==================== bbs_step_back
Figure 1. Pin placement (bbs_step_back).
Pins as bars across the die edge, other pins in gray.
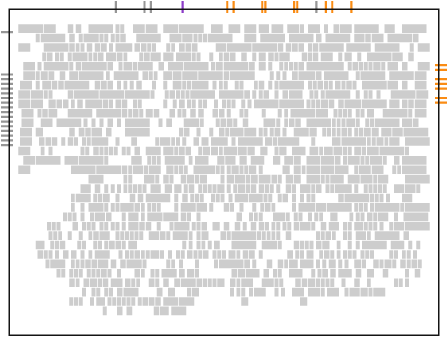
Figure 2. Clock distribution (bbs_step_back).
Bar = 20 um.
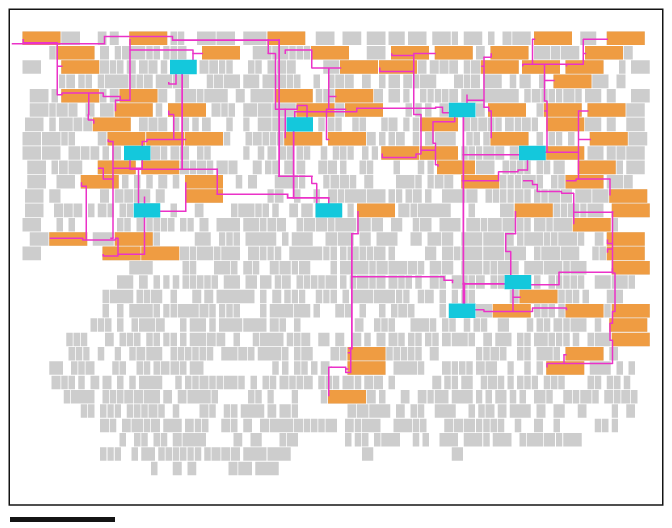
<file path="config.mk">
export PLATFORM = sky130hd
export DESIGN_NAME = bbs_step_back
export DESIGN_NICKNAME = d
export VERILOG_FILES = /design/src/rtl/bbs_step_back.sv
export SDC_FILE = /design/constraint.sdc
export NUM_CORES = 1
export LEC_CHECK = 0
export ABC_AREA = 1
export CORE_ASPECT_RATIO = 0.75
export CORE_MARGIN = 2
export CORE_UTILIZATION = 60
export CTS_BUF_LIST = sky130_fd_sc_hd__clkbuf_4 sky130_fd_sc_hd__clkbuf_8
export DETAILED_ROUTE_END_ITERATION = 10
export MAX_ROUTING_LAYER = met4
export PLACE_DENSITY = 0.89
export SLEW_MARGIN = 10
export SYNTH_ARGS = -nofsm -noshare
export SYNTH_HDL_FRONTEND = slang
export SYNTH_SLANG_ARGS = --single-unit
</file>
<file path="constraint.sdc">
create_clock -name clk -period 5.1 [get_ports clk]
set_input_delay 0.765 -clock clk [delete_from_list [all_inputs] [get_ports clk]]
set_output_delay 0.765 -clock clk [all_outputs]
set_load 0.02 [all_outputs]
</file>
<file path="src/rtl/bbs_step_back.sv">
// bbs_step_back: recovers the BBS predecessor x from s = x^2 mod MOD
// as x = s^EXP mod MOD. Option macro: BBS_STEP_BACK_CONST_TIME_EN.
module bbs_step_back #(
    parameter int SIZE     = 16,
    parameter int MOD      = 40633,
    parameter int EXP      = 5029,
    parameter int EXP_BITS = 13
) (
    input  logic            clk,
    input  logic            reset,
    input  logic            start,
    input  logic [SIZE-1:0] s_in,
    output logic            busy,
    output logic            done,
    output logic            err,
    output logic [SIZE-1:0] result
);

    localparam int CW = $clog2(SIZE);
    localparam int IW = $clog2(EXP_BITS);

    localparam logic [SIZE:0]     MOD_W    = (SIZE+1)'(MOD);
    localparam logic [EXP_BITS-1:0] EXP_W  = EXP_BITS'(EXP);
    localparam logic [CW-1:0]     CNT_LAST = CW'(SIZE-1);
    localparam logic [IW-1:0]     IDX_TOP  = IW'(EXP_BITS-1);

    typedef enum logic [1:0] {
        IDLE,
        SQR,
        MUL,
        DONE
    } state_t;

    state_t state;
    state_t state_nxt;

    logic [SIZE-1:0] acc;
    logic [SIZE-1:0] base;
    logic [SIZE:0]   t;
    logic [CW-1:0]   cnt;
    logic [IW-1:0]   idx;
    logic            err_q;
    logic [SIZE-1:0] result_q;

    logic [SIZE:0]   t_dbl;
    logic [SIZE:0]   t_red;
    logic [SIZE:0]   t_add;
    logic [SIZE:0]   t_nxt;
    logic [SIZE:0]   addend;
    logic [CW-1:0]   bsel;
    logic            mbit;

    logic            last;
    logic            ebit;
    logic            idx_zero;
    logic            too_big;
    logic            acc_we;
    logic            idx_dec;
    logic            accept;

    assign last     = (cnt == CNT_LAST);
    assign ebit     = EXP_W[idx];
    assign idx_zero = (idx == '0);
    assign too_big  = ({1'b0, s_in} >= MOD_W);
    assign accept   = (state == IDLE) && start;

    assign err      = err_q;
    assign result   = result_q;

    // One shift-add modmul step: multiplier is always acc, scanned MSB first.
    // Every intermediate stays below 2*MOD, so SIZE+1 bits never overflow.
    always_comb begin
        bsel   = CNT_LAST - cnt;
        mbit   = acc[bsel];
        addend = {1'b0, (state == MUL) ? base : acc};
        t_dbl  = t + t;
        t_red  = (t_dbl >= MOD_W) ? (t_dbl - MOD_W) : t_dbl;
        t_add  = mbit ? (t_red + addend) : t_red;
        t_nxt  = (t_add >= MOD_W) ? (t_add - MOD_W) : t_add;
    end

    // State register.
    always_ff @(posedge clk) begin
        if (reset) begin
            state <= IDLE;
        end else begin
            state <= state_nxt;
        end
    end

    // Next-state decode, status outputs and datapath strobes.
    always_comb begin
        state_nxt = state;
        acc_we    = 1'b0;
        idx_dec   = 1'b0;
        busy      = 1'b0;
        done      = 1'b0;
        unique case (state)
            IDLE: begin
                if (start) begin
                    state_nxt = too_big ? DONE : SQR;
                end
            end
            SQR: begin
                busy = 1'b1;
                if (last) begin
                    acc_we = 1'b1;
`ifdef BBS_STEP_BACK_CONST_TIME_EN
                    state_nxt = MUL;
`else
                    if (ebit) begin
                        state_nxt = MUL;
                    end else if (!idx_zero) begin
                        idx_dec   = 1'b1;
                        state_nxt = SQR;
                    end else begin
                        state_nxt = DONE;
                    end
`endif
                end
            end
            MUL: begin
                busy = 1'b1;
                if (last) begin
                    // a product for a clear exponent bit is dropped
                    acc_we = ebit;
                    if (!idx_zero) begin
                        idx_dec   = 1'b1;
                        state_nxt = SQR;
                    end else begin
                        state_nxt = DONE;
                    end
                end
            end
            DONE: begin
                done      = 1'b1;
                state_nxt = IDLE;
            end
            default: begin
                state_nxt = IDLE;
            end
        endcase
    end

    // Operand capture, modmul accumulation, exponent walk and result latch.
    always_ff @(posedge clk) begin
        if (reset) begin
            acc      <= '0;
            base     <= '0;
            t        <= '0;
            cnt      <= '0;
            idx      <= '0;
            err_q    <= 1'b0;
            result_q <= '0;
        end else if (accept) begin
            base     <= s_in;
            acc      <= SIZE'(1);
            idx      <= IDX_TOP;
            t        <= '0;
            cnt      <= '0;
            err_q    <= too_big;
            result_q <= '0;
        end else if (busy) begin
            if (last) begin
                t   <= '0;
                cnt <= '0;
            end else begin
                t   <= t_nxt;
                cnt <= cnt + 1'b1;
            end
            if (acc_we) begin
                acc <= t_nxt[SIZE-1:0];
            end
            if (idx_dec) begin
                idx <= idx - 1'b1;
            end
            if (state_nxt == DONE) begin
                result_q <= acc_we ? t_nxt[SIZE-1:0] : acc;
            end
        end
    end

endmodule
</file>
==> flow_metrics.env <==
# source this file to load flow results
export IMPL_status="complete, no violations"
export IMPL_lay_top_count="nand2_1"
export IMPL_drt_total_wl_um=19200
export IMPL_syn_to_final_growth_pct=9.72
export IMPL_fp_dieW_um=124
export IMPL_combGateArea_sq_um=4260
export IMPL_synth_flops=75
export IMPL_htree_levels=3
export IMPL_grt_pass1_wl_um=30100
export IMPL_ys_sh_simple_pct=44.9
export IMPL_cp_data_arrival_time_ns=5.01
export IMPL_met2_usage_pct=44.0
export IMPL_power_frac_comb_pct=18.7
export IMPL_io_buffers=37
export IMPL_drive_gt1_share_pct=13.3
export IMPL_power_per_cell_area_nw_per_um2=195
export IMPL_dpl_cell_area_sq_um=6830
export IMPL_cp_endpoint="result[7]"
export IMPL_hold_buffers=0
export IMPL_ys_cells=1038
export IMPL_hold_class="reg2reg"
export IMPL_ys_sh_aoi_pct=13.3
export IMPL_num_vias=6974
export IMPL_num_clock_buffers=9
export IMPL_worstMarginPinSlew_ns=1.10
export IMPL_track_usage_pct=34.7
export IMPL_rr_worst_depth=29
export IMPL_tool_warnings=33
export IMPL_ys_seq_share_pct=23.3
export IMPL_finalCriticalPeriod_ns=4.71
export IMPL_relSlewSlack_pct=26.6
export IMPL_sh_seq_area_pct=21.2
export IMPL_viasPerCell=5.78
export IMPL_grt_met1_usage_pct=50.8
export IMPL_instances_no_fill=1207
export IMPL_skew_ns=0.0193
export IMPL_startpoint_type="flop"
export IMPL_peakVddDrop_v=0.000138
export IMPL_crit_fanout=22
## Picture notes: Figure 1
| port | color | pins | direction | edge |
|---|---|---|---|---|
| done | purple | 1 | output | top |
| result | orange | 16 | output | 9 top, 7 right |
all pins by edge: 17 left, 14 top, 7 right

## Picture notes: Figure 2
[flip-flops] orange | count: 75
[clock drivers] cyan | count: 9
[clock wires] magenta | length: 944 um
routed clock nets: 10

-- cell usage after synthesis (2+ instances only) --
library cell | n | area, sq um
and2_1 | 3 | 18.8
nand3_2 | 21 | 210
nor2_4 | 5 | 56.3
nor4_1 | 2 | 12.5
o21ai_0 | 57 | 285
clkbuf_1 | 16 | 60.1
nor2_1 | 88 | 330
a21oi_1 | 48 | 240
buf_4 | 4 | 30.0
xnor2_1 | 3 | 26.3
xor2_1 | 12 | 105
nand2_4 | 16 | 180
nand2_1 | 321 | 1200
o2111ai_1 | 2 | 17.5
a21oi_2 | 20 | 175
o21bai_1 | 2 | 15.0
a31oi_1 | 2 | 12.5
inv_1 | 114 | 428
nand4_1 | 22 | 138
nand3_1 | 87 | 435
o21ai_1 | 3 | 15.0
dfxtp_1 | 75 | 1500
nor3_1 | 8 | 40.0
o21ai_2 | 4 | 35.0
inv_2 | 14 | 52.6
nand2_2 | 24 | 150
o211ai_1 | 2 | 15.0
ha_1 | 28 | 350
buf_2 | 4 | 20.0
buf_6 | 4 | 45.0
nor2_2 | 7 | 43.8
nand3_4 | 2 | 35.0
nand3b_1 | 4 | 30.0

==================== anode_capture
===== src/rtl/anode_capture.sv =====
// Purpose : recover the four digit patterns of a multiplexed 7-segment display
//           by watching its anode/cathode pins and capturing each stable window.
// Latency : pins held before edge k appear on digits after edge k+1+STABLE_CYCLES.
// Backpr. : none; a passive observer that never stalls the scan logic it watches.
//
// Ports
//   clk        in   system clock, all state on the rising edge
//   reset      in   synchronous active-high reset
//   an[3:0]    in   active-low one-hot anode lines
//   seg[6:0]   in   active-low cathodes, seg[0]=a .. seg[6]=g
//   dp         in   active-low decimal point
//   digits     out  captured patterns, active-high, digit k at [8k+7:8k] = {dp,g..a}
//   idx        out  index of the most recently captured digit
//   en_out     out  stable sample is a legal one-hot anode that has been captured
//   frame_done out  one-cycle pulse once all four digits have been captured
//   err        out  one-cycle pulse when a stable anode pattern is illegal
//   stale      out  level, no capture for TIMEOUT_CYCLES cycles
module anode_capture #(
  parameter int STABLE_CYCLES  = 4,
  parameter int TIMEOUT_CYCLES = 65535
) (
  input  logic        clk,
  input  logic        reset,
  input  logic [3:0]  an,
  input  logic [6:0]  seg,
  input  logic        dp,
  output logic [31:0] digits,
  output logic [1:0]  idx,
  output logic        en_out,
  output logic        frame_done,
  output logic        err,
  output logic        stale
);

  // Stability threshold fits 8 bits (up to 255), timeout fits 16 bits.
  localparam logic [7:0]  STABLE_MAX  = 8'(STABLE_CYCLES);
  localparam logic [7:0]  STABLE_LAST = 8'(STABLE_CYCLES - 1);
  localparam logic [15:0] TMO_MAX     = 16'(TIMEOUT_CYCLES);

  typedef struct packed {
    logic [3:0] an;
    logic [6:0] seg;
    logic       dp;
  } sample_t;

  // Everything dark: no anode selected, all cathodes off.
  localparam sample_t BLANK = '{an: 4'hF, seg: 7'h7F, dp: 1'b1};

  typedef enum logic [1:0] {
    IDLE   = 2'd0,
    SETTLE = 2'd1,
    HOLD   = 2'd2
  } state_t;

  // Input stage and its one-cycle-older copy used for change detection.
  sample_t     smp_q;
  sample_t     prev_q;

  state_t      state_q;
  logic [7:0]  stab_q;
  logic [7:0]  stab_d;
  logic [15:0] tmo_q;
  logic [15:0] tmo_d;

  logic [31:0] digits_q;
  logic [1:0]  idx_q;
  logic [3:0]  seen_q;
  logic        en_q;
  logic        fd_q;
  logic        err_q;
  logic        stale_q;

  // Decode of the registered sample.
  logic        changed;
  logic        smp_blank;
  logic        an_vld;
  logic [1:0]  an_idx;
  logic        reach;
  logic        do_cap;
  logic [3:0]  seen_set;
  logic        frame_full;

  assign changed   = (smp_q != prev_q);
  assign smp_blank = (smp_q.an == 4'hF);

  always_comb begin
    an_vld = 1'b1;
    an_idx = 2'd0;
    case (smp_q.an)
      4'b1110: an_idx = 2'd0;
      4'b1101: an_idx = 2'd1;
      4'b1011: an_idx = 2'd2;
      4'b0111: an_idx = 2'd3;
      default: an_vld = 1'b0;
    endcase
  end

  // Stability counter: restarts on any difference, saturates at the threshold.
  always_comb begin
    stab_d = stab_q;
    if (changed) begin
      stab_d = 8'd0;
    end else if (stab_q != STABLE_MAX) begin
      stab_d = stab_q + 8'd1;
    end
  end

  // The window is acted on in the same edge the counter reaches the threshold,
  // so the settled value lands on digits one edge after the last needed sample.
  assign reach      = (state_q == SETTLE) && !changed && (stab_q == STABLE_LAST);
  assign do_cap     = reach && an_vld;
  assign seen_set   = seen_q | (4'b0001 << an_idx);
  assign frame_full = (seen_set == 4'hF);

  // Timeout counter: a capture wins over saturation in the same cycle.
  always_comb begin
    tmo_d = tmo_q;
    if (do_cap) begin
      tmo_d = 16'd0;
    end else if (tmo_q != TMO_MAX) begin
      tmo_d = tmo_q + 16'd1;
    end
  end

  always_ff @(posedge clk) begin
    if (reset) begin
      smp_q    <= BLANK;
      prev_q   <= BLANK;
      state_q  <= IDLE;
      stab_q   <= 8'd0;
      tmo_q    <= 16'd0;
      digits_q <= 32'd0;
      idx_q    <= 2'd0;
      seen_q   <= 4'd0;
      en_q     <= 1'b0;
      fd_q     <= 1'b0;
      err_q    <= 1'b0;
      stale_q  <= 1'b0;
    end else begin
      smp_q   <= sample_t'({an, seg, dp});
      prev_q  <= smp_q;
      stab_q  <= stab_d;
      tmo_q   <= tmo_d;
      stale_q <= (tmo_d == TMO_MAX);
      fd_q    <= 1'b0;
      err_q   <= 1'b0;

      if (changed) begin
        // A new sample opens a fresh window; blank samples are never acted on.
        state_q <= smp_blank ? IDLE : SETTLE;
        en_q    <= 1'b0;
      end else if (reach) begin
        // Exactly one action per stable window, then wait for the next change.
        state_q <= HOLD;
        if (an_vld) begin
          digits_q[{an_idx, 3'b000} +: 8] <= ~{smp_q.dp, smp_q.seg};
          idx_q <= an_idx;
          en_q  <= 1'b1;
          if (frame_full) begin
            // The completing capture counts toward this frame; start afresh.
            seen_q <= 4'd0;
            fd_q   <= 1'b1;
          end else begin
            seen_q <= seen_set;
          end
        end else begin
          err_q <= 1'b1;
        end
      end
    end
  end

  assign digits     = digits_q;
  assign idx        = idx_q;
  assign en_out     = en_q;
  assign frame_done = fd_q;
  assign err        = err_q;
  assign stale      = stale_q;

endmodule


===== config.mk =====
export PLATFORM = sky130hd
export DESIGN_NAME = anode_capture
export DESIGN_NICKNAME = d
export VERILOG_FILES = /design/src/rtl/anode_capture.sv
export SDC_FILE = /design/constraint.sdc
export NUM_CORES = 1
export LEC_CHECK = 0
export ABC_AREA = 1
export CORE_ASPECT_RATIO = 0.8
export CORE_MARGIN = 4
export CORE_UTILIZATION = 60
export DETAILED_ROUTE_END_ITERATION = 8
export PLACE_DENSITY = 0.85
export SYNTH_ARGS = -nofsm -noshare
export SYNTH_HDL_FRONTEND = slang
export SYNTH_SLANG_ARGS = --single-unit

===== constraint.sdc =====
create_clock -name clk -period 4.6 [get_ports clk]
set_clock_uncertainty 0.05 [all_clocks]
set_input_delay 0.92 -clock clk [delete_from_list [all_inputs] [get_ports clk]]
set_output_delay 0.92 -clock clk [all_outputs]
set_load 0.02 [all_outputs]

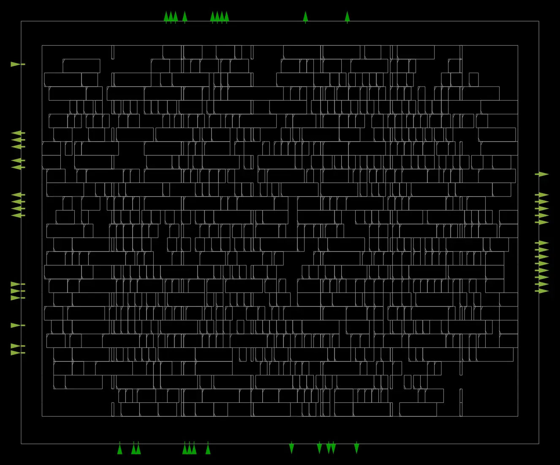
Figure 3: anode_capture, cell placement.
Placement Rows: 27
core area: 6930 sq um

==> flow_metrics.env <==
# source this file to load flow results
export IMPL_p_seq_uw=820
export IMPL_cp_data_arrival_time_ns=2.76
export IMPL_io_buffers=51
export IMPL_wl_per_cell_um=12.9
export IMPL_flop_area_sq_um=1840
export IMPL_grt_overflow_total=0
export IMPL_setup_viol=0
export IMPL_ys_seq_share_pct=42.9
export IMPL_gr_max_usage_layer="met2"
export IMPL_reg2reg_to="digits[10]"
export IMPL_cts_buffers_inserted=9
export IMPL_instances_no_fill=766
export IMPL_timing_final_crit_share_pct=55.9
export IMPL_rsz0062_at_grt="no"
export IMPL_clock_root_buffer="clkbuf_8"
export IMPL_antenna_found_initial=0
export IMPL_path_delay_family="simple AND/OR/NAND/NOR gates"
export IMPL_grt_max_degree=41
export IMPL_avgSynthCellArea_sq_um=6.83
export IMPL_syn_to_final_growth_pct=17.2
export IMPL_dp_cells=750
export IMPL_lay_top_cells="nand2_1 (141), inv_1 (101), dfxtp_1 (92)"
export IMPL_crit_fanout=29
export IMPL_rrSetupSlack_ns=2.03
export IMPL_tool_warnings=33
export IMPL_peakVddDrop_v=0.000182
export IMPL_status="complete, no violations"
export IMPL_finalCriticalPeriod_ns=2.57
export IMPL_postRouteAntennaNets=0
export IMPL_power_frac_comb_pct=8.2
export IMPL_cts_resized=0
export IMPL_cap_violations=0
export IMPL_worstMarginPinSlew_ns=0.673
export IMPL_antennaDiodeCount=0
export IMPL_cp_depth=11
export IMPL_timing_hold_ws_ns=0.396
export IMPL_grt_pass1_wl_um=16800
export IMPL_fillers=565
export IMPL_chipArea_sq_um=8590
export IMPL_pre_cts_ws_ns=2.05
export IMPL_stdcell_area_sq_um=5030
export IMPL_ys_cells=629
export IMPL_worstPathRequired_ns=4.79
export IMPL_relSlewSlack_pct=55.1
-- cell families after synthesis --
kind of cell | synth area share, %
AND/OR/NAND/NOR | 32.4
buffers and inverters | 12.0
flip-flops | 42.9
AND-OR/OR-AND | 7.57
XOR/XNOR | 2.24
adder cells (fa/ha/maj) | 2.91
-- area by class of cell --
cell class | instances | share of cell area (%)
Clock buffer | 12 | 2.88
Timing Repair Buffer | 55 | 10.7
Multi-Input combinational cell | 407 | 38.5
Clock inverter | 4 | 0.969
Inverter | 109 | 8.13
Sequential cell | 92 | 36.6
Tap cell | 87 | 2.16
-- synthesized netlist by cell type, drive strengths merged --
cell	count	share of area (%)
nand3	46	5.4
o22ai	2	0.29
clkbuf	12	1.0
dfxtp	92	43
nor3	29	3.4
nor4	1	0.15
nand2	142	13
ha	10	2.9
nor2	82	7.5
or2	16	2.3
nand4	7	1.0
a211oi	1	0.17
xnor2	4	0.82
a31oi	8	1.2
buf	9	1.4
xor2	7	1.4
a21oi	30	3.5
o21ai	21	2.4
and2	1	0.15
inv	109	9.5

==================== feature_weight_loader
Figure 4. Wiring by layer (feature_weight_loader).
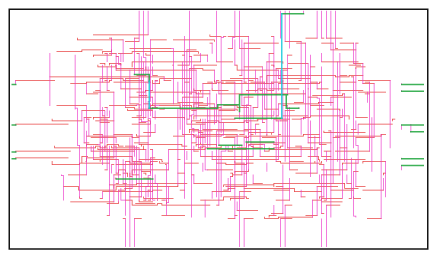
Figure 5. Cell placement (feature_weight_loader).
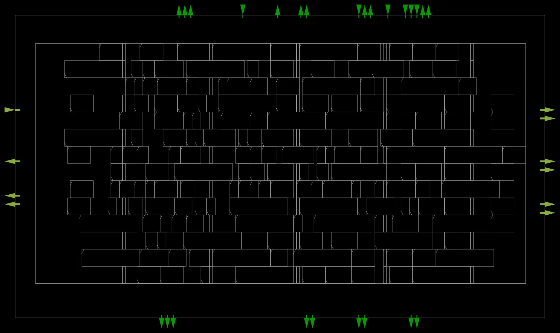
[config.mk]
export PLATFORM = sky130hd
export DESIGN_NAME = feature_weight_loader
export DESIGN_NICKNAME = d
export VERILOG_FILES = /design/src/rtl/cnn_pkg.sv /design/src/rtl/feature_weight_loader.sv
export SDC_FILE = /design/constraint.sdc
export NUM_CORES = 1
export LEC_CHECK = 0
export CAP_MARGIN = 20
export CORE_AREA = 3 3 81 45
export DETAILED_ROUTE_END_ITERATION = 10
export DIE_AREA = 0 0 84 48
export GPL_ROUTABILITY_DRIVEN = 0
export HOLD_SLACK_MARGIN = 0.06
export PLACE_DENSITY = 0.86
export SYNTH_ARGS = -nofsm -noshare
export SYNTH_HDL_FRONTEND = slang
export SYNTH_SLANG_ARGS = --single-unit
export TNS_END_PERCENT = 5
[constraint.sdc]
create_clock -name clk -period 4.2 [get_ports clk]
set_input_delay 0.42 -clock clk [delete_from_list [all_inputs] [get_ports clk]]
set_output_delay 0.42 -clock clk [all_outputs]
set_load 0.005 [all_outputs]
[src/rtl/cnn_pkg.sv]
`default_nettype none
// ============================================================================
// Module   : cnn_pkg
// Brief    : Shared types and helpers for the CNN weight loading path.
// Revision : 1.0 - initial release
// ============================================================================
package cnn_pkg;

    typedef logic signed [1:0] weight_t;

    typedef enum logic [1:0] {
        IDLE    = 2'd0,
        COLLECT = 2'd1,
        WRITE   = 2'd2,
        DONE    = 2'd3
    } loader_state_t;

    // Number of weights in one square kernel.
    function automatic int kk_of(input int kernel_size);
        return kernel_size * kernel_size;
    endfunction

endpackage
`default_nettype wire

[src/rtl/feature_weight_loader.sv]
`default_nettype none
// ============================================================================
// Module   : feature_weight_loader
// Brief    : Assembles streamed 2-bit weights into kernels and writes them,
//            one feature at a time, into the feature weight memory.
// Revision : 1.0 - initial release
// ============================================================================
module feature_weight_loader
    import cnn_pkg::*;
#(
    parameter int KERNEL_SIZE  = 3,
    parameter int NUM_FEATURES = 10
) (
    input  logic                                 clk,
    input  logic                                 rst,
    input  logic                                 start,
    input  logic                                 abort,
    input  logic                                 w_valid,
    input  logic [1:0]                           w_data,
    output logic                                 w_ready,
    output logic                                 feature_WrEn,
    output logic [$clog2(NUM_FEATURES):0]        address_w,
    output logic signed [1:0]                    feature_weights_input [KERNEL_SIZE*KERNEL_SIZE],
    output logic                                 busy,
    output logic                                 done,
    output logic                                 weights_loaded
);

    localparam int c_KK = kk_of(KERNEL_SIZE);
    localparam int c_EW = $clog2(c_KK);
    localparam int c_AW = $clog2(NUM_FEATURES) + 1;

    loader_state_t   r_state;
    loader_state_t   w_state_nxt;
    logic [c_EW-1:0] r_elem_cnt;
    logic [c_AW-1:0] r_feat_cnt;
    logic            r_loaded;
    weight_t         r_kernel [c_KK];

    logic w_xfer;
    logic w_last_elem;
    logic w_last_feat;

    assign w_xfer      = w_valid && (r_state == COLLECT);
    assign w_last_elem = (r_elem_cnt == c_EW'(c_KK - 1));
    assign w_last_feat = (r_feat_cnt == c_AW'(NUM_FEATURES - 1));

    always_ff @(posedge clk or negedge rst) begin
        if (!rst) begin
            r_state    <= IDLE;
            r_elem_cnt <= '0;
            r_feat_cnt <= '0;
            r_loaded   <= 1'b0;
            for (int i = 0; i < c_KK; i++) begin
                r_kernel[i] <= '0;
            end
        end else begin
            r_state <= w_state_nxt;
            if (abort) begin
                r_elem_cnt <= '0;
                r_feat_cnt <= '0;
                r_loaded   <= 1'b0;
            end else begin
                case (r_state)
                    IDLE: begin
                        if (start) begin
                            r_elem_cnt <= '0;
                            r_feat_cnt <= '0;
                            r_loaded   <= 1'b0;
                        end
                    end
                    COLLECT: begin
                        if (w_xfer) begin
                            r_kernel[r_elem_cnt] <= weight_t'(w_data);
                            r_elem_cnt           <= w_last_elem ? '0 : r_elem_cnt + 1'b1;
                        end
                    end
                    WRITE: begin
                        // Address must hold for the whole write cycle, so the
                        // feature index only advances at its closing edge.
                        if (!w_last_feat) begin
                            r_feat_cnt <= r_feat_cnt + 1'b1;
                        end
                    end
                    DONE: begin
                        r_loaded <= 1'b1;
                    end
                    default: ;
                endcase
            end
        end
    end

    // Next state plus outputs decoded purely from registered state, so there
    // is no combinational path from the stream inputs to w_ready.
    always_comb begin
        w_state_nxt  = r_state;
        w_ready      = 1'b0;
        feature_WrEn = 1'b1;
        busy         = 1'b0;
        done         = 1'b0;
        case (r_state)
            IDLE: begin
                if (start) w_state_nxt = COLLECT;
            end
            COLLECT: begin
                w_ready = 1'b1;
                busy    = 1'b1;
                if (w_xfer && w_last_elem) w_state_nxt = WRITE;
            end
            WRITE: begin
                feature_WrEn = 1'b0;
                busy         = 1'b1;
                w_state_nxt  = w_last_feat ? DONE : COLLECT;
            end
            DONE: begin
                done        = 1'b1;
                w_state_nxt = IDLE;
            end
            default: w_state_nxt = IDLE;
        endcase
        if (abort) w_state_nxt = IDLE;
    end

    assign address_w             = r_feat_cnt;
    assign weights_loaded        = r_loaded;
    assign feature_weights_input = r_kernel;

endmodule
`default_nettype wire

==> flow_metrics.env <==
# source this file to load flow results
export IMPL_nNonClkInverters=9
export IMPL_buf_share_pct=17.1
export IMPL_cp_end_kind="flop"
export IMPL_dpl_cell_area_sq_um=1950
export IMPL_status="complete, no violations"
export IMPL_powerComb_uw=151
export IMPL_setup_worst_path_class="reg2reg"
export IMPL_cap_violations=0
export IMPL_worstMarginPinSlew_ns=0.510
export IMPL_cts_tree="yes"
export IMPL_num_nonclk_buffers=35
export IMPL_combGateArea_sq_um=769
export IMPL_syn_to_final_growth_pct=29.8
export IMPL_flops=30
export IMPL_tool_warnings=33
export IMPL_cts_resized=0
export IMPL_avgSynthCellArea_sq_um=11.2
export IMPL_pre_cts_ws_ns=1.76
export IMPL_clk_share_pct=3.76
export IMPL_postRouteAntennaNets=0
export IMPL_maxSlewViolCount=0
export IMPL_clock_root_buffer="clkbuf_8"
export IMPL_top_cell_area_share_pct=48.0
Notes on Figure 4 above:
| layer | color | wire length |
|---|---|---|
| metal 2 | magenta | 1,680 um |
| metal 3 | green | 113 um |
| metal 4 | cyan | 26.5 um |
| metal 1 | red | 1,500 um |
Vias: 1,202
Routed WL: 3320 um
wire per inst: 15.2 um
All-Layer GR Usage: 17.5%

Notes on Figure 5 above:
core area: 2960 sq um
post-route insts no fill: 219
Fill cells: 221
Placement Rows: 14

==> path summary, 6_finish.rpt <==
| kind | start | endpoint | slack, ns | cells past startpoint |
|---|---|---|---|---|
| setup / recovery | r_state[1] | feature_weights_input[6] | 2.00 | 6 |
| hold / removal | rst | feature_weights_input[8] | 0.30 | 1 |
| setup reg to reg | r_state[1] | feature_weights_input[6] | 2.00 | 6 |
| hold reg to reg | feature_weights_input[16] | feature_weights_input[16] | 0.50 | 1 |
| max in group asynchronous | rst | address_w[3] | 3.35 | 2 |
| min in group clk | feature_weights_input[16] | feature_weights_input[16] | 0.50 | 1 |
==> worst max-delay path: cells and delay by family (launching register included) <==
family / cells / cell delay (ns)
adders and majority gates: 1 / 0.34
buffers and inverters: 1 / 0.15
DFF: 1 / 0.43
muxes: 1 / 0.35
and+or+nand+nor: 3 / 0.81
==> flip-flops by register name, summed over array words and instances (netlist names) <==
name / flops
r_state: 2
r_elem_cnt: 4
weights_loaded: 1
feature_weights_input: 18
address_w: 5
==> cell families after synthesis <==
kind of cell    after synthesis  share of synthesized area [%]
flops                        30                           48.0
fa+ha+maj                    10                           8.01
compound gates               20                           8.17
buf+inv                      11                           2.72
mux                          19                           13.6
simple gates                 49                           19.5

==================== risc_ctrl_fsm
Figure 6. Wiring by layer (risc_ctrl_fsm).
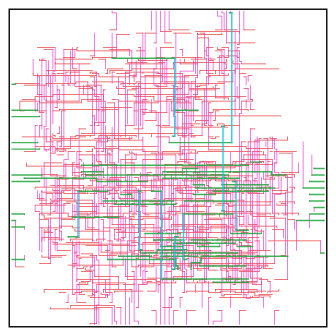
Figure 7. Cell placement (risc_ctrl_fsm).
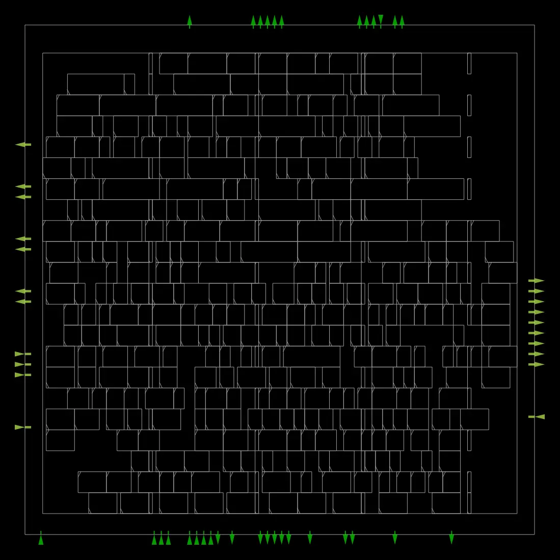
Figure 8. Clock distribution (risc_ctrl_fsm).
Bar = 20 um.
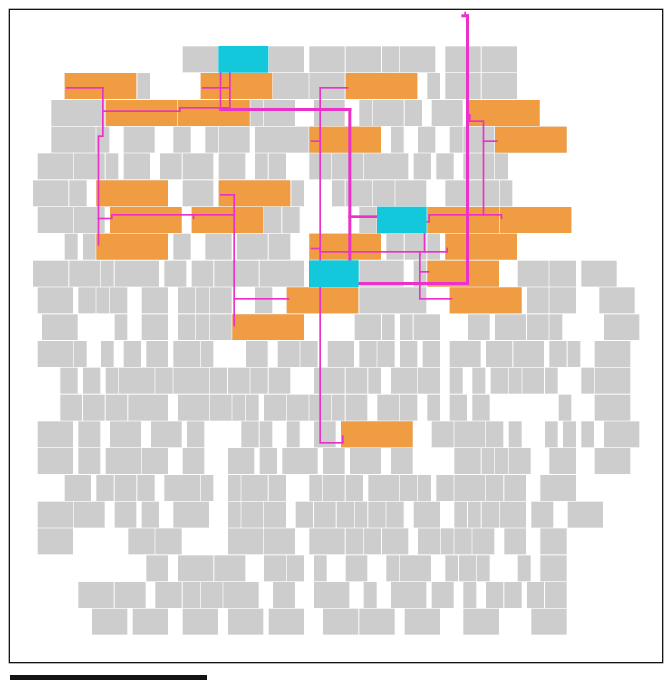
### config.mk
export PLATFORM = sky130hd
export DESIGN_NAME = risc_ctrl_fsm
export DESIGN_NICKNAME = d
export VERILOG_FILES = /design/src/rtl/risc_pkg.sv /design/src/rtl/mem_wait_timer.sv /design/src/rtl/risc_ctrl_fsm.sv
export SDC_FILE = /design/constraint.sdc
export NUM_CORES = 1
export LEC_CHECK = 0
export CAP_MARGIN = 20
export CORE_MARGIN = 2
export CORE_UTILIZATION = 53
export DETAILED_ROUTE_END_ITERATION = 7
export PLACE_DENSITY = 0.91
export SKIP_CTS_REPAIR_TIMING = 1
export SYNTH_ARGS = -nofsm -noshare
export SYNTH_HDL_FRONTEND = slang
export SYNTH_SLANG_ARGS = --single-unit
export TNS_END_PERCENT = 5
### constraint.sdc
create_clock -name clk -period 2.9 [get_ports clk]
set_clock_uncertainty 0.05 [all_clocks]
set_input_delay 0.29 -clock clk [delete_from_list [all_inputs] [get_ports clk]]
set_output_delay 0.29 -clock clk [all_outputs]
set_load 0.005 [all_outputs]
### src/rtl/risc_pkg.sv
// Shared types and encodings for the multicycle RISC controller:
// state enum, datapath select codes, branch condition codes and the condition evaluator.
package risc_pkg;

  typedef enum logic [4:0] {
    S_RESET, S_IF1, S_IF2, S_UPD_PC, S_DECODE,
    S_WR_IMM, S_RD_RN, S_RD_RM, S_RD_RD, S_EXE, S_EXE_UN, S_WB, S_CMP_S,
    S_ADDR, S_LATCH_A, S_LD_MEM, S_LD_WB, S_PASS_B, S_ST_MEM,
    S_CHK, S_LINK, S_BR_CALC, S_BR_LD, S_HALT
  } state_t;

  localparam logic [1:0] MEM_NONE  = 2'b00;
  localparam logic [1:0] MEM_READ  = 2'b01;
  localparam logic [1:0] MEM_WRITE = 2'b10;

  localparam logic [1:0] VSEL_C     = 2'b00;
  localparam logic [1:0] VSEL_MDATA = 2'b01;
  localparam logic [1:0] VSEL_IMM8  = 2'b10;
  localparam logic [1:0] VSEL_PC    = 2'b11;

  localparam logic [1:0] ASEL_A    = 2'b00;
  localparam logic [1:0] ASEL_ZERO = 2'b01;
  localparam logic [1:0] ASEL_PC   = 2'b10;

  localparam logic [1:0] BSEL_B    = 2'b00;
  localparam logic [1:0] BSEL_IMM5 = 2'b01;
  localparam logic [1:0] BSEL_IMM8 = 2'b10;

  localparam logic [1:0] SELPC_ZERO = 2'b00;
  localparam logic [1:0] SELPC_INC  = 2'b01;
  localparam logic [1:0] SELPC_C    = 2'b10;

  localparam logic [2:0] NSEL_NONE = 3'b000;
  localparam logic [2:0] NSEL_RN   = 3'b001;
  localparam logic [2:0] NSEL_RD   = 3'b010;
  localparam logic [2:0] NSEL_RM   = 3'b100;

  localparam logic [2:0] COND_AL = 3'b000;
  localparam logic [2:0] COND_EQ = 3'b001;
  localparam logic [2:0] COND_NE = 3'b010;
  localparam logic [2:0] COND_LT = 3'b011;
  localparam logic [2:0] COND_LE = 3'b100;
  localparam logic [2:0] COND_GE = 3'b101;
  localparam logic [2:0] COND_GT = 3'b110;
  localparam logic [2:0] COND_NV = 3'b111;

  // {opcode, op} encodings
  localparam logic [4:0] INS_MOV_IMM = 5'b11010;
  localparam logic [4:0] INS_MOV     = 5'b11000;
  localparam logic [4:0] INS_MVN     = 5'b10111;
  localparam logic [4:0] INS_ADD     = 5'b10100;
  localparam logic [4:0] INS_AND     = 5'b10110;
  localparam logic [4:0] INS_CMP     = 5'b10101;
  localparam logic [4:0] INS_LDR     = 5'b01100;
  localparam logic [4:0] INS_STR     = 5'b10000;
  localparam logic [4:0] INS_BL      = 5'b01011;
  localparam logic [4:0] INS_BX      = 5'b01000;
  localparam logic [4:0] INS_BLX     = 5'b01010;

  localparam logic [2:0] OPC_BRANCH = 3'b001;
  localparam logic [2:0] OPC_HALT   = 3'b111;

  function automatic logic cond_taken(input logic [2:0] cond, input logic Z,
                                      input logic N, input logic V);
    logic lt;
    lt = N ^ V;
    case (cond)
      COND_AL: return 1'b1;
      COND_EQ: return Z;
      COND_NE: return ~Z;
      COND_LT: return lt;
      COND_LE: return lt | Z;
      COND_GE: return ~lt;
      COND_GT: return ~lt & ~Z;
      default: return 1'b0;
    endcase
  endfunction

endpackage

### src/rtl/mem_wait_timer.sv
// Decides when the current memory access is complete: either after MEM_LAT cycles
// in a wait state, or when mem_ack is seen while waiting.
module mem_wait_timer #(
  parameter bit MEM_HANDSHAKE = 1'b0,
  parameter int MEM_LAT       = 1
) (
  input  logic clk,
  input  logic rst,
  input  logic busy,
  input  logic mem_ack,
  output logic done
);

  localparam int CW = (MEM_LAT > 1) ? $clog2(MEM_LAT) : 1;
  localparam logic [CW-1:0] LAST = CW'(MEM_LAT - 1);

  logic [CW-1:0] cnt_reg;

  // mem_ack only counts while a wait state is active
  assign done = busy & (MEM_HANDSHAKE ? mem_ack : (cnt_reg == LAST));

  // Counter restarts on every wait-state exit so back-to-back accesses each get full latency
  always_ff @(posedge clk) begin
    if (rst || !busy || done)
      cnt_reg <= '0;
    else
      cnt_reg <= cnt_reg + 1'b1;
  end

endmodule

### src/rtl/risc_ctrl_fsm.sv
// Multicycle control FSM for the simple RISC datapath: fetch/decode/execute sequencing,
// variable-latency memory waits, branch condition evaluation and a retired-instruction counter.
module risc_ctrl_fsm
  import risc_pkg::*;
#(
  parameter bit MEM_HANDSHAKE = 1'b0,
  parameter int MEM_LAT       = 1,
  parameter int CNT_W         = 16
) (
  input  logic             clk,
  input  logic             rst,
  input  logic [2:0]       opcode,
  input  logic [1:0]       op,
  input  logic [2:0]       cond,
  input  logic             Z,
  input  logic             N,
  input  logic             V,
  input  logic             mem_ack,
  output logic             loada,
  output logic             loadb,
  output logic             loadc,
  output logic             loads,
  output logic             write,
  output logic             load_pc,
  output logic             load_ir,
  output logic             load_addr,
  output logic             addr_sel,
  output logic [2:0]       nsel,
  output logic [1:0]       vsel,
  output logic [1:0]       asel,
  output logic [1:0]       bsel,
  output logic [1:0]       sel_pc,
  output logic [1:0]       mem_cmd,
  output logic             w,
  output logic [CNT_W-1:0] instr_cnt
);

  state_t           state_reg, state_next;
  logic [CNT_W-1:0] instr_cnt_reg;
  logic [4:0]       code;
  logic             mem_busy, mem_done;

  assign code      = {opcode, op};
  assign mem_busy  = (state_reg == S_IF1) || (state_reg == S_LD_MEM) || (state_reg == S_ST_MEM);
  assign instr_cnt = instr_cnt_reg;

  mem_wait_timer #(
    .MEM_HANDSHAKE(MEM_HANDSHAKE),
    .MEM_LAT      (MEM_LAT)
  ) u_timer (
    .clk    (clk),
    .rst    (rst),
    .busy   (mem_busy),
    .mem_ack(mem_ack),
    .done   (mem_done)
  );

  always_ff @(posedge clk) begin
    if (rst) begin
      state_reg     <= S_RESET;
      instr_cnt_reg <= '0;
    end else begin
      state_reg <= state_next;
      if (state_reg == S_DECODE && instr_cnt_reg != '1)
        instr_cnt_reg <= instr_cnt_reg + 1'b1;
    end
  end

  always_comb begin
    state_next = state_reg;
    loada      = 1'b0;
    loadb      = 1'b0;
    loadc      = 1'b0;
    loads      = 1'b0;
    write      = 1'b0;
    load_pc    = 1'b0;
    load_ir    = 1'b0;
    load_addr  = 1'b0;
    addr_sel   = 1'b0;
    nsel       = NSEL_NONE;
    vsel       = VSEL_C;
    asel       = ASEL_A;
    bsel       = BSEL_B;
    sel_pc     = SELPC_ZERO;
    mem_cmd    = MEM_NONE;
    w          = 1'b0;

    case (state_reg)
      S_RESET: begin
        load_pc    = 1'b1;
        sel_pc     = SELPC_ZERO;
        state_next = S_IF1;
      end
      S_IF1: begin
        addr_sel = 1'b1;
        mem_cmd  = MEM_READ;
        if (mem_done) state_next = S_IF2;
      end
      S_IF2: begin
        addr_sel   = 1'b1;
        mem_cmd    = MEM_READ;
        load_ir    = 1'b1;
        state_next = S_UPD_PC;
      end
      S_UPD_PC: begin
        load_pc    = 1'b1;
        sel_pc     = SELPC_INC;
        state_next = S_DECODE;
      end
      S_DECODE: begin
        case (code)
          INS_MOV_IMM:                                    state_next = S_WR_IMM;
          INS_MOV, INS_MVN:                               state_next = S_RD_RM;
          INS_ADD, INS_AND, INS_CMP, INS_LDR, INS_STR:    state_next = S_RD_RN;
          INS_BL, INS_BLX:                                state_next = S_LINK;
          INS_BX:                                         state_next = S_RD_RD;
          default: begin
            if (opcode == OPC_BRANCH)    state_next = S_CHK;
            else if (opcode == OPC_HALT) state_next = S_HALT;
            else                         state_next = S_IF1;
          end
        endcase
      end
      S_WR_IMM: begin
        nsel       = NSEL_RN;
        vsel       = VSEL_IMM8;
        write      = 1'b1;
        state_next = S_IF1;
      end
      S_RD_RN: begin
        nsel       = NSEL_RN;
        loada      = 1'b1;
        state_next = (code == INS_LDR || code == INS_STR) ? S_ADDR : S_RD_RM;
      end
      S_RD_RM: begin
        nsel  = NSEL_RM;
        loadb = 1'b1;
        if (code == INS_MOV || code == INS_MVN) state_next = S_EXE_UN;
        else if (code == INS_CMP)               state_next = S_CMP_S;
        else                                    state_next = S_EXE;
      end
      S_EXE: begin
        asel       = ASEL_A;
        loadc      = 1'b1;
        state_next = S_WB;
      end
      // single-operand ops route zero into the A side of the ALU
      S_EXE_UN: begin
        asel       = ASEL_ZERO;
        loadc      = 1'b1;
        state_next = S_WB;
      end
      S_WB: begin
        nsel       = NSEL_RD;
        vsel       = VSEL_C;
        write      = 1'b1;
        state_next = S_IF1;
      end
      S_CMP_S: begin
        asel       = ASEL_A;
        loads      = 1'b1;
        state_next = S_IF1;
      end
      S_ADDR: begin
        bsel       = BSEL_IMM5;
        loadc      = 1'b1;
        state_next = S_LATCH_A;
      end
      S_LATCH_A: begin
        load_addr  = 1'b1;
        state_next = (code == INS_LDR) ? S_LD_MEM : S_RD_RD;
      end
      S_LD_MEM: begin
        mem_cmd = MEM_READ;
        if (mem_done) state_next = S_LD_WB;
      end
      S_LD_WB: begin
        nsel       = NSEL_RD;
        vsel       = VSEL_MDATA;
        write      = 1'b1;
        state_next = S_IF1;
      end
      S_RD_RD: begin
        nsel       = NSEL_RD;
        loadb      = 1'b1;
        state_next = S_PASS_B;
      end
      S_PASS_B: begin
        asel       = ASEL_ZERO;
        loadc      = 1'b1;
        state_next = (code == INS_STR) ? S_ST_MEM : S_BR_LD;
      end
      S_ST_MEM: begin
        mem_cmd = MEM_WRITE;
        if (mem_done) state_next = S_IF1;
      end
      S_CHK: begin
        state_next = cond_taken(cond, Z, N, V) ? S_BR_CALC : S_IF1;
      end
      // PC already points past this instruction, so it is the link value
      S_LINK: begin
        nsel       = NSEL_RN;
        vsel       = VSEL_PC;
        write      = 1'b1;
        state_next = (code == INS_BL) ? S_BR_CALC : S_RD_RD;
      end
      S_BR_CALC: begin
        asel       = ASEL_PC;
        bsel       = BSEL_IMM8;
        loadc      = 1'b1;
        state_next = S_BR_LD;
      end
      S_BR_LD: begin
        load_pc    = 1'b1;
        sel_pc     = SELPC_C;
        state_next = S_IF1;
      end
      S_HALT: begin
        w = 1'b1;
      end
      default: state_next = S_RESET;
    endcase
  end

endmodule

==> flow_metrics.env <==
# source this file to load flow results
export IMPL_status="complete, no violations"
export IMPL_rr_worst_depth=5
export IMPL_flop_area_sq_um=440
export IMPL_drtPass1Iterations=5
export IMPL_stdcell_area_sq_um=2630
export IMPL_wl_met2_um=2610
export IMPL_syn_to_final_growth_pct=28.4
export IMPL_lay_top_count="clkdlybuf4s50_1"
export IMPL_synthCells=292
export IMPL_ys_area_sq_um=2050
export IMPL_rrSetupSlack_ns=0.61
export IMPL_drc=0
export IMPL_setup_worst_path_class="reg2out"
export IMPL_io_pins=53
export IMPL_clk_pin_slew_ns=0.07
export IMPL_logic_gates=243
export IMPL_top_cell_area_share_pct=21.5
export IMPL_io_buffers=51
export IMPL_timing_final_crit_share_pct=90.7
export IMPL_drive_gt1_share_pct=8.41
export IMPL_clock_root_buffer="clkbuf_8"
export IMPL_tns_ns=0
export IMPL_ys_sh_simple_pct=43.4
About Figure 6:
| layer | color | wire length |
|---|---|---|
| metal 4 | cyan | 128 um |
| metal 1 | red | 2,450 um |
| metal 3 | green | 544 um |
| metal 2 | magenta | 2,610 um |

About Figure 7:
post-route insts no fill: 381
final core utilization: 71.4%
Placement Rows: 22
Seq area share: 16.7%

About Figure 8:
[clock wires] magenta | length: 256 um
[flip-flops] orange | count: 22
[clock drivers] cyan | count: 3
routed clock nets: 4

report_power, final:
group          leakage (nW)  switching, mW  internal (mW)  total, mW
Combinational         0.688          0.294          0.247      0.541
Sequential            0.178         0.0628          0.319      0.382
Clock                0.0216         0.0911         0.0927      0.184
Total                 0.888          0.448          0.658       1.11
worst paths after layout:
kind,startpoint,to
setup / recovery,state_reg[3],loadc
setup reg to reg,state_reg[3],state_reg[1]
hold reg to reg,instr_cnt[12],instr_cnt[12]
hold / removal,instr_cnt[12],instr_cnt[12]
metal layers:
metal | GRT usage [%] | vias up
li1 | - | 1139
met1 | 36.2 | 1076
met2 | 42.6 | 121
met3 | 5.96 | 21
met4 | 9.44 | 0
met5 | 0 | -
cell families (layout without fill, tap and decap cells):
group                    Yosys count  count (layout)
buffers and inverters             27              68
AND/OR/NAND/NOR                  155             155
flip-flops                        22              22
multiplexers                       1               1
adder cells (fa/ha/maj)            1               1
other                              1               1
XOR/XNOR                          17              17
AND-OR/OR-AND                     68              68
worst max-delay path: stages, from the launching register on:
cell             delay (ns)
dfxtp_1                0.78
nand2b_1               0.16
o32ai_1                0.49
clkdlybuf4s50_1        0.61

==================== sa_col_ctrl
$ cat src/rtl/sa_col_ctrl.sv
// Sequencer for a weight-stationary column of NUM_PE PE cells: weight load,
// skewed activation streaming and result-valid tracking for the last PE.
module sa_col_ctrl #(
  parameter int NUM_PE = 4,
  parameter int LEN_W  = 8
) (
  input  logic                  clk,
  input  logic                  rst_n,
  input  logic                  start,
  input  logic                  reload_w,
  input  logic [LEN_W-1:0]      num_vec,
  input  logic                  w_valid,
  input  logic [7:0]            w_data,
  output logic                  w_ready,
  input  logic                  a_valid,
  input  logic [NUM_PE*8-1:0]   a_data,
  output logic                  a_ready,
  output logic [NUM_PE-1:0]     pe_en_store,
  output logic [NUM_PE*8-1:0]   pe_in,
  output logic                  res_valid,
  output logic                  busy,
  output logic                  done
);

  localparam int IDX_W = $clog2(NUM_PE);
  // Lane k (k>=1) owns k skew stages; lanes are packed back to back.
  localparam int NSKEW = NUM_PE * (NUM_PE - 1) / 2;

  typedef enum logic [2:0] {
    S_IDLE,
    S_LOAD,
    S_COMPUTE,
    S_DRAIN,
    S_FIN
  } state_e;

  state_e                state_q, state_d;
  logic [LEN_W-1:0]      vec_cnt_q, vec_cnt_d;
  logic [IDX_W-1:0]      w_idx_q, w_idx_d;
  logic [NUM_PE:0]       vld_q, vld_d;
  logic [8*NSKEW-1:0]    skew_q, skew_d;
  logic [NUM_PE-1:0]     pe_en_store_q, pe_en_store_d;
  logic [NUM_PE*8-1:0]   pe_in_q, pe_in_d;
  logic                  w_hs, a_hs;

  // A transfer happens on the rising edge where valid & ready are both high;
  // ready depends only on state, never on valid.
  assign w_ready = (state_q == S_LOAD);
  assign a_ready = (state_q == S_COMPUTE);
  assign w_hs    = w_valid & w_ready;
  assign a_hs    = a_valid & a_ready;

  assign busy        = (state_q != S_IDLE) && (state_q != S_FIN);
  assign done        = (state_q == S_FIN);
  assign res_valid   = vld_q[NUM_PE];
  assign pe_en_store = pe_en_store_q;
  assign pe_in       = pe_in_q;

  always_comb begin
    state_d   = state_q;
    vec_cnt_d = vec_cnt_q;
    w_idx_d   = w_idx_q;
    case (state_q)
      S_IDLE: begin
        if (start) begin
          vec_cnt_d = num_vec;
          w_idx_d   = '0;
          if (reload_w)             state_d = S_LOAD;
          else if (num_vec != '0)   state_d = S_COMPUTE;
          else                      state_d = S_FIN;
        end
      end
      S_LOAD: begin
        if (w_hs) begin
          w_idx_d = w_idx_q + IDX_W'(1);
          if (w_idx_q == IDX_W'(NUM_PE - 1)) begin
            w_idx_d = '0;
            state_d = (vec_cnt_q != '0) ? S_COMPUTE : S_FIN;
          end
        end
      end
      S_COMPUTE: begin
        if (a_hs) begin
          vec_cnt_d = vec_cnt_q - LEN_W'(1);
          if (vec_cnt_q == LEN_W'(1)) state_d = S_DRAIN;
        end
      end
      S_DRAIN: begin
        if (vld_q == '0) state_d = S_FIN;
      end
      S_FIN:   state_d = S_IDLE;
      default: state_d = S_IDLE;
    endcase
  end

  always_comb begin
    vld_d         = {vld_q[NUM_PE-1:0], a_hs};
    skew_d        = '0;
    pe_en_store_d = '0;
    pe_in_d       = '0;
    for (int k = 1; k < NUM_PE; k++) begin
      skew_d[8*(k*(k-1)/2) +: 8] = a_hs ? a_data[8*k +: 8] : 8'd0;
      for (int s = 1; s < k; s++) begin
        skew_d[8*(k*(k-1)/2 + s) +: 8] = skew_q[8*(k*(k-1)/2 + s - 1) +: 8];
      end
    end
    if (w_ready) begin
      if (w_hs) begin
        pe_en_store_d[w_idx_q]    = 1'b1;
        pe_in_d[8*w_idx_q +: 8]   = w_data;
      end
    end else begin
      // The last skew stage of lane k feeds the registered pe_in[k].
      pe_in_d[7:0] = a_hs ? a_data[7:0] : 8'd0;
      for (int k = 1; k < NUM_PE; k++) begin
        pe_in_d[8*k +: 8] = skew_q[8*(k*(k-1)/2 + k - 1) +: 8];
      end
    end
  end

  always_ff @(posedge clk or negedge rst_n) begin
    if (!rst_n) begin
      state_q       <= S_IDLE;
      vec_cnt_q     <= '0;
      w_idx_q       <= '0;
      vld_q         <= '0;
      skew_q        <= '0;
      pe_en_store_q <= '0;
      pe_in_q       <= '0;
    end else begin
      state_q       <= state_d;
      vec_cnt_q     <= vec_cnt_d;
      w_idx_q       <= w_idx_d;
      vld_q         <= vld_d;
      skew_q        <= skew_d;
      pe_en_store_q <= pe_en_store_d;
      pe_in_q       <= pe_in_d;
    end
  end

endmodule
$ cat config.mk
export PLATFORM = sky130hd
export DESIGN_NAME = sa_col_ctrl
export DESIGN_NICKNAME = d
export VERILOG_FILES = /design/src/rtl/sa_col_ctrl.sv
export SDC_FILE = /design/constraint.sdc
export NUM_CORES = 1
export LEC_CHECK = 0
export CORE_MARGIN = 2
export CORE_UTILIZATION = 44
export DETAILED_ROUTE_END_ITERATION = 8
export PLACE_DENSITY = 0.74
export SETUP_SLACK_MARGIN = 0.1
export SLEW_MARGIN = 20
export SYNTH_ARGS = -nofsm -noshare
export SYNTH_HDL_FRONTEND = slang
export SYNTH_SLANG_ARGS = --single-unit
$ cat constraint.sdc
create_clock -name clk -period 1.8 [get_ports clk]
set_input_delay 0.27 -clock clk [delete_from_list [all_inputs] [get_ports clk]]
set_output_delay 0.27 -clock clk [all_outputs]
set_load 0.03 [all_outputs]
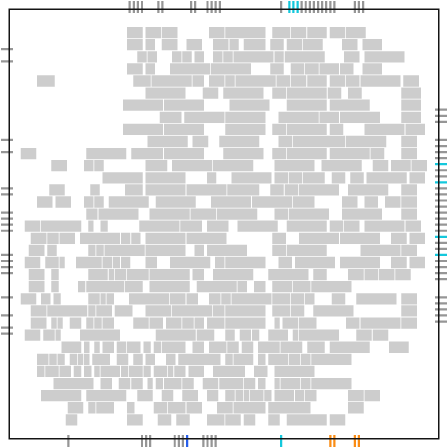
Figure 9: sa_col_ctrl, pin placement.
Pins as bars across the die edge, other pins in gray.
| port | color | pins | direction | edge |
|---|---|---|---|---|
| res_valid | blue | 1 | output | bottom |
| pe_en_store | orange | 4 | output | bottom |
| w_data | cyan | 8 | input | 4 right, 3 top, 1 bottom |
all pins by edge: 32 right, 28 top, 18 left, 17 bottom

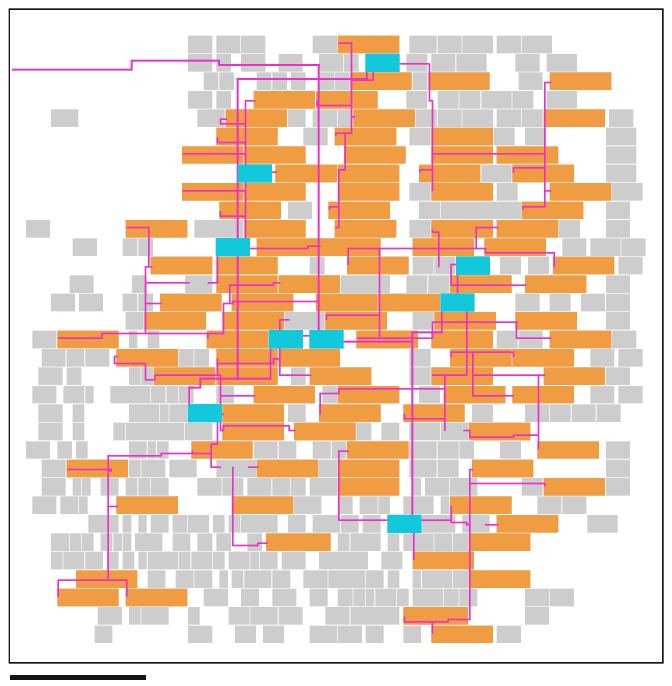
Figure 10: sa_col_ctrl, clock distribution.
Bar = 20 um.
[clock drivers] cyan | count: 9
[clock wires] magenta | length: 1,020 um
[flip-flops] orange | count: 102
routed clock nets: 10
clock power share: 17.7%
Late-Pin Clk Latency: 0.37 ns

==> flow_metrics.env <==
# source this file to load flow results
export IMPL_status="finished with violations"
export IMPL_violations="setup timing"
export IMPL_htree_levels=3
export IMPL_cts_sinks=102
export IMPL_grt_pass1_wl_um=13100
export IMPL_hold_viol_final=0
export IMPL_sh_seq_area_pct=46.8
export IMPL_fin_ws_ns=-0.0499
export IMPL_track_usage_pct=19.1
export IMPL_power_leader="combinational logic"
export IMPL_final_net_count=468
export IMPL_grt_overflow_total=0
export IMPL_timing_hold_ws_ns=0.352
export IMPL_tap_cells=105
export IMPL_cp_data_arrival_time_ns=2.11
export IMPL_crit_fanout=2
export IMPL_min_from="skew_q[37]"
export IMPL_stdcell_area_sq_um=5450
export IMPL_setup_viol=1
export IMPL_seqPwrFrac_pct=38.6
export IMPL_clockBufferDepth=2
export IMPL_slowest_delay_ns=0.52
export IMPL_largest_area_cell="dfrtp_1"
export IMPL_syn_area_sq_um=3740
export IMPL_async_flop_share_pct=100
export IMPL_lay_top_count="dfrtp_1"
export IMPL_critical_path_buf_inv_count=0
export IMPL_lay_top_cells="dfrtp_1 (100), clkdlybuf4s50_1 (74), a22o_1 (34)"
export IMPL_ys_seq_share_pct=68.3
export IMPL_crit_slowest_cell="or4b_1"
export IMPL_synthTopCellsByCount="dfrtp_1 (102), a22o_1 (34), and3_1 (26)"
export IMPL_flops=102
export IMPL_die_height_um=96.2
export IMPL_io_buffers=94
export IMPL_switching_share_pct=36.8
## what timing repair did
item / 4_1_cts / 5_1_grt
pin swaps: 4 / 11
buffers inserted: 11 / 7
gates resized: 39 / 25
hold buffers: 1 / 0
hold endpoints to repair: 36 / 0
cloned: 1 / 0
endpoints found under the setup margin: 27 / 56
## routing by layer
metal / track usage (%) / wire length, um / vias up
met5: 0 / 0 / -
met4: 8.33 / 189 / 0
met3: 4.07 / 498 / 14
met2: 31.9 / 4460 / 86
met1: 24.1 / 3560 / 1325
li1: - / - / 1282
## cell families after synthesis
| logic type | Yosys count | share of synthesized area, % |
|---|---|---|
| compound gates | 67 | 13.3 |
| flops | 102 | 68.3 |
| fa+ha+maj | 7 | 2.34 |
| simple gates | 79 | 12.7 |
| mux | 2 | 0.569 |
| buf+inv | 25 | 2.81 |
## stage by stage
| step | cells | util (%) |
|---|---|---|
| finish | 517 | 66.4 |
| detailed placement | 482 | 59.7 |
| global placement | 482 | 59.7 |
| floorplan | 282 | - |
| CTS | 511 | 65.0 |
| global route | 517 | 66.4 |
## flip-flops by register name, indices dropped and copies added, names as in the netlist
name	flops
vld_q	5
state_q	3
w_idx_q	2
vec_cnt_q	8
pe_en_store	4
pe_in	32
skew_q	48

==================== fetch_prefetch
Figure 11. Cells colored by class (fetch_prefetch).
Fill, decap, tap and diode cells in gray.
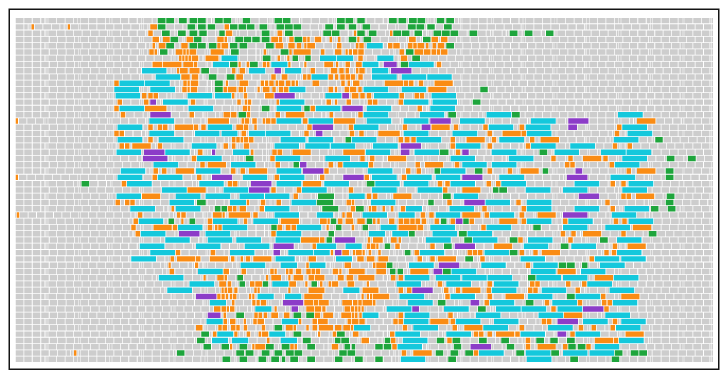
Figure 12. Cell placement (fetch_prefetch).
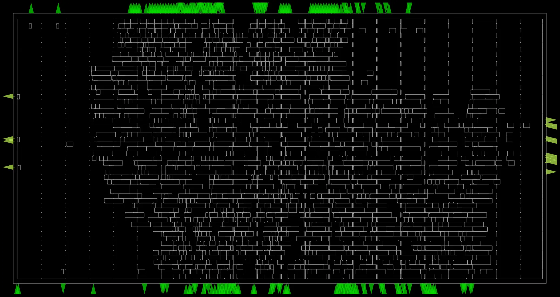
Figure 13. Wiring by layer (fetch_prefetch).
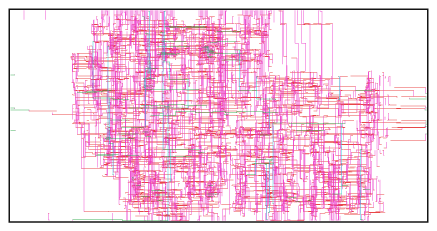
[src/rtl/riscv_pkg.sv]
// Shared fetch-stage types and constants.
// Provides the PC/address width and the prefetch slot record used by the slot ring.
// Types only: no logic, no latency, no flow control.
package riscv_pkg;

  localparam int XLEN = 32;

  // Canonical NOP (addi x0,x0,0).
  localparam logic [31:0] NOP_INSTR = 32'h0000_0013;

  // One prefetch queue entry: the PC it was fetched from, the returned word,
  // and whether the memory response has landed yet.
  typedef struct packed {
    logic [XLEN-1:0] pc;
    logic [31:0]     instr;
    logic            filled;
  } fetch_slot_t;

endpackage

[src/rtl/fetch_slot_ring.sv]
// Prefetch slot ring: DEPTH slots with alloc (tail), fill and head pointers.
// Latency: alloc/fill/dequeue take effect on the next clock edge; head fields are combinational.
// Backpressure: none internally; the caller only allocates while credits remain.
// Ports: clk/rst; i_flush empties the ring; i_alloc + i_alloc_pc reserve the tail slot;
//   i_fill + i_fill_instr complete the oldest unfilled slot; i_deq pops the head;
//   o_head_* expose the head slot; o_used = alloc-head; o_inflight = alloc-fill.
module fetch_slot_ring
  import riscv_pkg::*;
#(
  parameter int DEPTH = 4,
  parameter int PW    = $clog2(DEPTH) + 1
) (
  input  logic            clk,
  input  logic            rst,
  input  logic            i_flush,
  input  logic            i_alloc,
  input  logic [XLEN-1:0] i_alloc_pc,
  input  logic            i_fill,
  input  logic [31:0]     i_fill_instr,
  input  logic            i_deq,
  output logic [XLEN-1:0] o_head_pc,
  output logic [31:0]     o_head_instr,
  output logic            o_head_filled,
  output logic [PW-1:0]   o_used,
  output logic [PW-1:0]   o_inflight
);

  localparam int IW = PW - 1;

  fetch_slot_t r_slots [DEPTH];
  // Pointers carry one extra MSB as a wrap bit so full and empty differ.
  logic [PW-1:0] r_alloc;
  logic [PW-1:0] r_fill;
  logic [PW-1:0] r_head;

  always_ff @(posedge clk) begin
    if (rst) begin
      r_alloc <= '0;
      r_fill  <= '0;
      r_head  <= '0;
      for (int i = 0; i < DEPTH; i++) begin
        r_slots[i] <= '0;
      end
    end else if (i_flush) begin
      // Everything allocated so far is abandoned; slot contents are left as-is
      // and are re-initialised on their next allocation.
      r_fill <= r_alloc;
      r_head <= r_alloc;
    end else begin
      if (i_alloc) begin
        r_slots[r_alloc[IW-1:0]].pc     <= i_alloc_pc;
        r_slots[r_alloc[IW-1:0]].filled <= 1'b0;
        r_alloc <= r_alloc + PW'(1);
      end
      // fill never equals alloc here: a response implies an outstanding slot.
      if (i_fill) begin
        r_slots[r_fill[IW-1:0]].instr  <= i_fill_instr;
        r_slots[r_fill[IW-1:0]].filled <= 1'b1;
        r_fill <= r_fill + PW'(1);
      end
      if (i_deq) begin
        r_head <= r_head + PW'(1);
      end
    end
  end

  assign o_head_pc     = r_slots[r_head[IW-1:0]].pc;
  assign o_head_instr  = r_slots[r_head[IW-1:0]].instr;
  assign o_head_filled = r_slots[r_head[IW-1:0]].filled;
  assign o_used        = r_alloc - r_head;
  assign o_inflight    = r_alloc - r_fill;

endmodule

[src/rtl/fetch_prefetch.sv]
// IF stage with a DEPTH-entry prefetch queue between PC generation and instruction memory.
// Latency: request to FetchValidF is memory latency + 1 cycle (responses are registered into the ring).
// Backpressure: requests are credit-limited (queued + to-be-dropped < DEPTH); StallF holds the head.
// Ports: clk, rst (sync, active-high); PCSrcE/PCTargetE redirect; StallF from ID;
//   imem_req_* valid/ready request channel; imem_rsp_* in-order response (no backpressure);
//   FetchValidF/InstrF/PCF/PCPlus4F to ID.
// Optional FETCH_PERF_EN macro: adds perf_req_cnt, perf_drop_cnt, perf_starve_cnt outputs.
module fetch_prefetch #(
  parameter int              XLEN     = riscv_pkg::XLEN,
  parameter int              DEPTH    = 4,
  parameter logic [XLEN-1:0] RESET_PC = '0
) (
  input  logic            clk,
  input  logic            rst,
  input  logic            PCSrcE,
  input  logic [XLEN-1:0] PCTargetE,
  input  logic            StallF,
  output logic            imem_req_valid,
  input  logic            imem_req_ready,
  output logic [XLEN-1:0] imem_req_addr,
  input  logic            imem_rsp_valid,
  input  logic [31:0]     imem_rsp_data,
  output logic            FetchValidF,
  output logic [31:0]     InstrF,
  output logic [XLEN-1:0] PCF,
  output logic [XLEN-1:0] PCPlus4F
`ifdef FETCH_PERF_EN
  ,
  output logic [31:0]     perf_req_cnt,
  output logic [31:0]     perf_drop_cnt,
  output logic [31:0]     perf_starve_cnt
`endif
);

  import riscv_pkg::*;

  localparam int          PW      = $clog2(DEPTH) + 1;
  localparam logic [PW:0] L_DEPTH = (PW+1)'(DEPTH);

  logic [XLEN-1:0] r_req_pc;
  // Responses still owed by memory for requests abandoned by a redirect.
  logic [PW-1:0]   r_drop_cnt;

  logic [PW-1:0]   w_used;
  logic [PW-1:0]   w_inflight;
  logic [XLEN-1:0] w_head_pc;
  logic [31:0]     w_head_instr;
  logic            w_head_filled;
  logic [PW:0]     w_occ;
  logic            w_req_fire;
  logic            w_rsp_drop;
  logic            w_rsp_fill;
  logic            w_deq;

  // Dropped-but-pending responses still consume credit so they never overrun the ring.
  assign w_occ          = {1'b0, w_used} + {1'b0, r_drop_cnt};
  assign imem_req_valid = !rst && (w_occ < L_DEPTH) && !PCSrcE;
  assign imem_req_addr  = r_req_pc;
  assign w_req_fire     = imem_req_valid && imem_req_ready;

  // A response arriving on a redirect cycle belongs to the flushed stream.
  assign w_rsp_drop = imem_rsp_valid && ((r_drop_cnt != '0) || PCSrcE);
  assign w_rsp_fill = imem_rsp_valid && !w_rsp_drop;

  assign FetchValidF = !rst && w_head_filled && (w_used != '0) && !PCSrcE;
  assign w_deq       = FetchValidF && !StallF;
  assign InstrF      = w_head_instr;
  assign PCF         = w_head_pc;
  assign PCPlus4F    = w_head_pc + XLEN'(4);

  always_ff @(posedge clk) begin
    if (rst) begin
      r_req_pc   <= RESET_PC;
      r_drop_cnt <= '0;
    end else if (PCSrcE) begin
      // Everything still outstanding becomes droppable, minus the response
      // consumed this very cycle.
      r_drop_cnt <= r_drop_cnt + w_inflight - {{(PW-1){1'b0}}, imem_rsp_valid};
      r_req_pc   <= PCTargetE & ~XLEN'(3);
    end else begin
      if (w_req_fire) begin
        r_req_pc <= r_req_pc + XLEN'(4);
      end
      if (w_rsp_drop) begin
        r_drop_cnt <= r_drop_cnt - PW'(1);
      end
    end
  end

  fetch_slot_ring #(
    .DEPTH (DEPTH),
    .PW    (PW)
  ) u_ring (
    .clk           (clk),
    .rst           (rst),
    .i_flush       (PCSrcE),
    .i_alloc       (w_req_fire),
    .i_alloc_pc    (r_req_pc),
    .i_fill        (w_rsp_fill),
    .i_fill_instr  (imem_rsp_data),
    .i_deq         (w_deq),
    .o_head_pc     (w_head_pc),
    .o_head_instr  (w_head_instr),
    .o_head_filled (w_head_filled),
    .o_used        (w_used),
    .o_inflight    (w_inflight)
  );

`ifdef FETCH_PERF_EN
  logic [31:0] r_perf_req;
  logic [31:0] r_perf_drop;
  logic [31:0] r_perf_starve;

  always_ff @(posedge clk) begin
    if (rst) begin
      r_perf_req    <= '0;
      r_perf_drop   <= '0;
      r_perf_starve <= '0;
    end else begin
      if (w_req_fire)                 r_perf_req    <= r_perf_req + 32'd1;
      if (w_rsp_drop)                 r_perf_drop   <= r_perf_drop + 32'd1;
      if (!FetchValidF && !PCSrcE)    r_perf_starve <= r_perf_starve + 32'd1;
    end
  end

  assign perf_req_cnt    = r_perf_req;
  assign perf_drop_cnt   = r_perf_drop;
  assign perf_starve_cnt = r_perf_starve;
`endif

endmodule

[config.mk]
export PLATFORM = sky130hd
export DESIGN_NAME = fetch_prefetch
export DESIGN_NICKNAME = d
export VERILOG_FILES = /design/src/rtl/riscv_pkg.sv /design/src/rtl/fetch_slot_ring.sv /design/src/rtl/fetch_prefetch.sv
export SDC_FILE = /design/constraint.sdc
export NUM_CORES = 1
export LEC_CHECK = 0
export CORE_ASPECT_RATIO = 0.5
export CORE_MARGIN = 2
export CORE_UTILIZATION = 31
export CTS_CLUSTER_DIAMETER = 50
export CTS_CLUSTER_SIZE = 28
export DETAILED_ROUTE_END_ITERATION = 7
export PLACE_DENSITY = 0.59
export SLEW_MARGIN = 10
export SYNTH_ARGS = -nofsm -noshare
export SYNTH_HDL_FRONTEND = slang
export SYNTH_SLANG_ARGS = --single-unit
[constraint.sdc]
create_clock -name clk -period 4.4 [get_ports clk]
set_input_delay 0.88 -clock clk [delete_from_list [all_inputs] [get_ports clk]]
set_output_delay 0.88 -clock clk [all_outputs]
set_load 0.01 [all_outputs]
==> flow_metrics.env <==
# source this file to load flow results
export IMPL_status="complete, no violations"
export IMPL_synth_flops=296
export IMPL_ys_cells=1069
export IMPL_edf_count=248
export IMPL_htree_levels=1
export IMPL_grt_pass1_vias=10030
export IMPL_p_switching_mw=1.89
export IMPL_relSlewSlack_pct=20.5
export IMPL_synthTopCellsByCount="edfxtp_1 (248), and3_1 (133), and2_1 (103)"
export IMPL_startpoint_type="flop"
export IMPL_rr_worst_depth=11
export IMPL_clock_root_buffer="clkbuf_16"
export IMPL_p_leak_nw=6.74
export IMPL_grt_max_degree=117
export IMPL_syn_area_sq_um=14200
export IMPL_lay_top_count="edfxtp_1"
export IMPL_worstPathRequired_ns=3.52
export IMPL_switching_share_pct=27.1
export IMPL_cap_violations=0
export IMPL_fp_dieW_um=307
About Figure 11:
| class | color | cells | share of their area |
|---|---|---|---|
| clock drivers and dummy loads | purple | 52 | 5.8% |
| sequential cells | cyan | 296 | 49% |
| remaining buffers and delay cells | green | 233 | 13% |
| combinational and other logic | orange | 693 | 32% |
Placement Rows: 55
Seq area share: 47.0%
finished layout cell area: 17,900 sq um
final core utilization: 39.5%

About Figure 12:
Fill cells: 4,251
post-route insts no fill: 1,872
core area: 45,300 sq um
num sequential: 296

About Figure 13:
| layer | color | wire length |
|---|---|---|
| metal 2 | magenta | 20.8 mm |
| metal 1 | red | 15,700 um |
| metal 4 | cyan | 896 um |
| metal 3 | green | 1,120 um |

[flip-flops by register name (all words and copies together) (netlist names), named ones only]
register        flops
u_ring.r_slots    252
imem_req_addr      30
r_drop_cnt          3
u_ring.r_alloc      3
u_ring.r_fill       3
u_ring.r_head       3
[worst max-delay path, cell delays in order, from the launching register on]
cell and delay (ns):
dfxtp_4 0.53, buf_4 0.27, mux4_1 0.69, and3_4 0.25
and4_1 0.22, nand4_1 0.11, xnor2_1 0.12, clkdlybuf4s50_1 0.56
[what timing repair did]
item / CTS / global route
endpoints found under the setup margin: 1 / 17
setup buffers: 1 / 1
resized: 1 / 4
endpoints found under the hold margin: 0 / 0
pin swaps: 1 / 1
[area by class of cell]
class,instances,area [sq um],area share [%]
Clock buffer,29,726,4.06
Clock inverter,23,269,1.50
Inverter,31,116,0.650
Multi-Input combinational cell,662,5360,29.9
Sequential cell,296,8420,47.0
Tap cell,598,748,4.18
Timing Repair Buffer,233,2260,12.6
[power groups by stage]
stage	Clock, mW	Sequential (mW)	Combinational (mW)
global placement	0	3.34	1.07
finish	2.61	3.28	1.08
detailed placement	0	3.35	1.09
floorplan	0	3.32	0.595
CTS	2.65	3.28	1.10
global route	2.78	3.30	1.17

==================== gip_emul_sig_harness
Figure 14. Clock distribution (gip_emul_sig_harness).
Bar = 50 um.
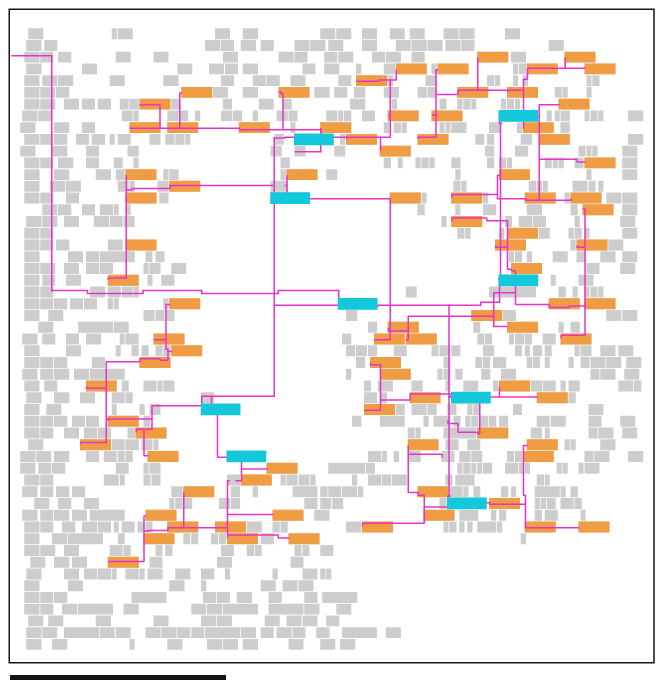
Figure 15. Cells colored by class (gip_emul_sig_harness).
Fill, decap, tap and diode cells in gray.
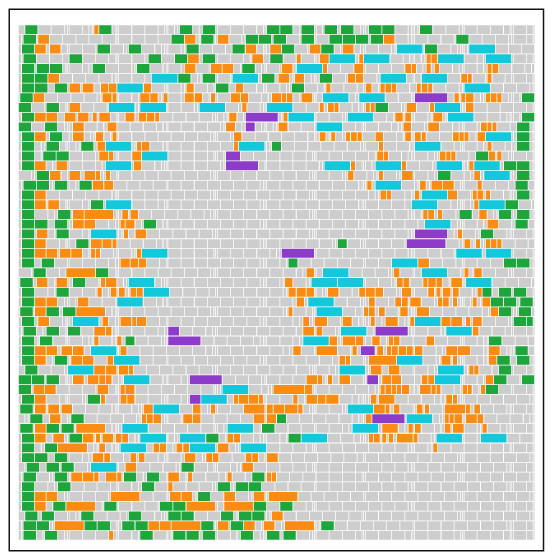
Figure 16. Wiring by layer (gip_emul_sig_harness).
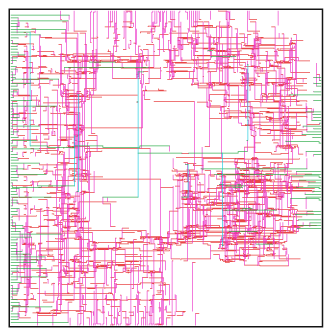
**config.mk**
```make
export PLATFORM = sky130hd
export DESIGN_NAME = gip_emul_sig_harness
export DESIGN_NICKNAME = d
export VERILOG_FILES = /design/src/rtl/gip_emul_pkg.sv /design/src/rtl/gip_emul_misr.sv /design/src/rtl/gip_emul_sig_harness.sv
export SDC_FILE = /design/constraint.sdc
export NUM_CORES = 1
export LEC_CHECK = 0
export ABC_AREA = 0
export CAP_MARGIN = 20
export CELL_PAD_IN_SITES_DETAIL_PLACEMENT = 0
export CELL_PAD_IN_SITES_GLOBAL_PLACEMENT = 2
export CORE_AREA = 2 2 147 149
export CTS_CLUSTER_SIZE = 10
export DETAILED_ROUTE_END_ITERATION = 10
export DIE_AREA = 0 0 149 151
export HOLD_SLACK_MARGIN = 0.06
export PLACE_DENSITY = 0.86
export SYNTH_ARGS = -nofsm -noshare
export SYNTH_HDL_FRONTEND = slang
export SYNTH_SLANG_ARGS = --single-unit
```
**constraint.sdc**
```tcl
create_clock -name gip_clock -period 5.6 [get_ports gip_clock]
set_input_delay 1.4 -clock gip_clock [delete_from_list [all_inputs] [get_ports gip_clock]]
set_output_delay 1.4 -clock gip_clock [all_outputs]
set_load 0.02 [all_outputs]
```
**src/rtl/gip_emul_pkg.sv**
```systemverilog
// rtl/gip_emul_pkg.sv - shared definitions for the GIP emulation stimulus/signature harness
//
// Purpose: FSM state encoding, default LFSR/MISR polynomials and the
// response slice-fold function used by gip_emul_sig_harness and gip_emul_misr.
// Ports: none (package).
package gip_emul_pkg;

  typedef enum logic [2:0] {
    ST_IDLE   = 3'd0,
    ST_RUN    = 3'd1,
    ST_DRAIN  = 3'd2,
    ST_UNLOAD = 3'd3,
    ST_DONE   = 3'd4
  } gip_emul_state_e;

  localparam logic [31:0] STIM_POLY_DEFAULT = 32'h8020_0003;
  localparam logic [31:0] SIG_POLY_DEFAULT  = 32'h04C1_1DB7;

  // Upper bounds of the generic fold: responses up to 1024 bits, signatures
  // up to 64 bits, at most 64 slices.
  localparam int FOLD_RESP_MAX  = 1024;
  localparam int FOLD_SIG_MAX   = 64;
  localparam int FOLD_SLICE_MAX = 64;

  // XOR of n_slices consecutive sig_w-bit slices of vec, low slice first.
  function automatic logic [FOLD_SIG_MAX-1:0] fold_slices(
    input logic [FOLD_RESP_MAX-1:0] vec,
    input int                       sig_w,
    input int                       n_slices
  );
    logic [FOLD_SIG_MAX-1:0] acc;
    logic [FOLD_SIG_MAX-1:0] mask;
    acc  = '0;
    mask = {FOLD_SIG_MAX{1'b1}} >> (FOLD_SIG_MAX - sig_w);
    for (int j = 0; j < FOLD_SLICE_MAX; j++) begin
      if (j < n_slices) begin
        acc ^= FOLD_SIG_MAX'(vec >> (j * sig_w));
      end
    end
    return acc & mask;
  endfunction

endpackage

```
**src/rtl/gip_emul_misr.sv**
```systemverilog
// rtl/gip_emul_misr.sv - multiple-input signature register with clear, capture and shift-out
//
// Purpose: folds a RESP_WIDTH response into SIG_WIDTH bits and compresses it
// into a Galois MISR; can also shift the signature left (0 fill) for unload.
// Priority: rst_i > clear_i > capture_i > shift_i.
// Ports:
//   clk_i       clock
//   rst_i       synchronous active-high reset (signature -> 0)
//   clear_i     signature -> 0
//   capture_i   compress response_i into the signature
//   shift_i     shift signature left one bit, 0 fill
//   response_i  response vector (RESP_WIDTH, multiple of SIG_WIDTH)
//   sig_o       current signature
//   sig_next_o  value the signature takes at the next edge (reset excluded)
module gip_emul_misr
  import gip_emul_pkg::*;
#(
  parameter int                    SIG_WIDTH  = 32,
  parameter logic [SIG_WIDTH-1:0]  SIG_POLY   = SIG_WIDTH'(SIG_POLY_DEFAULT),
  parameter int                    RESP_WIDTH = 128
) (
  input  logic                  clk_i,
  input  logic                  rst_i,
  input  logic                  clear_i,
  input  logic                  capture_i,
  input  logic                  shift_i,
  input  logic [RESP_WIDTH-1:0] response_i,
  output logic [SIG_WIDTH-1:0]  sig_o,
  output logic [SIG_WIDTH-1:0]  sig_next_o
);

  logic [SIG_WIDTH-1:0] sig_q, sig_d;
  logic [SIG_WIDTH-1:0] fold;

  assign fold = SIG_WIDTH'(fold_slices(FOLD_RESP_MAX'(response_i), SIG_WIDTH,
                                       RESP_WIDTH / SIG_WIDTH));

  always_comb begin
    sig_d = sig_q;
    if (clear_i) begin
      sig_d = '0;
    end else if (capture_i) begin
      sig_d = {sig_q[SIG_WIDTH-2:0], 1'b0} ^ (sig_q[SIG_WIDTH-1] ? SIG_POLY : '0) ^ fold;
    end else if (shift_i) begin
      sig_d = {sig_q[SIG_WIDTH-2:0], 1'b0};
    end
  end

  always_ff @(posedge clk_i) begin
    if (rst_i) begin
      sig_q <= '0;
    end else begin
      sig_q <= sig_d;
    end
  end

  assign sig_o      = sig_q;
  assign sig_next_o = sig_d;

endmodule

```
**src/rtl/gip_emul_sig_harness.sv**
```systemverilog
// rtl/gip_emul_sig_harness.sv - LFSR stimulus generator and MISR signature harness for GIP emulation
//
// Purpose: drives a wrapped gip_* unit with LFSR stimulus for run_length
// cycles, captures its responses (plus DRAIN_CYCLES of pipeline tail) into a
// MISR signature and optionally unloads the signature serially, MSB first.
// Optional feature macro: GIP_EMUL_SIG_HARNESS_SERIAL_UNLOAD_EN enables the
// UNLOAD state and the serial port; otherwise DRAIN goes straight to DONE,
// the signature is held through DONE and the serial outputs are tied to 0.
// Ports:
//   gip_clock, gip_reset            clock, synchronous active-high reset
//   seed                            switch seed, XORed into each LFSR step
//   start, run_length               launch request (level) and run length
//   stim_enable, stimulus           DUT advance enable and LFSR state
//   response, response_valid        DUT outputs and their qualifier
//   busy, done                      not-IDLE / in-DONE status
//   signature                       MISR state
//   sig_serial, sig_serial_valid    serial signature unload
module gip_emul_sig_harness
  import gip_emul_pkg::*;
#(
  parameter int                    STIM_WIDTH   = 32,
  parameter logic [31:0]           STIM_POLY    = STIM_POLY_DEFAULT,
  parameter logic [STIM_WIDTH-1:0] STIM_INIT    = STIM_WIDTH'(1),
  parameter int                    RESP_WIDTH   = 128,
  parameter int                    SIG_WIDTH    = 32,
  parameter logic [SIG_WIDTH-1:0]  SIG_POLY     = SIG_WIDTH'(SIG_POLY_DEFAULT),
  parameter int                    CNT_WIDTH    = 16,
  parameter int                    DRAIN_CYCLES = 4
) (
  input  logic                  gip_clock,
  input  logic                  gip_reset,
  input  logic [7:0]            seed,
  input  logic                  start,
  input  logic [CNT_WIDTH-1:0]  run_length,
  output logic                  stim_enable,
  output logic [STIM_WIDTH-1:0] stimulus,
  input  logic [RESP_WIDTH-1:0] response,
  input  logic                  response_valid,
  output logic                  busy,
  output logic                  done,
  output logic [SIG_WIDTH-1:0]  signature,
  output logic                  sig_serial,
  output logic                  sig_serial_valid
);

  localparam logic [STIM_WIDTH-1:0] STIM_TAPS = STIM_WIDTH'(STIM_POLY);
  localparam logic [CNT_WIDTH-1:0]  CNT_ONE   = CNT_WIDTH'(1);
  localparam logic [CNT_WIDTH-1:0]  DRAIN_CNT = CNT_WIDTH'(DRAIN_CYCLES);
`ifdef GIP_EMUL_SIG_HARNESS_SERIAL_UNLOAD_EN
  localparam logic [CNT_WIDTH-1:0]  SIG_CNT   = CNT_WIDTH'(SIG_WIDTH);
`endif

  gip_emul_state_e       state_q, state_d;
  logic [CNT_WIDTH-1:0]  cnt_q, cnt_d;
  logic [STIM_WIDTH-1:0] lfsr_q, lfsr_d, lfsr_step;
  logic                  stim_enable_q, busy_q, done_q;
  logic                  misr_clear, misr_capture, misr_shift;
  logic [SIG_WIDTH-1:0]  sig_cur, sig_next;

  // Counter reaching 1 (or already 0, e.g. DRAIN_CYCLES==0) ends a phase.
  always_comb begin
    state_d      = state_q;
    cnt_d        = cnt_q;
    misr_clear   = 1'b0;
    misr_capture = 1'b0;
    misr_shift   = 1'b0;
    case (state_q)
      ST_IDLE: begin
        if (start) begin
          misr_clear = 1'b1;
          if (run_length == '0) begin
            state_d = ST_DRAIN;
            cnt_d   = DRAIN_CNT;
          end else begin
            state_d = ST_RUN;
            cnt_d   = run_length;
          end
        end
      end
      ST_RUN: begin
        misr_capture = response_valid;
        if (cnt_q <= CNT_ONE) begin
          state_d = ST_DRAIN;
          cnt_d   = DRAIN_CNT;
        end else begin
          cnt_d = cnt_q - CNT_ONE;
        end
      end
      ST_DRAIN: begin
        misr_capture = response_valid;
        if (cnt_q <= CNT_ONE) begin
`ifdef GIP_EMUL_SIG_HARNESS_SERIAL_UNLOAD_EN
          state_d = ST_UNLOAD;
          cnt_d   = SIG_CNT;
`else
          state_d = ST_DONE;
          cnt_d   = '0;
`endif
        end else begin
          cnt_d = cnt_q - CNT_ONE;
        end
      end
      ST_UNLOAD: begin
        misr_shift = 1'b1;
        if (cnt_q <= CNT_ONE) begin
          state_d = ST_DONE;
          cnt_d   = '0;
        end else begin
          cnt_d = cnt_q - CNT_ONE;
        end
      end
      ST_DONE: begin
        if (!start) begin
          state_d = ST_IDLE;
        end
      end
      default: state_d = ST_IDLE;
    endcase
  end

  // Galois step with the seed folded in; an all-zero result would lock up.
  assign lfsr_step = {lfsr_q[STIM_WIDTH-2:0], 1'b0}
                   ^ (lfsr_q[STIM_WIDTH-1] ? STIM_TAPS : '0)
                   ^ STIM_WIDTH'(seed);

  always_comb begin
    lfsr_d = lfsr_q;
    if (state_q == ST_RUN) begin
      lfsr_d = (lfsr_step == '0) ? STIM_INIT : lfsr_step;
    end
  end

  // Status outputs are registered from the next state so they line up
  // with state_q after each edge.
  always_ff @(posedge gip_clock) begin
    if (gip_reset) begin
      state_q       <= ST_IDLE;
      cnt_q         <= '0;
      lfsr_q        <= STIM_INIT;
      stim_enable_q <= 1'b0;
      busy_q        <= 1'b0;
      done_q        <= 1'b0;
    end else begin
      state_q       <= state_d;
      cnt_q         <= cnt_d;
      lfsr_q        <= lfsr_d;
      stim_enable_q <= (state_d == ST_RUN);
      busy_q        <= (state_d != ST_IDLE);
      done_q        <= (state_d == ST_DONE);
    end
  end

  gip_emul_misr #(
    .SIG_WIDTH  (SIG_WIDTH),
    .SIG_POLY   (SIG_POLY),
    .RESP_WIDTH (RESP_WIDTH)
  ) u_misr (
    .clk_i      (gip_clock),
    .rst_i      (gip_reset),
    .clear_i    (misr_clear),
    .capture_i  (misr_capture),
    .shift_i    (misr_shift),
    .response_i (response),
    .sig_o      (sig_cur),
    .sig_next_o (sig_next)
  );

`ifdef GIP_EMUL_SIG_HARNESS_SERIAL_UNLOAD_EN
  logic sig_serial_q, sig_serial_valid_q;

  // The bit on the pin during an UNLOAD cycle is the MSB the MISR holds in
  // that cycle, i.e. the MSB of its next value as seen one edge earlier.
  always_ff @(posedge gip_clock) begin
    if (gip_reset) begin
      sig_serial_q       <= 1'b0;
      sig_serial_valid_q <= 1'b0;
    end else begin
      sig_serial_q       <= (state_d == ST_UNLOAD) & sig_next[SIG_WIDTH-1];
      sig_serial_valid_q <= (state_d == ST_UNLOAD);
    end
  end

  assign sig_serial       = sig_serial_q;
  assign sig_serial_valid = sig_serial_valid_q;
`else
  logic unused_sig_next;
  assign unused_sig_next  = ^sig_next;
  assign sig_serial       = 1'b0;
  assign sig_serial_valid = 1'b0;
`endif

  assign stim_enable = stim_enable_q;
  assign stimulus    = lfsr_q;
  assign busy        = busy_q;
  assign done        = done_q;
  assign signature   = sig_cur;

endmodule

```
==> flow_metrics.env <==
# source this file to load flow results
export IMPL_status="complete, no violations"
export IMPL_seqPwrFrac_pct=31.3
export IMPL_highest_layer="met4"
export IMPL_logic_family="XOR/XNOR gates"
export IMPL_cap_violations=0
export IMPL_hold_buffers=0
export IMPL_cp_endpoint="cnt_q[15]"
export IMPL_stdcell_area_sq_um=7920
export IMPL_mux_area_share_pct=0
export IMPL_core_area_sq_um=20800
export IMPL_drt_iter0_markers=177
export IMPL_peakVddDrop_v=0.000142
export IMPL_min_from="cnt_q[12]"
export IMPL_ys_sh_aoi_pct=17.0
export IMPL_p_switching_mw=1.10
export IMPL_p_leak_nw=2.67
export IMPL_ys_seq_share_pct=33.4
export IMPL_setup_worst_path_class="in2reg"
export IMPL_dp_cells=1077
export IMPL_relSlewSlack_pct=32.0
## Picture notes: Figure 14
[flip-flops] orange | count: 86
[clock drivers] cyan | count: 9
[clock wires] magenta | length: 1,320 um
flops lie: all over the die
routed clock nets: 10
Late-Pin Clk Latency: 0.35 ns
clock power share: 23.0%
clock group power: 638 uW
Layout Skew: 0.00999 ns

## Picture notes: Figure 15
| class | color | cells | share of their area |
|---|---|---|---|
| combinational and other logic | orange | 488 | 43% |
| remaining buffers and delay cells | green | 228 | 30% |
| sequential cells | cyan | 86 | 23% |
| clock drivers and dummy loads | purple | 16 | 4.1% |

## Picture notes: Figure 16
| layer | color | wire length |
|---|---|---|
| metal 3 | green | 1,330 um |
| metal 2 | magenta | 7,390 um |
| metal 4 | cyan | 280 um |
| metal 1 | red | 6,670 um |
wire per inst: 14.3 um
Routed WL: 15,700 um

cells in the mapped netlist, types with 4 or more instances:
cell type / count / share of area (%)
nand3_1: 7 / 0.68
xor2_1: 5 / 0.85
clkbuf_1: 22 / 1.6
nor3_1: 5 / 0.48
nand2b_1: 4 / 0.48
nand2_1: 82 / 6.0
a31oi_1: 14 / 1.7
xnor2_1: 117 / 20
nor4_1: 9 / 1.1
buf_2: 10 / 0.97
xnor3_1: 13 / 5.7
o211ai_1: 11 / 1.6
nor2_1: 53 / 3.9
or3_1: 14 / 1.7
a211oi_1: 16 / 2.3
inv_1: 5 / 0.36
dfxtp_1: 86 / 33
nand4_1: 4 / 0.48
a21oi_1: 57 / 5.5
o21ai_0: 23 / 2.2
worst max-delay path, stage by stage:
cell and delay, ns:
clkdlybuf4s50_1 0.52, nor4b_4 0.77, nor2_2 0.20, or3_1 0.40, a221oi_1 0.25
layout make-up:
type	instances	area, sq um	share of cell area [%]
clock buffers	9	225	2.84
clock inverters	7	86.3	1.09
inverters	5	18.8	0.237
multi-input cells	483	3260	41.2
flip-flops and latches	86	1720	21.7
well taps	275	344	4.34
repair buffers	228	2260	28.6

==================== mult_div_unit
==> src/rtl/mult_div_unit.sv <==
// Multi-cycle multiply/divide unit. It produces HI/LO results and flags
// divide by zero.
// Multiply uses shift-add on the operand magnitudes. Divide is restoring
// division and produces one quotient bit per cycle. The sign is fixed up
// in FIN.
// Optional feature: define MULT_DIV_UNSIGNED_EN so that op[1] selects an
// unsigned operation (MULTU/DIVU).
module mult_div_unit #(
    parameter int WIDTH = 32
) (
    input  logic             clk,
    input  logic             reset,
    input  logic             start,
    input  logic [1:0]       op,
    input  logic [WIDTH-1:0] a,
    input  logic [WIDTH-1:0] b,
    output logic             busy,
    output logic             done,
    output logic             div_zero,
    output logic [WIDTH-1:0] hi,
    output logic [WIDTH-1:0] lo
);

    localparam int CW = $clog2(WIDTH);

    typedef enum logic [1:0] {IDLE, RUN, FIN, ZERO} state_t;

    state_t           state_reg, state_next;
    logic [CW-1:0]    count_reg;
    logic [WIDTH-1:0] acc_reg;       // running high product / partial remainder
    logic [WIDTH-1:0] mq_reg;        // multiplier / dividend shifting into quotient
    logic [WIDTH-1:0] opnd_reg;      // multiplicand or divisor magnitude
    logic             is_div_reg;
    logic             neg_q_reg;     // negate product or quotient
    logic             neg_r_reg;     // negate remainder (sign of dividend)
    logic [WIDTH-1:0] hi_reg, lo_reg;
    logic             done_reg, div_zero_reg;

    logic             signed_op;
    logic             a_neg, b_neg;
    logic [WIDTH-1:0] a_mag, b_mag;
    logic             accept, zero_div;
    logic [WIDTH-1:0] addend;
    logic [WIDTH:0]   mul_sum;
    logic [WIDTH:0]   div_shift, div_trial;
    logic [2*WIDTH-1:0] prod, prod_fix;
    logic [WIDTH-1:0] quo_fix, rem_fix;

`ifdef MULT_DIV_UNSIGNED_EN
    assign signed_op = ~op[1];
`else
    // op[1] has no meaning when only signed operations exist
    logic op_unused;
    assign op_unused = op[1];
    assign signed_op = 1'b1;
`endif

    // Operand magnitudes, acceptance, and one iteration step for each algorithm
    always_comb begin
        a_neg     = signed_op & a[WIDTH-1];
        b_neg     = signed_op & b[WIDTH-1];
        a_mag     = a_neg ? (~a + 1'b1) : a;
        b_mag     = b_neg ? (~b + 1'b1) : b;
        accept    = (state_reg == IDLE) && start && !done_reg;
        zero_div  = op[0] && (b == '0);
        addend    = mq_reg[0] ? opnd_reg : {WIDTH{1'b0}};
        mul_sum   = {1'b0, acc_reg} + {1'b0, addend};
        div_shift = {acc_reg, mq_reg[WIDTH-1]};
        div_trial = div_shift - {1'b0, opnd_reg};
        prod      = {acc_reg, mq_reg};
        prod_fix  = neg_q_reg ? (~prod + 1'b1) : prod;
        quo_fix   = neg_q_reg ? (~mq_reg + 1'b1) : mq_reg;
        rem_fix   = neg_r_reg ? (~acc_reg + 1'b1) : acc_reg;
    end

    // Next-state logic and busy decode
    always_comb begin
        state_next = state_reg;
        busy       = 1'b0;
        case (state_reg)
            IDLE: if (accept) state_next = zero_div ? ZERO : RUN;
            RUN: begin
                busy = 1'b1;
                if (count_reg == CW'(WIDTH - 1)) state_next = FIN;
            end
            FIN: begin
                busy       = 1'b1;
                state_next = IDLE;
            end
            ZERO:    state_next = IDLE;
            default: state_next = IDLE;
        endcase
    end

    // State register
    always_ff @(posedge clk or negedge reset) begin
        if (!reset) state_reg <= IDLE;
        else        state_reg <= state_next;
    end

    // Operand capture, iteration, and result load
    always_ff @(posedge clk or negedge reset) begin
        if (!reset) begin
            count_reg    <= '0;
            acc_reg      <= '0;
            mq_reg       <= '0;
            opnd_reg     <= '0;
            is_div_reg   <= 1'b0;
            neg_q_reg    <= 1'b0;
            neg_r_reg    <= 1'b0;
            hi_reg       <= '0;
            lo_reg       <= '0;
            done_reg     <= 1'b0;
            div_zero_reg <= 1'b0;
        end else begin
            done_reg     <= 1'b0;
            div_zero_reg <= 1'b0;
            case (state_reg)
                IDLE: if (accept) begin
                    if (zero_div) begin
                        done_reg     <= 1'b1;
                        div_zero_reg <= 1'b1;
                    end else begin
                        count_reg  <= '0;
                        acc_reg    <= '0;
                        is_div_reg <= op[0];
                        neg_q_reg  <= a_neg ^ b_neg;
                        neg_r_reg  <= a_neg;
                        mq_reg     <= op[0] ? a_mag : b_mag;
                        opnd_reg   <= op[0] ? b_mag : a_mag;
                    end
                end
                RUN: begin
                    count_reg <= count_reg + CW'(1);
                    if (is_div_reg) begin
                        // A negative trial means the divisor does not fit, so restore
                        if (!div_trial[WIDTH]) begin
                            acc_reg <= div_trial[WIDTH-1:0];
                            mq_reg  <= {mq_reg[WIDTH-2:0], 1'b1};
                        end else begin
                            acc_reg <= div_shift[WIDTH-1:0];
                            mq_reg  <= {mq_reg[WIDTH-2:0], 1'b0};
                        end
                    end else begin
                        acc_reg <= mul_sum[WIDTH:1];
                        mq_reg  <= {mul_sum[0], mq_reg[WIDTH-1:1]};
                    end
                end
                FIN: begin
                    done_reg <= 1'b1;
                    if (is_div_reg) begin
                        hi_reg <= rem_fix;
                        lo_reg <= quo_fix;
                    end else begin
                        hi_reg <= prod_fix[2*WIDTH-1:WIDTH];
                        lo_reg <= prod_fix[WIDTH-1:0];
                    end
                end
                default: ;
            endcase
        end
    end

    assign done     = done_reg;
    assign div_zero = div_zero_reg;
    assign hi       = hi_reg;
    assign lo       = lo_reg;

endmodule
==> config.mk <==
export PLATFORM = sky130hd
export DESIGN_NAME = mult_div_unit
export DESIGN_NICKNAME = d
export VERILOG_FILES = /design/src/rtl/mult_div_unit.sv
export SDC_FILE = /design/constraint.sdc
export NUM_CORES = 1
export LEC_CHECK = 0
export CAP_MARGIN = 15
export CORE_MARGIN = 10
export CORE_UTILIZATION = 50
export CTS_CLUSTER_DIAMETER = 100
export DETAILED_ROUTE_END_ITERATION = 8
export GPL_TIMING_DRIVEN = 0
export PLACE_DENSITY = 0.72
export SLEW_MARGIN = 20
export SYNTH_ARGS = -nofsm -noshare
export SYNTH_HDL_FRONTEND = slang
export SYNTH_SLANG_ARGS = --single-unit
export TNS_END_PERCENT = 100
==> constraint.sdc <==
create_clock -name clk -period 3.4 [get_ports clk]
set_input_delay 0.68 -clock clk [delete_from_list [all_inputs] [get_ports clk]]
set_output_delay 0.68 -clock clk [all_outputs]
set_load 0.01 [all_outputs]
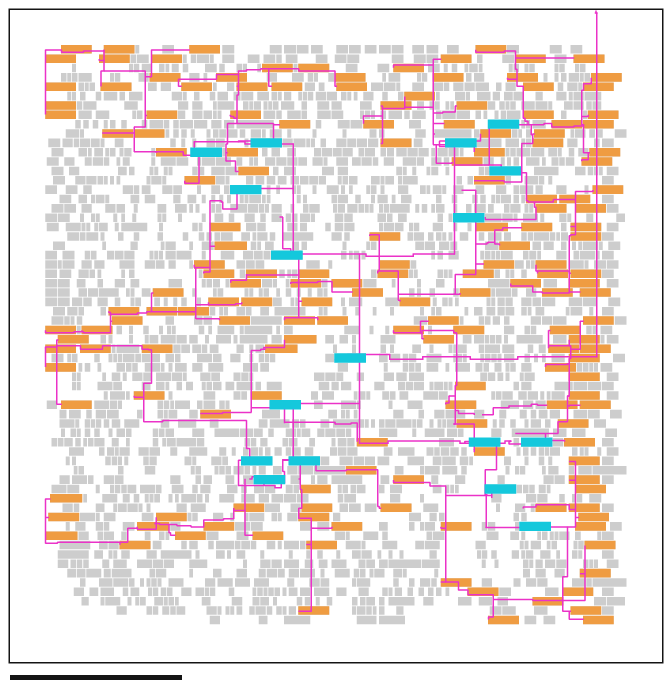
Figure 17: mult_div_unit, clock distribution.
Bar = 50 um.
[flip-flops] orange | count: 172
[clock drivers] cyan | count: 17
[clock wires] magenta | length: 2,510 um
routed clock nets: 18
flops lie: all over the die

[timing repair]
item	in CTS	in global routing
hold buffers	0	0
pin swaps	14	25
endpoints found under the setup margin	112	68
cloned	2	0
setup buffers	16	21
gates resized	67	63
[cells by family after synthesis]
group | count (synthesis) | share of synthesized area (%)
AOI/OAI and AO/OA | 566 | 24.1
and+or+nand+nor | 544 | 17.5
xor gates and xnor gates | 175 | 10.7
DFF | 172 | 29.9
buffers and inverters | 169 | 4.51
muxes | 89 | 6.71
adders and majority gates | 75 | 6.63
[metrics by stage]
stage / instances / instance area (sq um) / utilization (%) / hold WS [ns]
3_5_place_dp: 2309 / 16300 / 56.9 / 0.474
6_report: 2377 / 17700 / 62.0 / 0.0929
2_1_floorplan: 1790 / 14400 / - / 0.384
3_3_place_gp: 2307 / 16200 / 56.7 / 0.461
4_1_cts: 2358 / 17300 / 60.4 / 0.102
5_1_grt: 2377 / 17700 / 62.0 / 0.115
==> flow_metrics.env <==
# source this file to load flow results
export IMPL_status="finished with violations"
export IMPL_violations="setup timing"
export IMPL_pg_clk_mw=2.15
export IMPL_dp_hpwl_um=41800
export IMPL_top_cell_area_share_pct=29.9
export IMPL_grt_met1_usage_pct=40.3
export IMPL_core_area_sq_um=28500
export IMPL_setup_viol=1
export IMPL_setup_worst_path_class="reg2reg"
export IMPL_cp_data_arrival_time_ns=3.86
export IMPL_rows=62
export IMPL_crit_start="mq_reg[0]"
export IMPL_clk_pin_slew_ns=0.08
export IMPL_clock_latency_late_pin_ns=0.46
export IMPL_wl_met2_um=23900
export IMPL_synthCells=1790
export IMPL_fin_ws_ns=-0.0815
export IMPL_tap_cells=384
export IMPL_die_height_um=190
export IMPL_internal_power_mw=8.05
export IMPL_top_cell="nor2_1"
export IMPL_yosysWarnings=0

==================== grey_check
Figure 18. Cells colored by class (grey_check).
Fill, decap, tap and diode cells in gray.
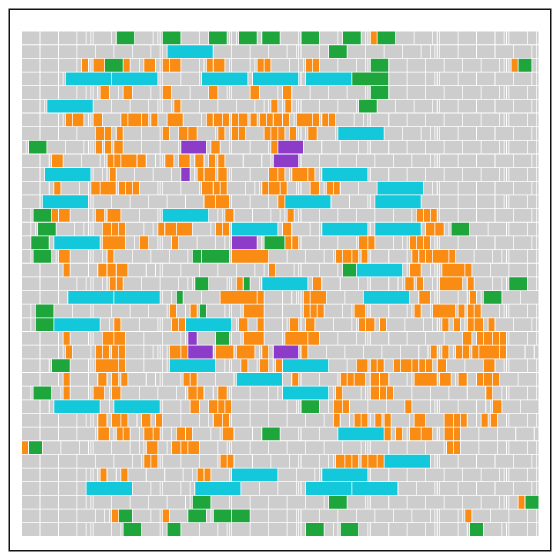
Figure 19. Wiring by layer (grey_check).
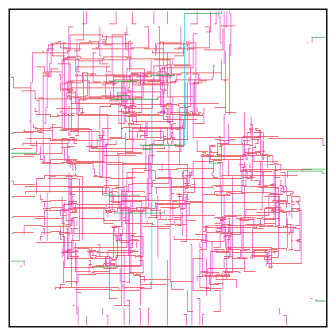
Figure 20. Pin placement (grey_check).
Pins as bars across the die edge, other pins in gray.
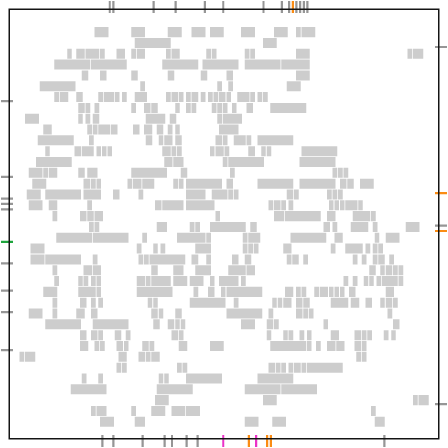
[config.mk]
export PLATFORM = sky130hd
export DESIGN_NAME = grey_check
export DESIGN_NICKNAME = d
export VERILOG_FILES = /design/src/rtl/grey_pkg.sv /design/src/rtl/grey2bin.sv /design/src/rtl/grey_check.sv
export SDC_FILE = /design/constraint.sdc
export NUM_CORES = 1
export LEC_CHECK = 0
export ABC_AREA = 1
export CAP_MARGIN = 20
export CELL_PAD_IN_SITES_DETAIL_PLACEMENT = 0
export CELL_PAD_IN_SITES_GLOBAL_PLACEMENT = 2
export CORE_MARGIN = 2
export CORE_UTILIZATION = 25
export CTS_CLUSTER_SIZE = 16
export DETAILED_ROUTE_END_ITERATION = 8
export GPL_TIMING_DRIVEN = 0
export PLACE_DENSITY = 0.75
export SYNTH_ARGS = -nofsm -noshare
export SYNTH_HDL_FRONTEND = slang
export SYNTH_HIERARCHICAL = 1
export SYNTH_SLANG_ARGS = --single-unit
[constraint.sdc]
create_clock -name clk -period 6.1 [get_ports clk]
set_input_delay 1.22 -clock clk [delete_from_list [all_inputs] [get_ports clk]]
set_output_delay 1.22 -clock clk [all_outputs]
set_load 0.03 [all_outputs]
[src/rtl/grey_pkg.sv]
// grey_pkg: shared definitions for the Gray-code step checker.
// Holds the default code width, the checker FSM state type and the
// Gray/binary helper functions (successor, Gray->binary, binary->Gray).
// The helpers work on 32-bit vectors; callers zero-extend narrower codes
// and pass the real code width so the successor wraps correctly.
package grey_pkg;

    localparam int GREY_WIDTH = 6;

    typedef enum logic [1:0] {
        ST_SYNC  = 2'd0,
        ST_TRACK = 2'd1,
        ST_FAULT = 2'd2,
        ST_RSVD  = 2'd3
    } grey_state_e;

    // Gray -> binary: each binary bit is the XOR of all Gray bits at or above it.
    function automatic logic [31:0] f_grey2bin(input logic [31:0] g);
        logic [31:0] b;
        b[31] = g[31];
        for (int i = 30; i >= 0; i--) begin
            b[i] = b[i+1] ^ g[i];
        end
        return b;
    endfunction

    // Binary -> Gray: reflected binary code.
    function automatic logic [31:0] f_bin2grey(input logic [31:0] b);
        return b ^ (b >> 1);
    endfunction

    // Gray successor of g for a code of width w (wraps from all-ones binary to 0).
    function automatic logic [31:0] f_grey6(input logic [31:0] g, input logic [31:0] w);
        logic [31:0] mask;
        logic [31:0] b;
        if (w >= 32'd32) begin
            mask = 32'hFFFF_FFFF;
        end else begin
            mask = (32'd1 << w) - 32'd1;
        end
        b = (f_grey2bin(g & mask) + 32'd1) & mask;
        return f_bin2grey(b);
    endfunction

endpackage

[src/rtl/grey2bin.sv]
// grey2bin: purely combinational Gray-to-binary converter used to drive
// the binary view of the last accepted code.
module grey2bin
    import grey_pkg::*;
#(
    parameter int WIDTH = GREY_WIDTH
) (
    input  logic [WIDTH-1:0] grey_i,
    output logic [WIDTH-1:0] bin_o
);

    // Each binary bit folds every Gray bit from itself up to the MSB.
    for (genvar i = 0; i < WIDTH; i++) begin : g_bit
        assign bin_o[i] = ^grey_i[WIDTH-1:i];
    end

endmodule

[src/rtl/grey_check.sv]
// grey_check: monitors a Gray counter and classifies every change as a
// legal single step (exact Gray successor, including wrap-around) or an
// illegal step. Legal steps are counted (wrapping 16-bit counter), illegal
// steps are counted in a saturating counter and raise a sticky flag.
//
// Pipeline: grey_in is captured into stage 1; stage 1 is compared with the
// stored reference and the registered outputs update on the following edge,
// i.e. two edges after grey_in changes.
//
// Build option: define GREY_CHECK_BIN_EN to drive bin_out with the binary
// value of the last accepted code. Without it bin_out stays 0 and no
// conversion logic exists; successor checking is identical in both builds.
//
// The stage-1 valid bit makes sure that after reset the first value that
// is actually sampled from grey_in (not the reset value of stage 1) is the
// one taken as the unchecked starting reference.
module grey_check
    import grey_pkg::*;
#(
    parameter int WIDTH = GREY_WIDTH,
    parameter int ERR_W = 8
) (
    input  logic             clk,
    input  logic             rst,
    input  logic             clr,
    input  logic [WIDTH-1:0] grey_in,
    output logic [WIDTH-1:0] bin_out,
    output logic [15:0]      step_cnt,
    output logic [ERR_W-1:0] err_cnt,
    output logic             err_flag,
    output logic [1:0]       state_o
);

    localparam logic [ERR_W-1:0] ERR_MAX = {ERR_W{1'b1}};

    logic [WIDTH-1:0] stage1_q;
    logic             s1_vld_q;

    grey_state_e      state_q, state_d;
    logic [WIDTH-1:0] ref_q,   ref_d;
    logic [WIDTH-1:0] bin_q,   bin_d;
    logic [15:0]      step_q,  step_d;
    logic [ERR_W-1:0] err_q,   err_d;
    logic             flag_q,  flag_d;

    logic [WIDTH-1:0] succ_s;
    logic [WIDTH-1:0] conv_s;
    logic             event_s;
    logic             legal_s;

    // Stage 1: capture the incoming Gray code every cycle.
    always_ff @(posedge clk or posedge rst) begin
        if (rst) begin
            stage1_q <= '0;
            s1_vld_q <= 1'b0;
        end else begin
            stage1_q <= grey_in;
            s1_vld_q <= 1'b1;
        end
    end

    assign succ_s  = WIDTH'(f_grey6(32'(ref_q), 32'(WIDTH)));
    assign event_s = (stage1_q != ref_q);
    assign legal_s = (stage1_q == succ_s);

`ifdef GREY_CHECK_BIN_EN
    grey2bin #(
        .WIDTH (WIDTH)
    ) u_grey2bin (
        .grey_i (stage1_q),
        .bin_o  (conv_s)
    );
`else
    assign conv_s = '0;
`endif

    // Stage 2: next-state, reference and counter decisions.
    always_comb begin
        state_d = state_q;
        ref_d   = ref_q;
        bin_d   = bin_q;
        step_d  = step_q;
        err_d   = err_q;
        flag_d  = flag_q;

        if (clr) begin
            // Clear wins over any event seen on the same edge.
            state_d = ST_SYNC;
            ref_d   = '0;
            bin_d   = '0;
            step_d  = 16'd0;
            err_d   = '0;
            flag_d  = 1'b0;
        end else begin
            case (state_q)
                ST_SYNC: begin
                    if (s1_vld_q) begin
                        // First sampled value becomes the reference unchecked.
                        ref_d   = stage1_q;
                        bin_d   = conv_s;
                        state_d = ST_TRACK;
                    end else begin
                        state_d = ST_SYNC;
                    end
                end
                ST_TRACK, ST_FAULT: begin
                    if (event_s) begin
                        if (legal_s) begin
                            ref_d  = stage1_q;
                            bin_d  = conv_s;
                            step_d = step_q + 16'd1;
                        end else begin
                            ref_d   = stage1_q;
                            err_d   = (err_q == ERR_MAX) ? err_q : (err_q + ERR_W'(1));
                            flag_d  = 1'b1;
                            state_d = ST_FAULT;
                        end
                    end else begin
                        state_d = state_q;
                    end
                end
                default: begin
                    // Unused encoding: drop back and resynchronise.
                    state_d = ST_SYNC;
                end
            endcase
        end
    end

    // Stage 2 registers: all outputs come straight from flops.
    always_ff @(posedge clk or posedge rst) begin
        if (rst) begin
            state_q <= ST_SYNC;
            ref_q   <= '0;
            bin_q   <= '0;
            step_q  <= 16'd0;
            err_q   <= '0;
            flag_q  <= 1'b0;
        end else begin
            state_q <= state_d;
            ref_q   <= ref_d;
            bin_q   <= bin_d;
            step_q  <= step_d;
            err_q   <= err_d;
            flag_q  <= flag_d;
        end
    end

    assign bin_out  = bin_q;
    assign step_cnt = step_q;
    assign err_cnt  = err_q;
    assign err_flag = flag_q;
    assign state_o  = state_q;

endmodule

==> flow_metrics.env <==
# source this file to load flow results
export IMPL_status="complete, no violations"
export IMPL_switching_share_pct=39.8
export IMPL_ys_sh_adder_pct=3.27
export IMPL_timing_final_crit_share_pct=57.7
export IMPL_powerComb_uw=320
export IMPL_dp_hpwl_um=5250
export IMPL_syn_to_final_growth_pct=24.3
export IMPL_synthCells=379
export IMPL_relSlewSlack_pct=62.3
export IMPL_ys_sh_simple_pct=41.9
export IMPL_seqPwrFrac_pct=37.6
export IMPL_async_flop_share_pct=100
export IMPL_cpMostUsedCell="nand2_1"
export IMPL_critical_path_buf_inv_count=6
export IMPL_rsz0062_at_grt="no"
export IMPL_initial_core_util_pct=25.9
export IMPL_ys_sh_aoi_pct=4.57
export IMPL_drt_iter0_markers=126
export IMPL_synth_cell_types=31
export IMPL_setup_viol=0
export IMPL_crit_start="ref_q[5]"
export IMPL_tool_warnings=26
export IMPL_cts_buffers_inserted=5
export IMPL_num_vias=2470
export IMPL_cts_resized=0
export IMPL_viasPerCell=4.38
export IMPL_grt_pass1_wl_um=12100
export IMPL_startpoint_type="flop"
Notes on Figure 18 above:
| class | color | cells | share of their area |
|---|---|---|---|
| sequential cells | cyan | 40 | 32% |
| remaining buffers and delay cells | green | 51 | 15% |
| combinational and other logic | orange | 329 | 50% |
| clock drivers and dummy loads | purple | 8 | 2.9% |
Placement Rows: 37
core area: 10,400 sq um
final core utilization: 32.1%

Notes on Figure 19 above:
| layer | color | wire length |
|---|---|---|
| metal 4 | cyan | 104 um |
| metal 3 | green | 156 um |
| metal 2 | magenta | 3,260 um |
| metal 1 | red | 3,510 um |

Notes on Figure 20 above:
| port | color | pins | direction | edge |
|---|---|---|---|---|
| state_o | magenta | 2 | output | bottom |
| err_flag | green | 1 | output | left |
| grey_in | orange | 6 | input | 3 bottom, 2 right, 1 top |
Die X: 108 um
chip height: 108 um
I/O Buffers: 35

## layout make-up
class	count	area [sq um]	area share, %
Buffer	15	110	3.30
Sequential cell	40	1000	30.0
Tap cell	136	170	5.11
Clock buffer	6	82.6	2.48
Multi-Input combinational cell	284	1420	42.6
Timing Repair Buffer	36	370	11.1
Clock inverter	2	10.0	0.300
Inverter	45	169	5.07
## per-stage QoR
stage / worst slack (ns) / std cells / cell area, sq um / util (%)
detailed placement: 2.58 / 556 / 3240 / 31.3
floorplan: 2.99 / 384 / 2700 / -
global placement: 2.59 / 555 / 3220 / 31.1
CTS: 2.55 / 564 / 3330 / 32.1
finish: 2.58 / 564 / 3330 / 32.1
global route: 2.21 / 564 / 3330 / 32.1
## per-layer routing
metal	vias to the layer above	share of wire, %	global-route usage (%)
met1	1132	50	18.0
li1	1295	-	-
met5	-	0	0
met4	0	1.5	3.57
met2	36	46	21.4
met3	7	2.2	1.94
## state kept, by name (all words and copies together) (netlist names)
name      flops
err_cnt       8
err_flag      1
ref_q         6
s1_vld_q      1
stage1_q      6
state_o       2
step_cnt     16

==================== fb_display_reader
Figure 21. Cells colored by class (fb_display_reader).
Fill, decap, tap and diode cells in gray.
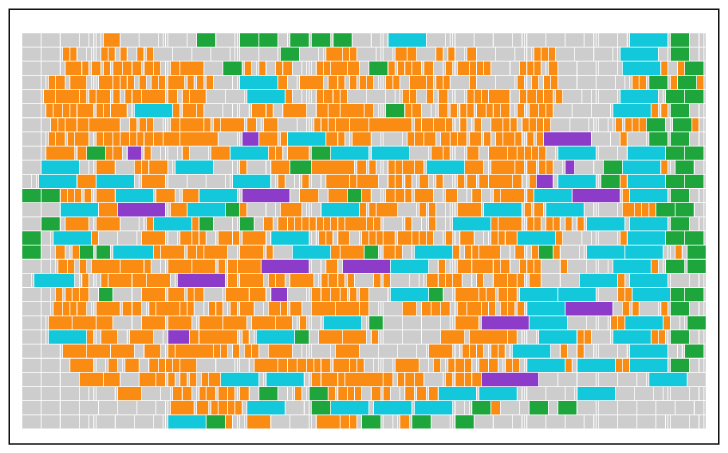
Figure 22. Clock distribution (fb_display_reader).
Bar = 50 um.
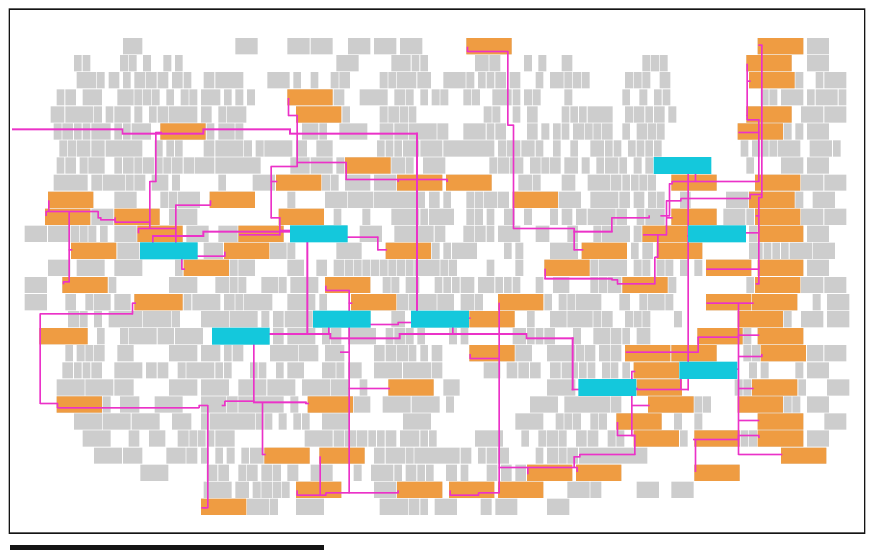
**src/rtl/fb_display_reader.sv**
```systemverilog
// fb_display_reader: 800x600@72 display timing generator that scans a
// 200x150 framebuffer with 4x pixel replication. It overlays a 9x9 cursor
// outline and drives sync, display-enable and colour pins.
//
// Pipeline (one register per stage, all controls travel with the pixel):
//   stage 0: hcnt/vcnt counters, active window, cursor hit, sync decode
//   stage 1: raddr registered, controls in s1_ctl
//   stage 2: rdata valid for the stage-1 raddr, controls in s2_ctl
//   stage 3: rgb/hs/vs/de/frame_start output registers
//
// Read path: fixed latency with no handshake. rdata is taken exactly one clk
// after raddr is registered, whatever it holds. A writer racing the reader
// simply shows up on screen, and the reader never stalls.
module fb_display_reader #(
    parameter int          H_LEN      = 200,
    parameter int          V_LEN      = 150,
    parameter int          DW         = 15,
    parameter logic [11:0] CURSOR_RGB = 12'hF00
) (
    input  logic          clk,
    input  logic          rstn,
    input  logic [11:0]   rdata,
    input  logic [7:0]    cursor_x,
    input  logic [7:0]    cursor_y,
    input  logic          cursor_en,
    output logic [DW-1:0] raddr,
    output logic          hs,
    output logic          vs,
    output logic          de,
    output logic [11:0]   rgb,
    output logic          frame_start
);

    // Visible area is the framebuffer scaled up 4x in each direction.
    localparam logic [10:0]   H_ACTIVE     = 11'(4 * H_LEN);
    localparam logic [10:0]   H_SYNC_START = 11'd856;
    localparam logic [10:0]   H_SYNC_END   = 11'd975;
    localparam logic [10:0]   H_LAST       = 11'd1039;
    localparam logic [9:0]    V_ACTIVE     = 10'(4 * V_LEN);
    localparam logic [9:0]    V_SYNC_START = 10'd637;
    localparam logic [9:0]    V_SYNC_END   = 10'd642;
    localparam logic [9:0]    V_LAST       = 10'd665;
    localparam logic [DW-1:0] H_LEN_W      = DW'(H_LEN);

    // Control bundle bit positions: {frame_start, hit, de, vs, hs}.
    localparam int C_HS  = 0;
    localparam int C_VS  = 1;
    localparam int C_DE  = 2;
    localparam int C_HIT = 3;
    localparam int C_FS  = 4;

    logic [10:0]   hcnt;
    logic [9:0]    vcnt;

    logic [7:0]    cur_x_q;
    logic [7:0]    cur_y_q;
    logic          cur_en_q;

    logic          frame_origin;
    logic          active;
    logic [7:0]    fx;
    logic [7:0]    fy;
    logic [7:0]    cur_x;
    logic [7:0]    cur_y;
    logic          cur_en;
    logic signed [8:0] dx;
    logic signed [8:0] dy;
    logic signed [8:0] adx;
    logic signed [8:0] ady;
    logic          hit;
    logic          hs0;
    logic          vs0;
    logic [DW-1:0] addr0;
    logic [4:0]    ctl0;

    logic [4:0]    s1_ctl;
    logic [4:0]    s2_ctl;

    // Raster counters: hcnt wraps every line, vcnt advances on each hcnt wrap.
    always_ff @(posedge clk) begin
        if (!rstn) begin
            hcnt <= '0;
            vcnt <= '0;
        end else if (hcnt == H_LAST) begin
            hcnt <= '0;
            vcnt <= (vcnt == V_LAST) ? '0 : vcnt + 10'd1;
        end else begin
            hcnt <= hcnt + 11'd1;
        end
    end

    // Cursor inputs are captured only at the frame origin so one frame always
    // uses one cursor position and the outline never tears.
    always_ff @(posedge clk) begin
        if (!rstn) begin
            cur_x_q  <= '0;
            cur_y_q  <= '0;
            cur_en_q <= 1'b0;
        end else if (frame_origin) begin
            cur_x_q  <= cursor_x;
            cur_y_q  <= cursor_y;
            cur_en_q <= cursor_en;
        end
    end

    // Stage 0 decode: window, framebuffer coordinates, cursor outline, syncs.
    always_comb begin
        frame_origin = (hcnt == 11'd0) && (vcnt == 10'd0);
        active       = (hcnt < H_ACTIVE) && (vcnt < V_ACTIVE);
        fx           = hcnt[9:2];
        fy           = vcnt[9:2];

        // Pixel (0,0) already belongs to the new frame, so it uses the live
        // inputs that are being latched on this same cycle.
        cur_x  = frame_origin ? cursor_x  : cur_x_q;
        cur_y  = frame_origin ? cursor_y  : cur_y_q;
        cur_en = frame_origin ? cursor_en : cur_en_q;

        // Signed 9-bit distances. Near an edge they go negative rather than
        // wrapping, so the outline is clipped instead of reappearing opposite.
        dx  = $signed({1'b0, fx}) - $signed({1'b0, cur_x});
        dy  = $signed({1'b0, fy}) - $signed({1'b0, cur_y});
        adx = dx[8] ? -dx : dx;
        ady = dy[8] ? -dy : dy;

        hit = cur_en && active
              && (adx <= 9'sd4) && (ady <= 9'sd4)
              && ((adx == 9'sd4) || (ady == 9'sd4));

        hs0   = (hcnt >= H_SYNC_START) && (hcnt <= H_SYNC_END);
        vs0   = (vcnt >= V_SYNC_START) && (vcnt <= V_SYNC_END);
        addr0 = active ? (DW'(fy) * H_LEN_W + DW'(fx)) : '0;

        ctl0        = '0;
        ctl0[C_HS]  = hs0;
        ctl0[C_VS]  = vs0;
        ctl0[C_DE]  = active;
        ctl0[C_HIT] = hit;
        ctl0[C_FS]  = frame_origin;
    end

    // Stages 1 and 2: issue the read address, then carry controls alongside
    // the read so they meet rdata on the same cycle.
    always_ff @(posedge clk) begin
        if (!rstn) begin
            raddr  <= '0;
            s1_ctl <= '0;
            s2_ctl <= '0;
        end else begin
            raddr  <= addr0;
            s1_ctl <= ctl0;
            s2_ctl <= s1_ctl;
        end
    end

    // Stage 3: all pins come out of one register rank. Colour is forced to
    // black outside the visible window.
    always_ff @(posedge clk) begin
        if (!rstn) begin
            hs          <= 1'b0;
            vs          <= 1'b0;
            de          <= 1'b0;
            frame_start <= 1'b0;
            rgb         <= '0;
        end else begin
            hs          <= s2_ctl[C_HS];
            vs          <= s2_ctl[C_VS];
            de          <= s2_ctl[C_DE];
            frame_start <= s2_ctl[C_FS];
            if (!s2_ctl[C_DE]) begin
                rgb <= '0;
            end else if (s2_ctl[C_HIT]) begin
                rgb <= CURSOR_RGB;
            end else begin
                rgb <= rdata;
            end
        end
    end

endmodule

```
**config.mk**
```make
export PLATFORM = sky130hd
export DESIGN_NAME = fb_display_reader
export DESIGN_NICKNAME = d
export VERILOG_FILES = /design/src/rtl/fb_display_reader.sv
export SDC_FILE = /design/constraint.sdc
export NUM_CORES = 1
export LEC_CHECK = 0
export ABC_AREA = 1
export CORE_ASPECT_RATIO = 0.6
export CORE_MARGIN = 2
export CORE_UTILIZATION = 50
export DETAILED_ROUTE_END_ITERATION = 10
export PLACE_DENSITY_LB_ADDON = 0.3
export SYNTH_ARGS = -nofsm -noshare
export SYNTH_HDL_FRONTEND = slang
export SYNTH_SLANG_ARGS = --single-unit
```
**constraint.sdc**
```tcl
create_clock -name clk -period 3.9 [get_ports clk]
set_input_delay 0.78 -clock clk [delete_from_list [all_inputs] [get_ports clk]]
set_output_delay 0.78 -clock clk [all_outputs]
set_load 0.01 [all_outputs]
```
==> flow_metrics.env <==
# source this file to load flow results
export IMPL_status="complete, no violations"
export IMPL_antennaDiodeCount=0
export IMPL_dpl_cell_area_sq_um=6090
export IMPL_clockBufferDepth=2
export IMPL_hold_class="reg2reg"
export IMPL_drt_total_wl_um=12900
export IMPL_ys_sh_aoi_pct=8.03
export IMPL_top_cell_area_share_pct=30.2
export IMPL_logic_family="simple AND/OR/NAND/NOR gates"
export IMPL_power_per_cell_area_nw_per_um2=360
export IMPL_viasPerCell=5.13
export IMPL_grt_max_degree=20
export IMPL_drive_gt1_share_pct=8.72
export IMPL_ys_seq_share_pct=30.2
export IMPL_startpoint_type="flop"
export IMPL_pre_cts_ws_ns=0.151
export IMPL_final_net_count=901
export IMPL_ys_area_sq_um=5240
export IMPL_fp_dieW_um=136
export IMPL_synth_flops=79
export IMPL_tns_ns=0
export IMPL_crit_fanout=16
export IMPL_cp_data_arrival_time_ns=3.84
export IMPL_fin_ws_ns=0.347
export IMPL_syn_to_final_growth_pct=23.0
export IMPL_synthCells=717
export IMPL_yosysWarnings=0
Notes on Figure 21 above:
| class | color | cells | share of their area |
|---|---|---|---|
| sequential cells | cyan | 79 | 25% |
| remaining buffers and delay cells | green | 75 | 11% |
| combinational and other logic | orange | 633 | 58% |
| clock drivers and dummy loads | purple | 16 | 4.9% |

Notes on Figure 22 above:
[clock wires] magenta | length: 1,050 um
[flip-flops] orange | count: 79
[clock drivers] cyan | count: 9
routed clock nets: 10
Layout Skew: 0.00964 ns
clock power share: 37.4%
clock group power: 865 uW
Late-Pin Clk Latency: 0.34 ns

==> power breakdown <==
group | internal, mW | total (mW) | switching (mW)
Combinational | 0.244 | 0.605 | 0.361
Sequential | 0.836 | 0.846 | 0.00980
Clock | 0.504 | 0.865 | 0.362
==> routing by layer <==
metal | routed length [um] | global-route usage, % | part of all wire (%) | vias up
met5 | 0 | 0 | 0 | -
met2 | 5520 | 38.4 | 43 | 145
met1 | 6430 | 33.6 | 50 | 2188
met4 | 125 | 4.92 | 0.97 | 0
met3 | 832 | 5.19 | 6.4 | 17
li1 | - | - | - | 2463
==> layout make-up <==
type | instances | share of cell area (%)
clock buffer | 9 | 3.50
clock inverter | 7 | 1.24
inverter | 125 | 7.34
multi-input combinational | 508 | 49.5
sequential | 79 | 24.6
tap | 135 | 2.62
timing repair buffer | 75 | 11.2
==> metrics by stage <==
stage	hold WS (ns)	power, mW
finish	0.413	2.32
global route	0.441	2.45
CTS	0.413	2.31
detailed placement	0.399	1.45
global placement	0.394	1.43
floorplan	0.390	1.30
==> repair_timing <==
item / 4_1_cts / 5_1_grt
endpoints found under the setup margin: 0 / 1
setup buffers: 0 / 1
gates resized: 0 / 16


==> notes/layouts.md <==
Pictures saved along the way, in no particular order.

Pin placement.
Pins as bars across the die edge, other pins in gray.
(a)
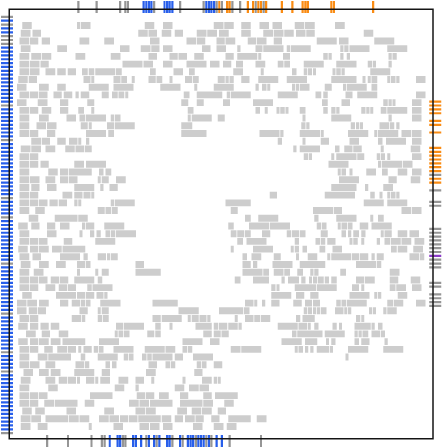
(b)
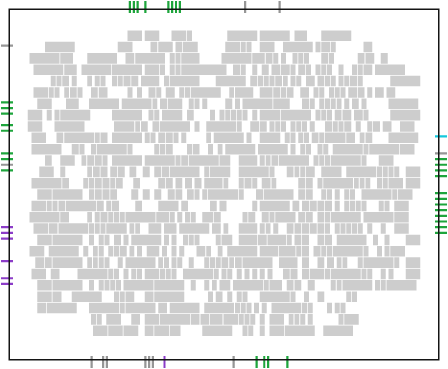
(c)
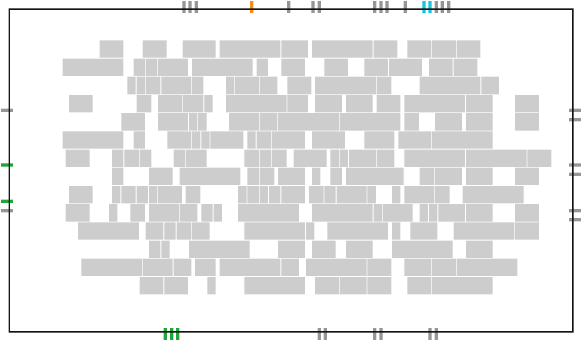
(d)
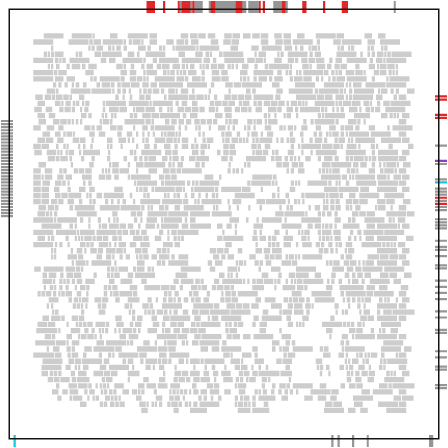
(e)
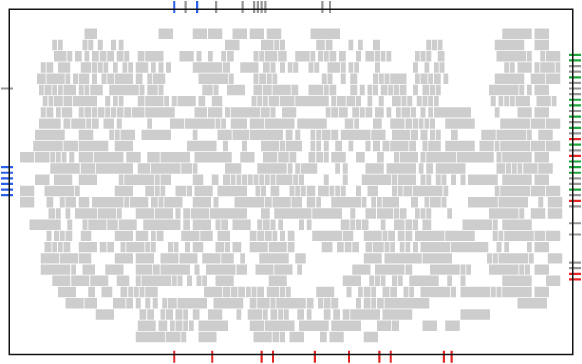
(f)
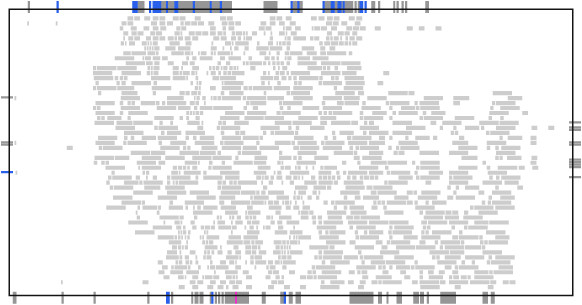
- (f) = fetch_prefetch
- (d) = mult_div_unit
- (c) = feature_weight_loader
- (b) = anode_capture
- (e) = fb_display_reader
- (a) = gip_emul_sig_harness

Key to (b):
| port | color | pins | direction | edge |
|---|---|---|---|---|
| digits | green | 32 | output | 12 right, 8 left, 8 top, 4 bottom |
| seg | purple | 7 | input | 6 left, 1 bottom |
| stale | cyan | 1 | output | right |
all pins by edge: 16 left, 14 right, 12 bottom, 10 top


## Gallery

Cell placement.
shot_01.png
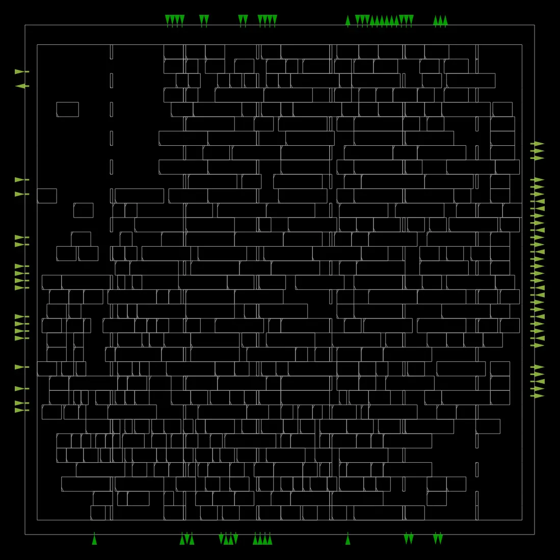
shot_02.png
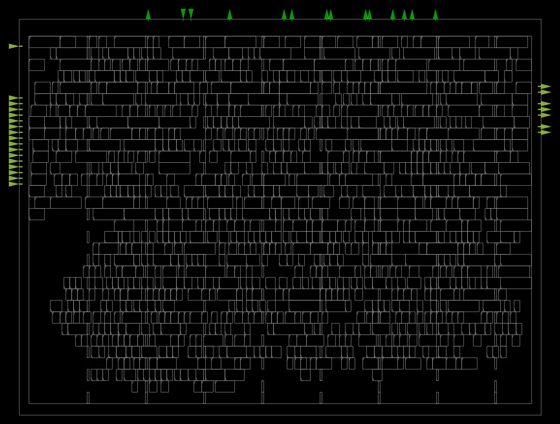
shot_03.png
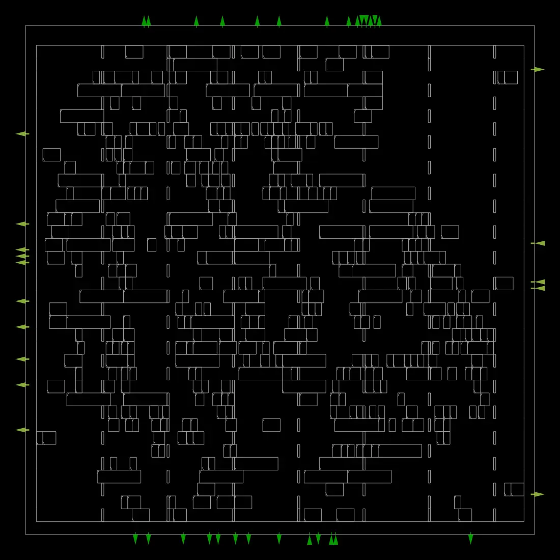
shot_04.png
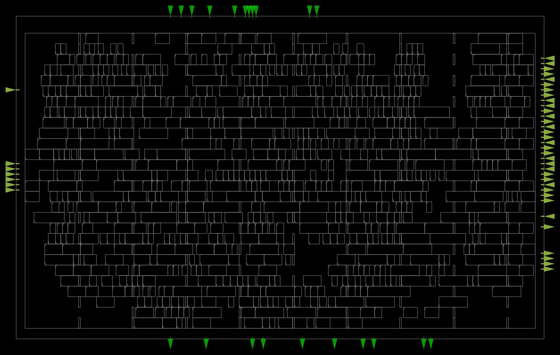
shot_05.png
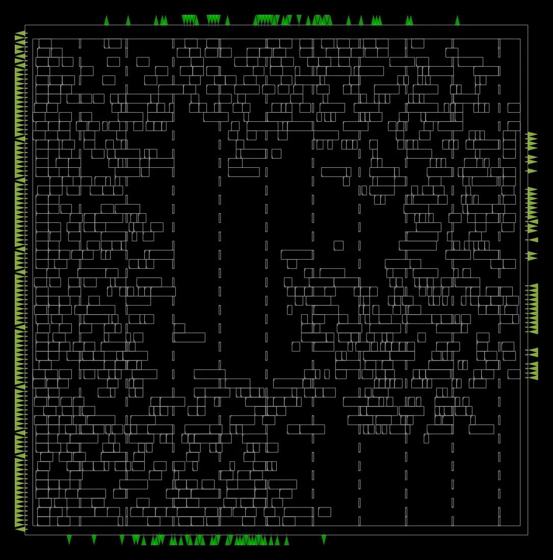
shot_06.png
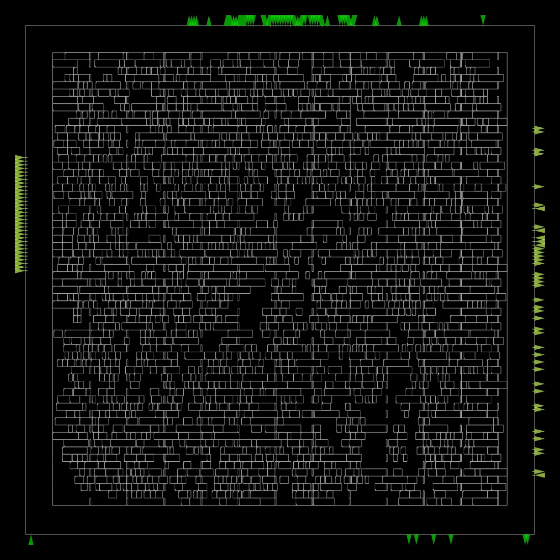
- shot_04.png = fb_display_reader
- shot_05.png = gip_emul_sig_harness
- shot_06.png = mult_div_unit
- shot_01.png = sa_col_ctrl
- shot_02.png = bbs_step_back
- shot_03.png = grey_check
- most cells: shot_06.png
- lowest utilization: shot_03.png

Power figures rest on the tool's default switching activity, not on a simulated workload.
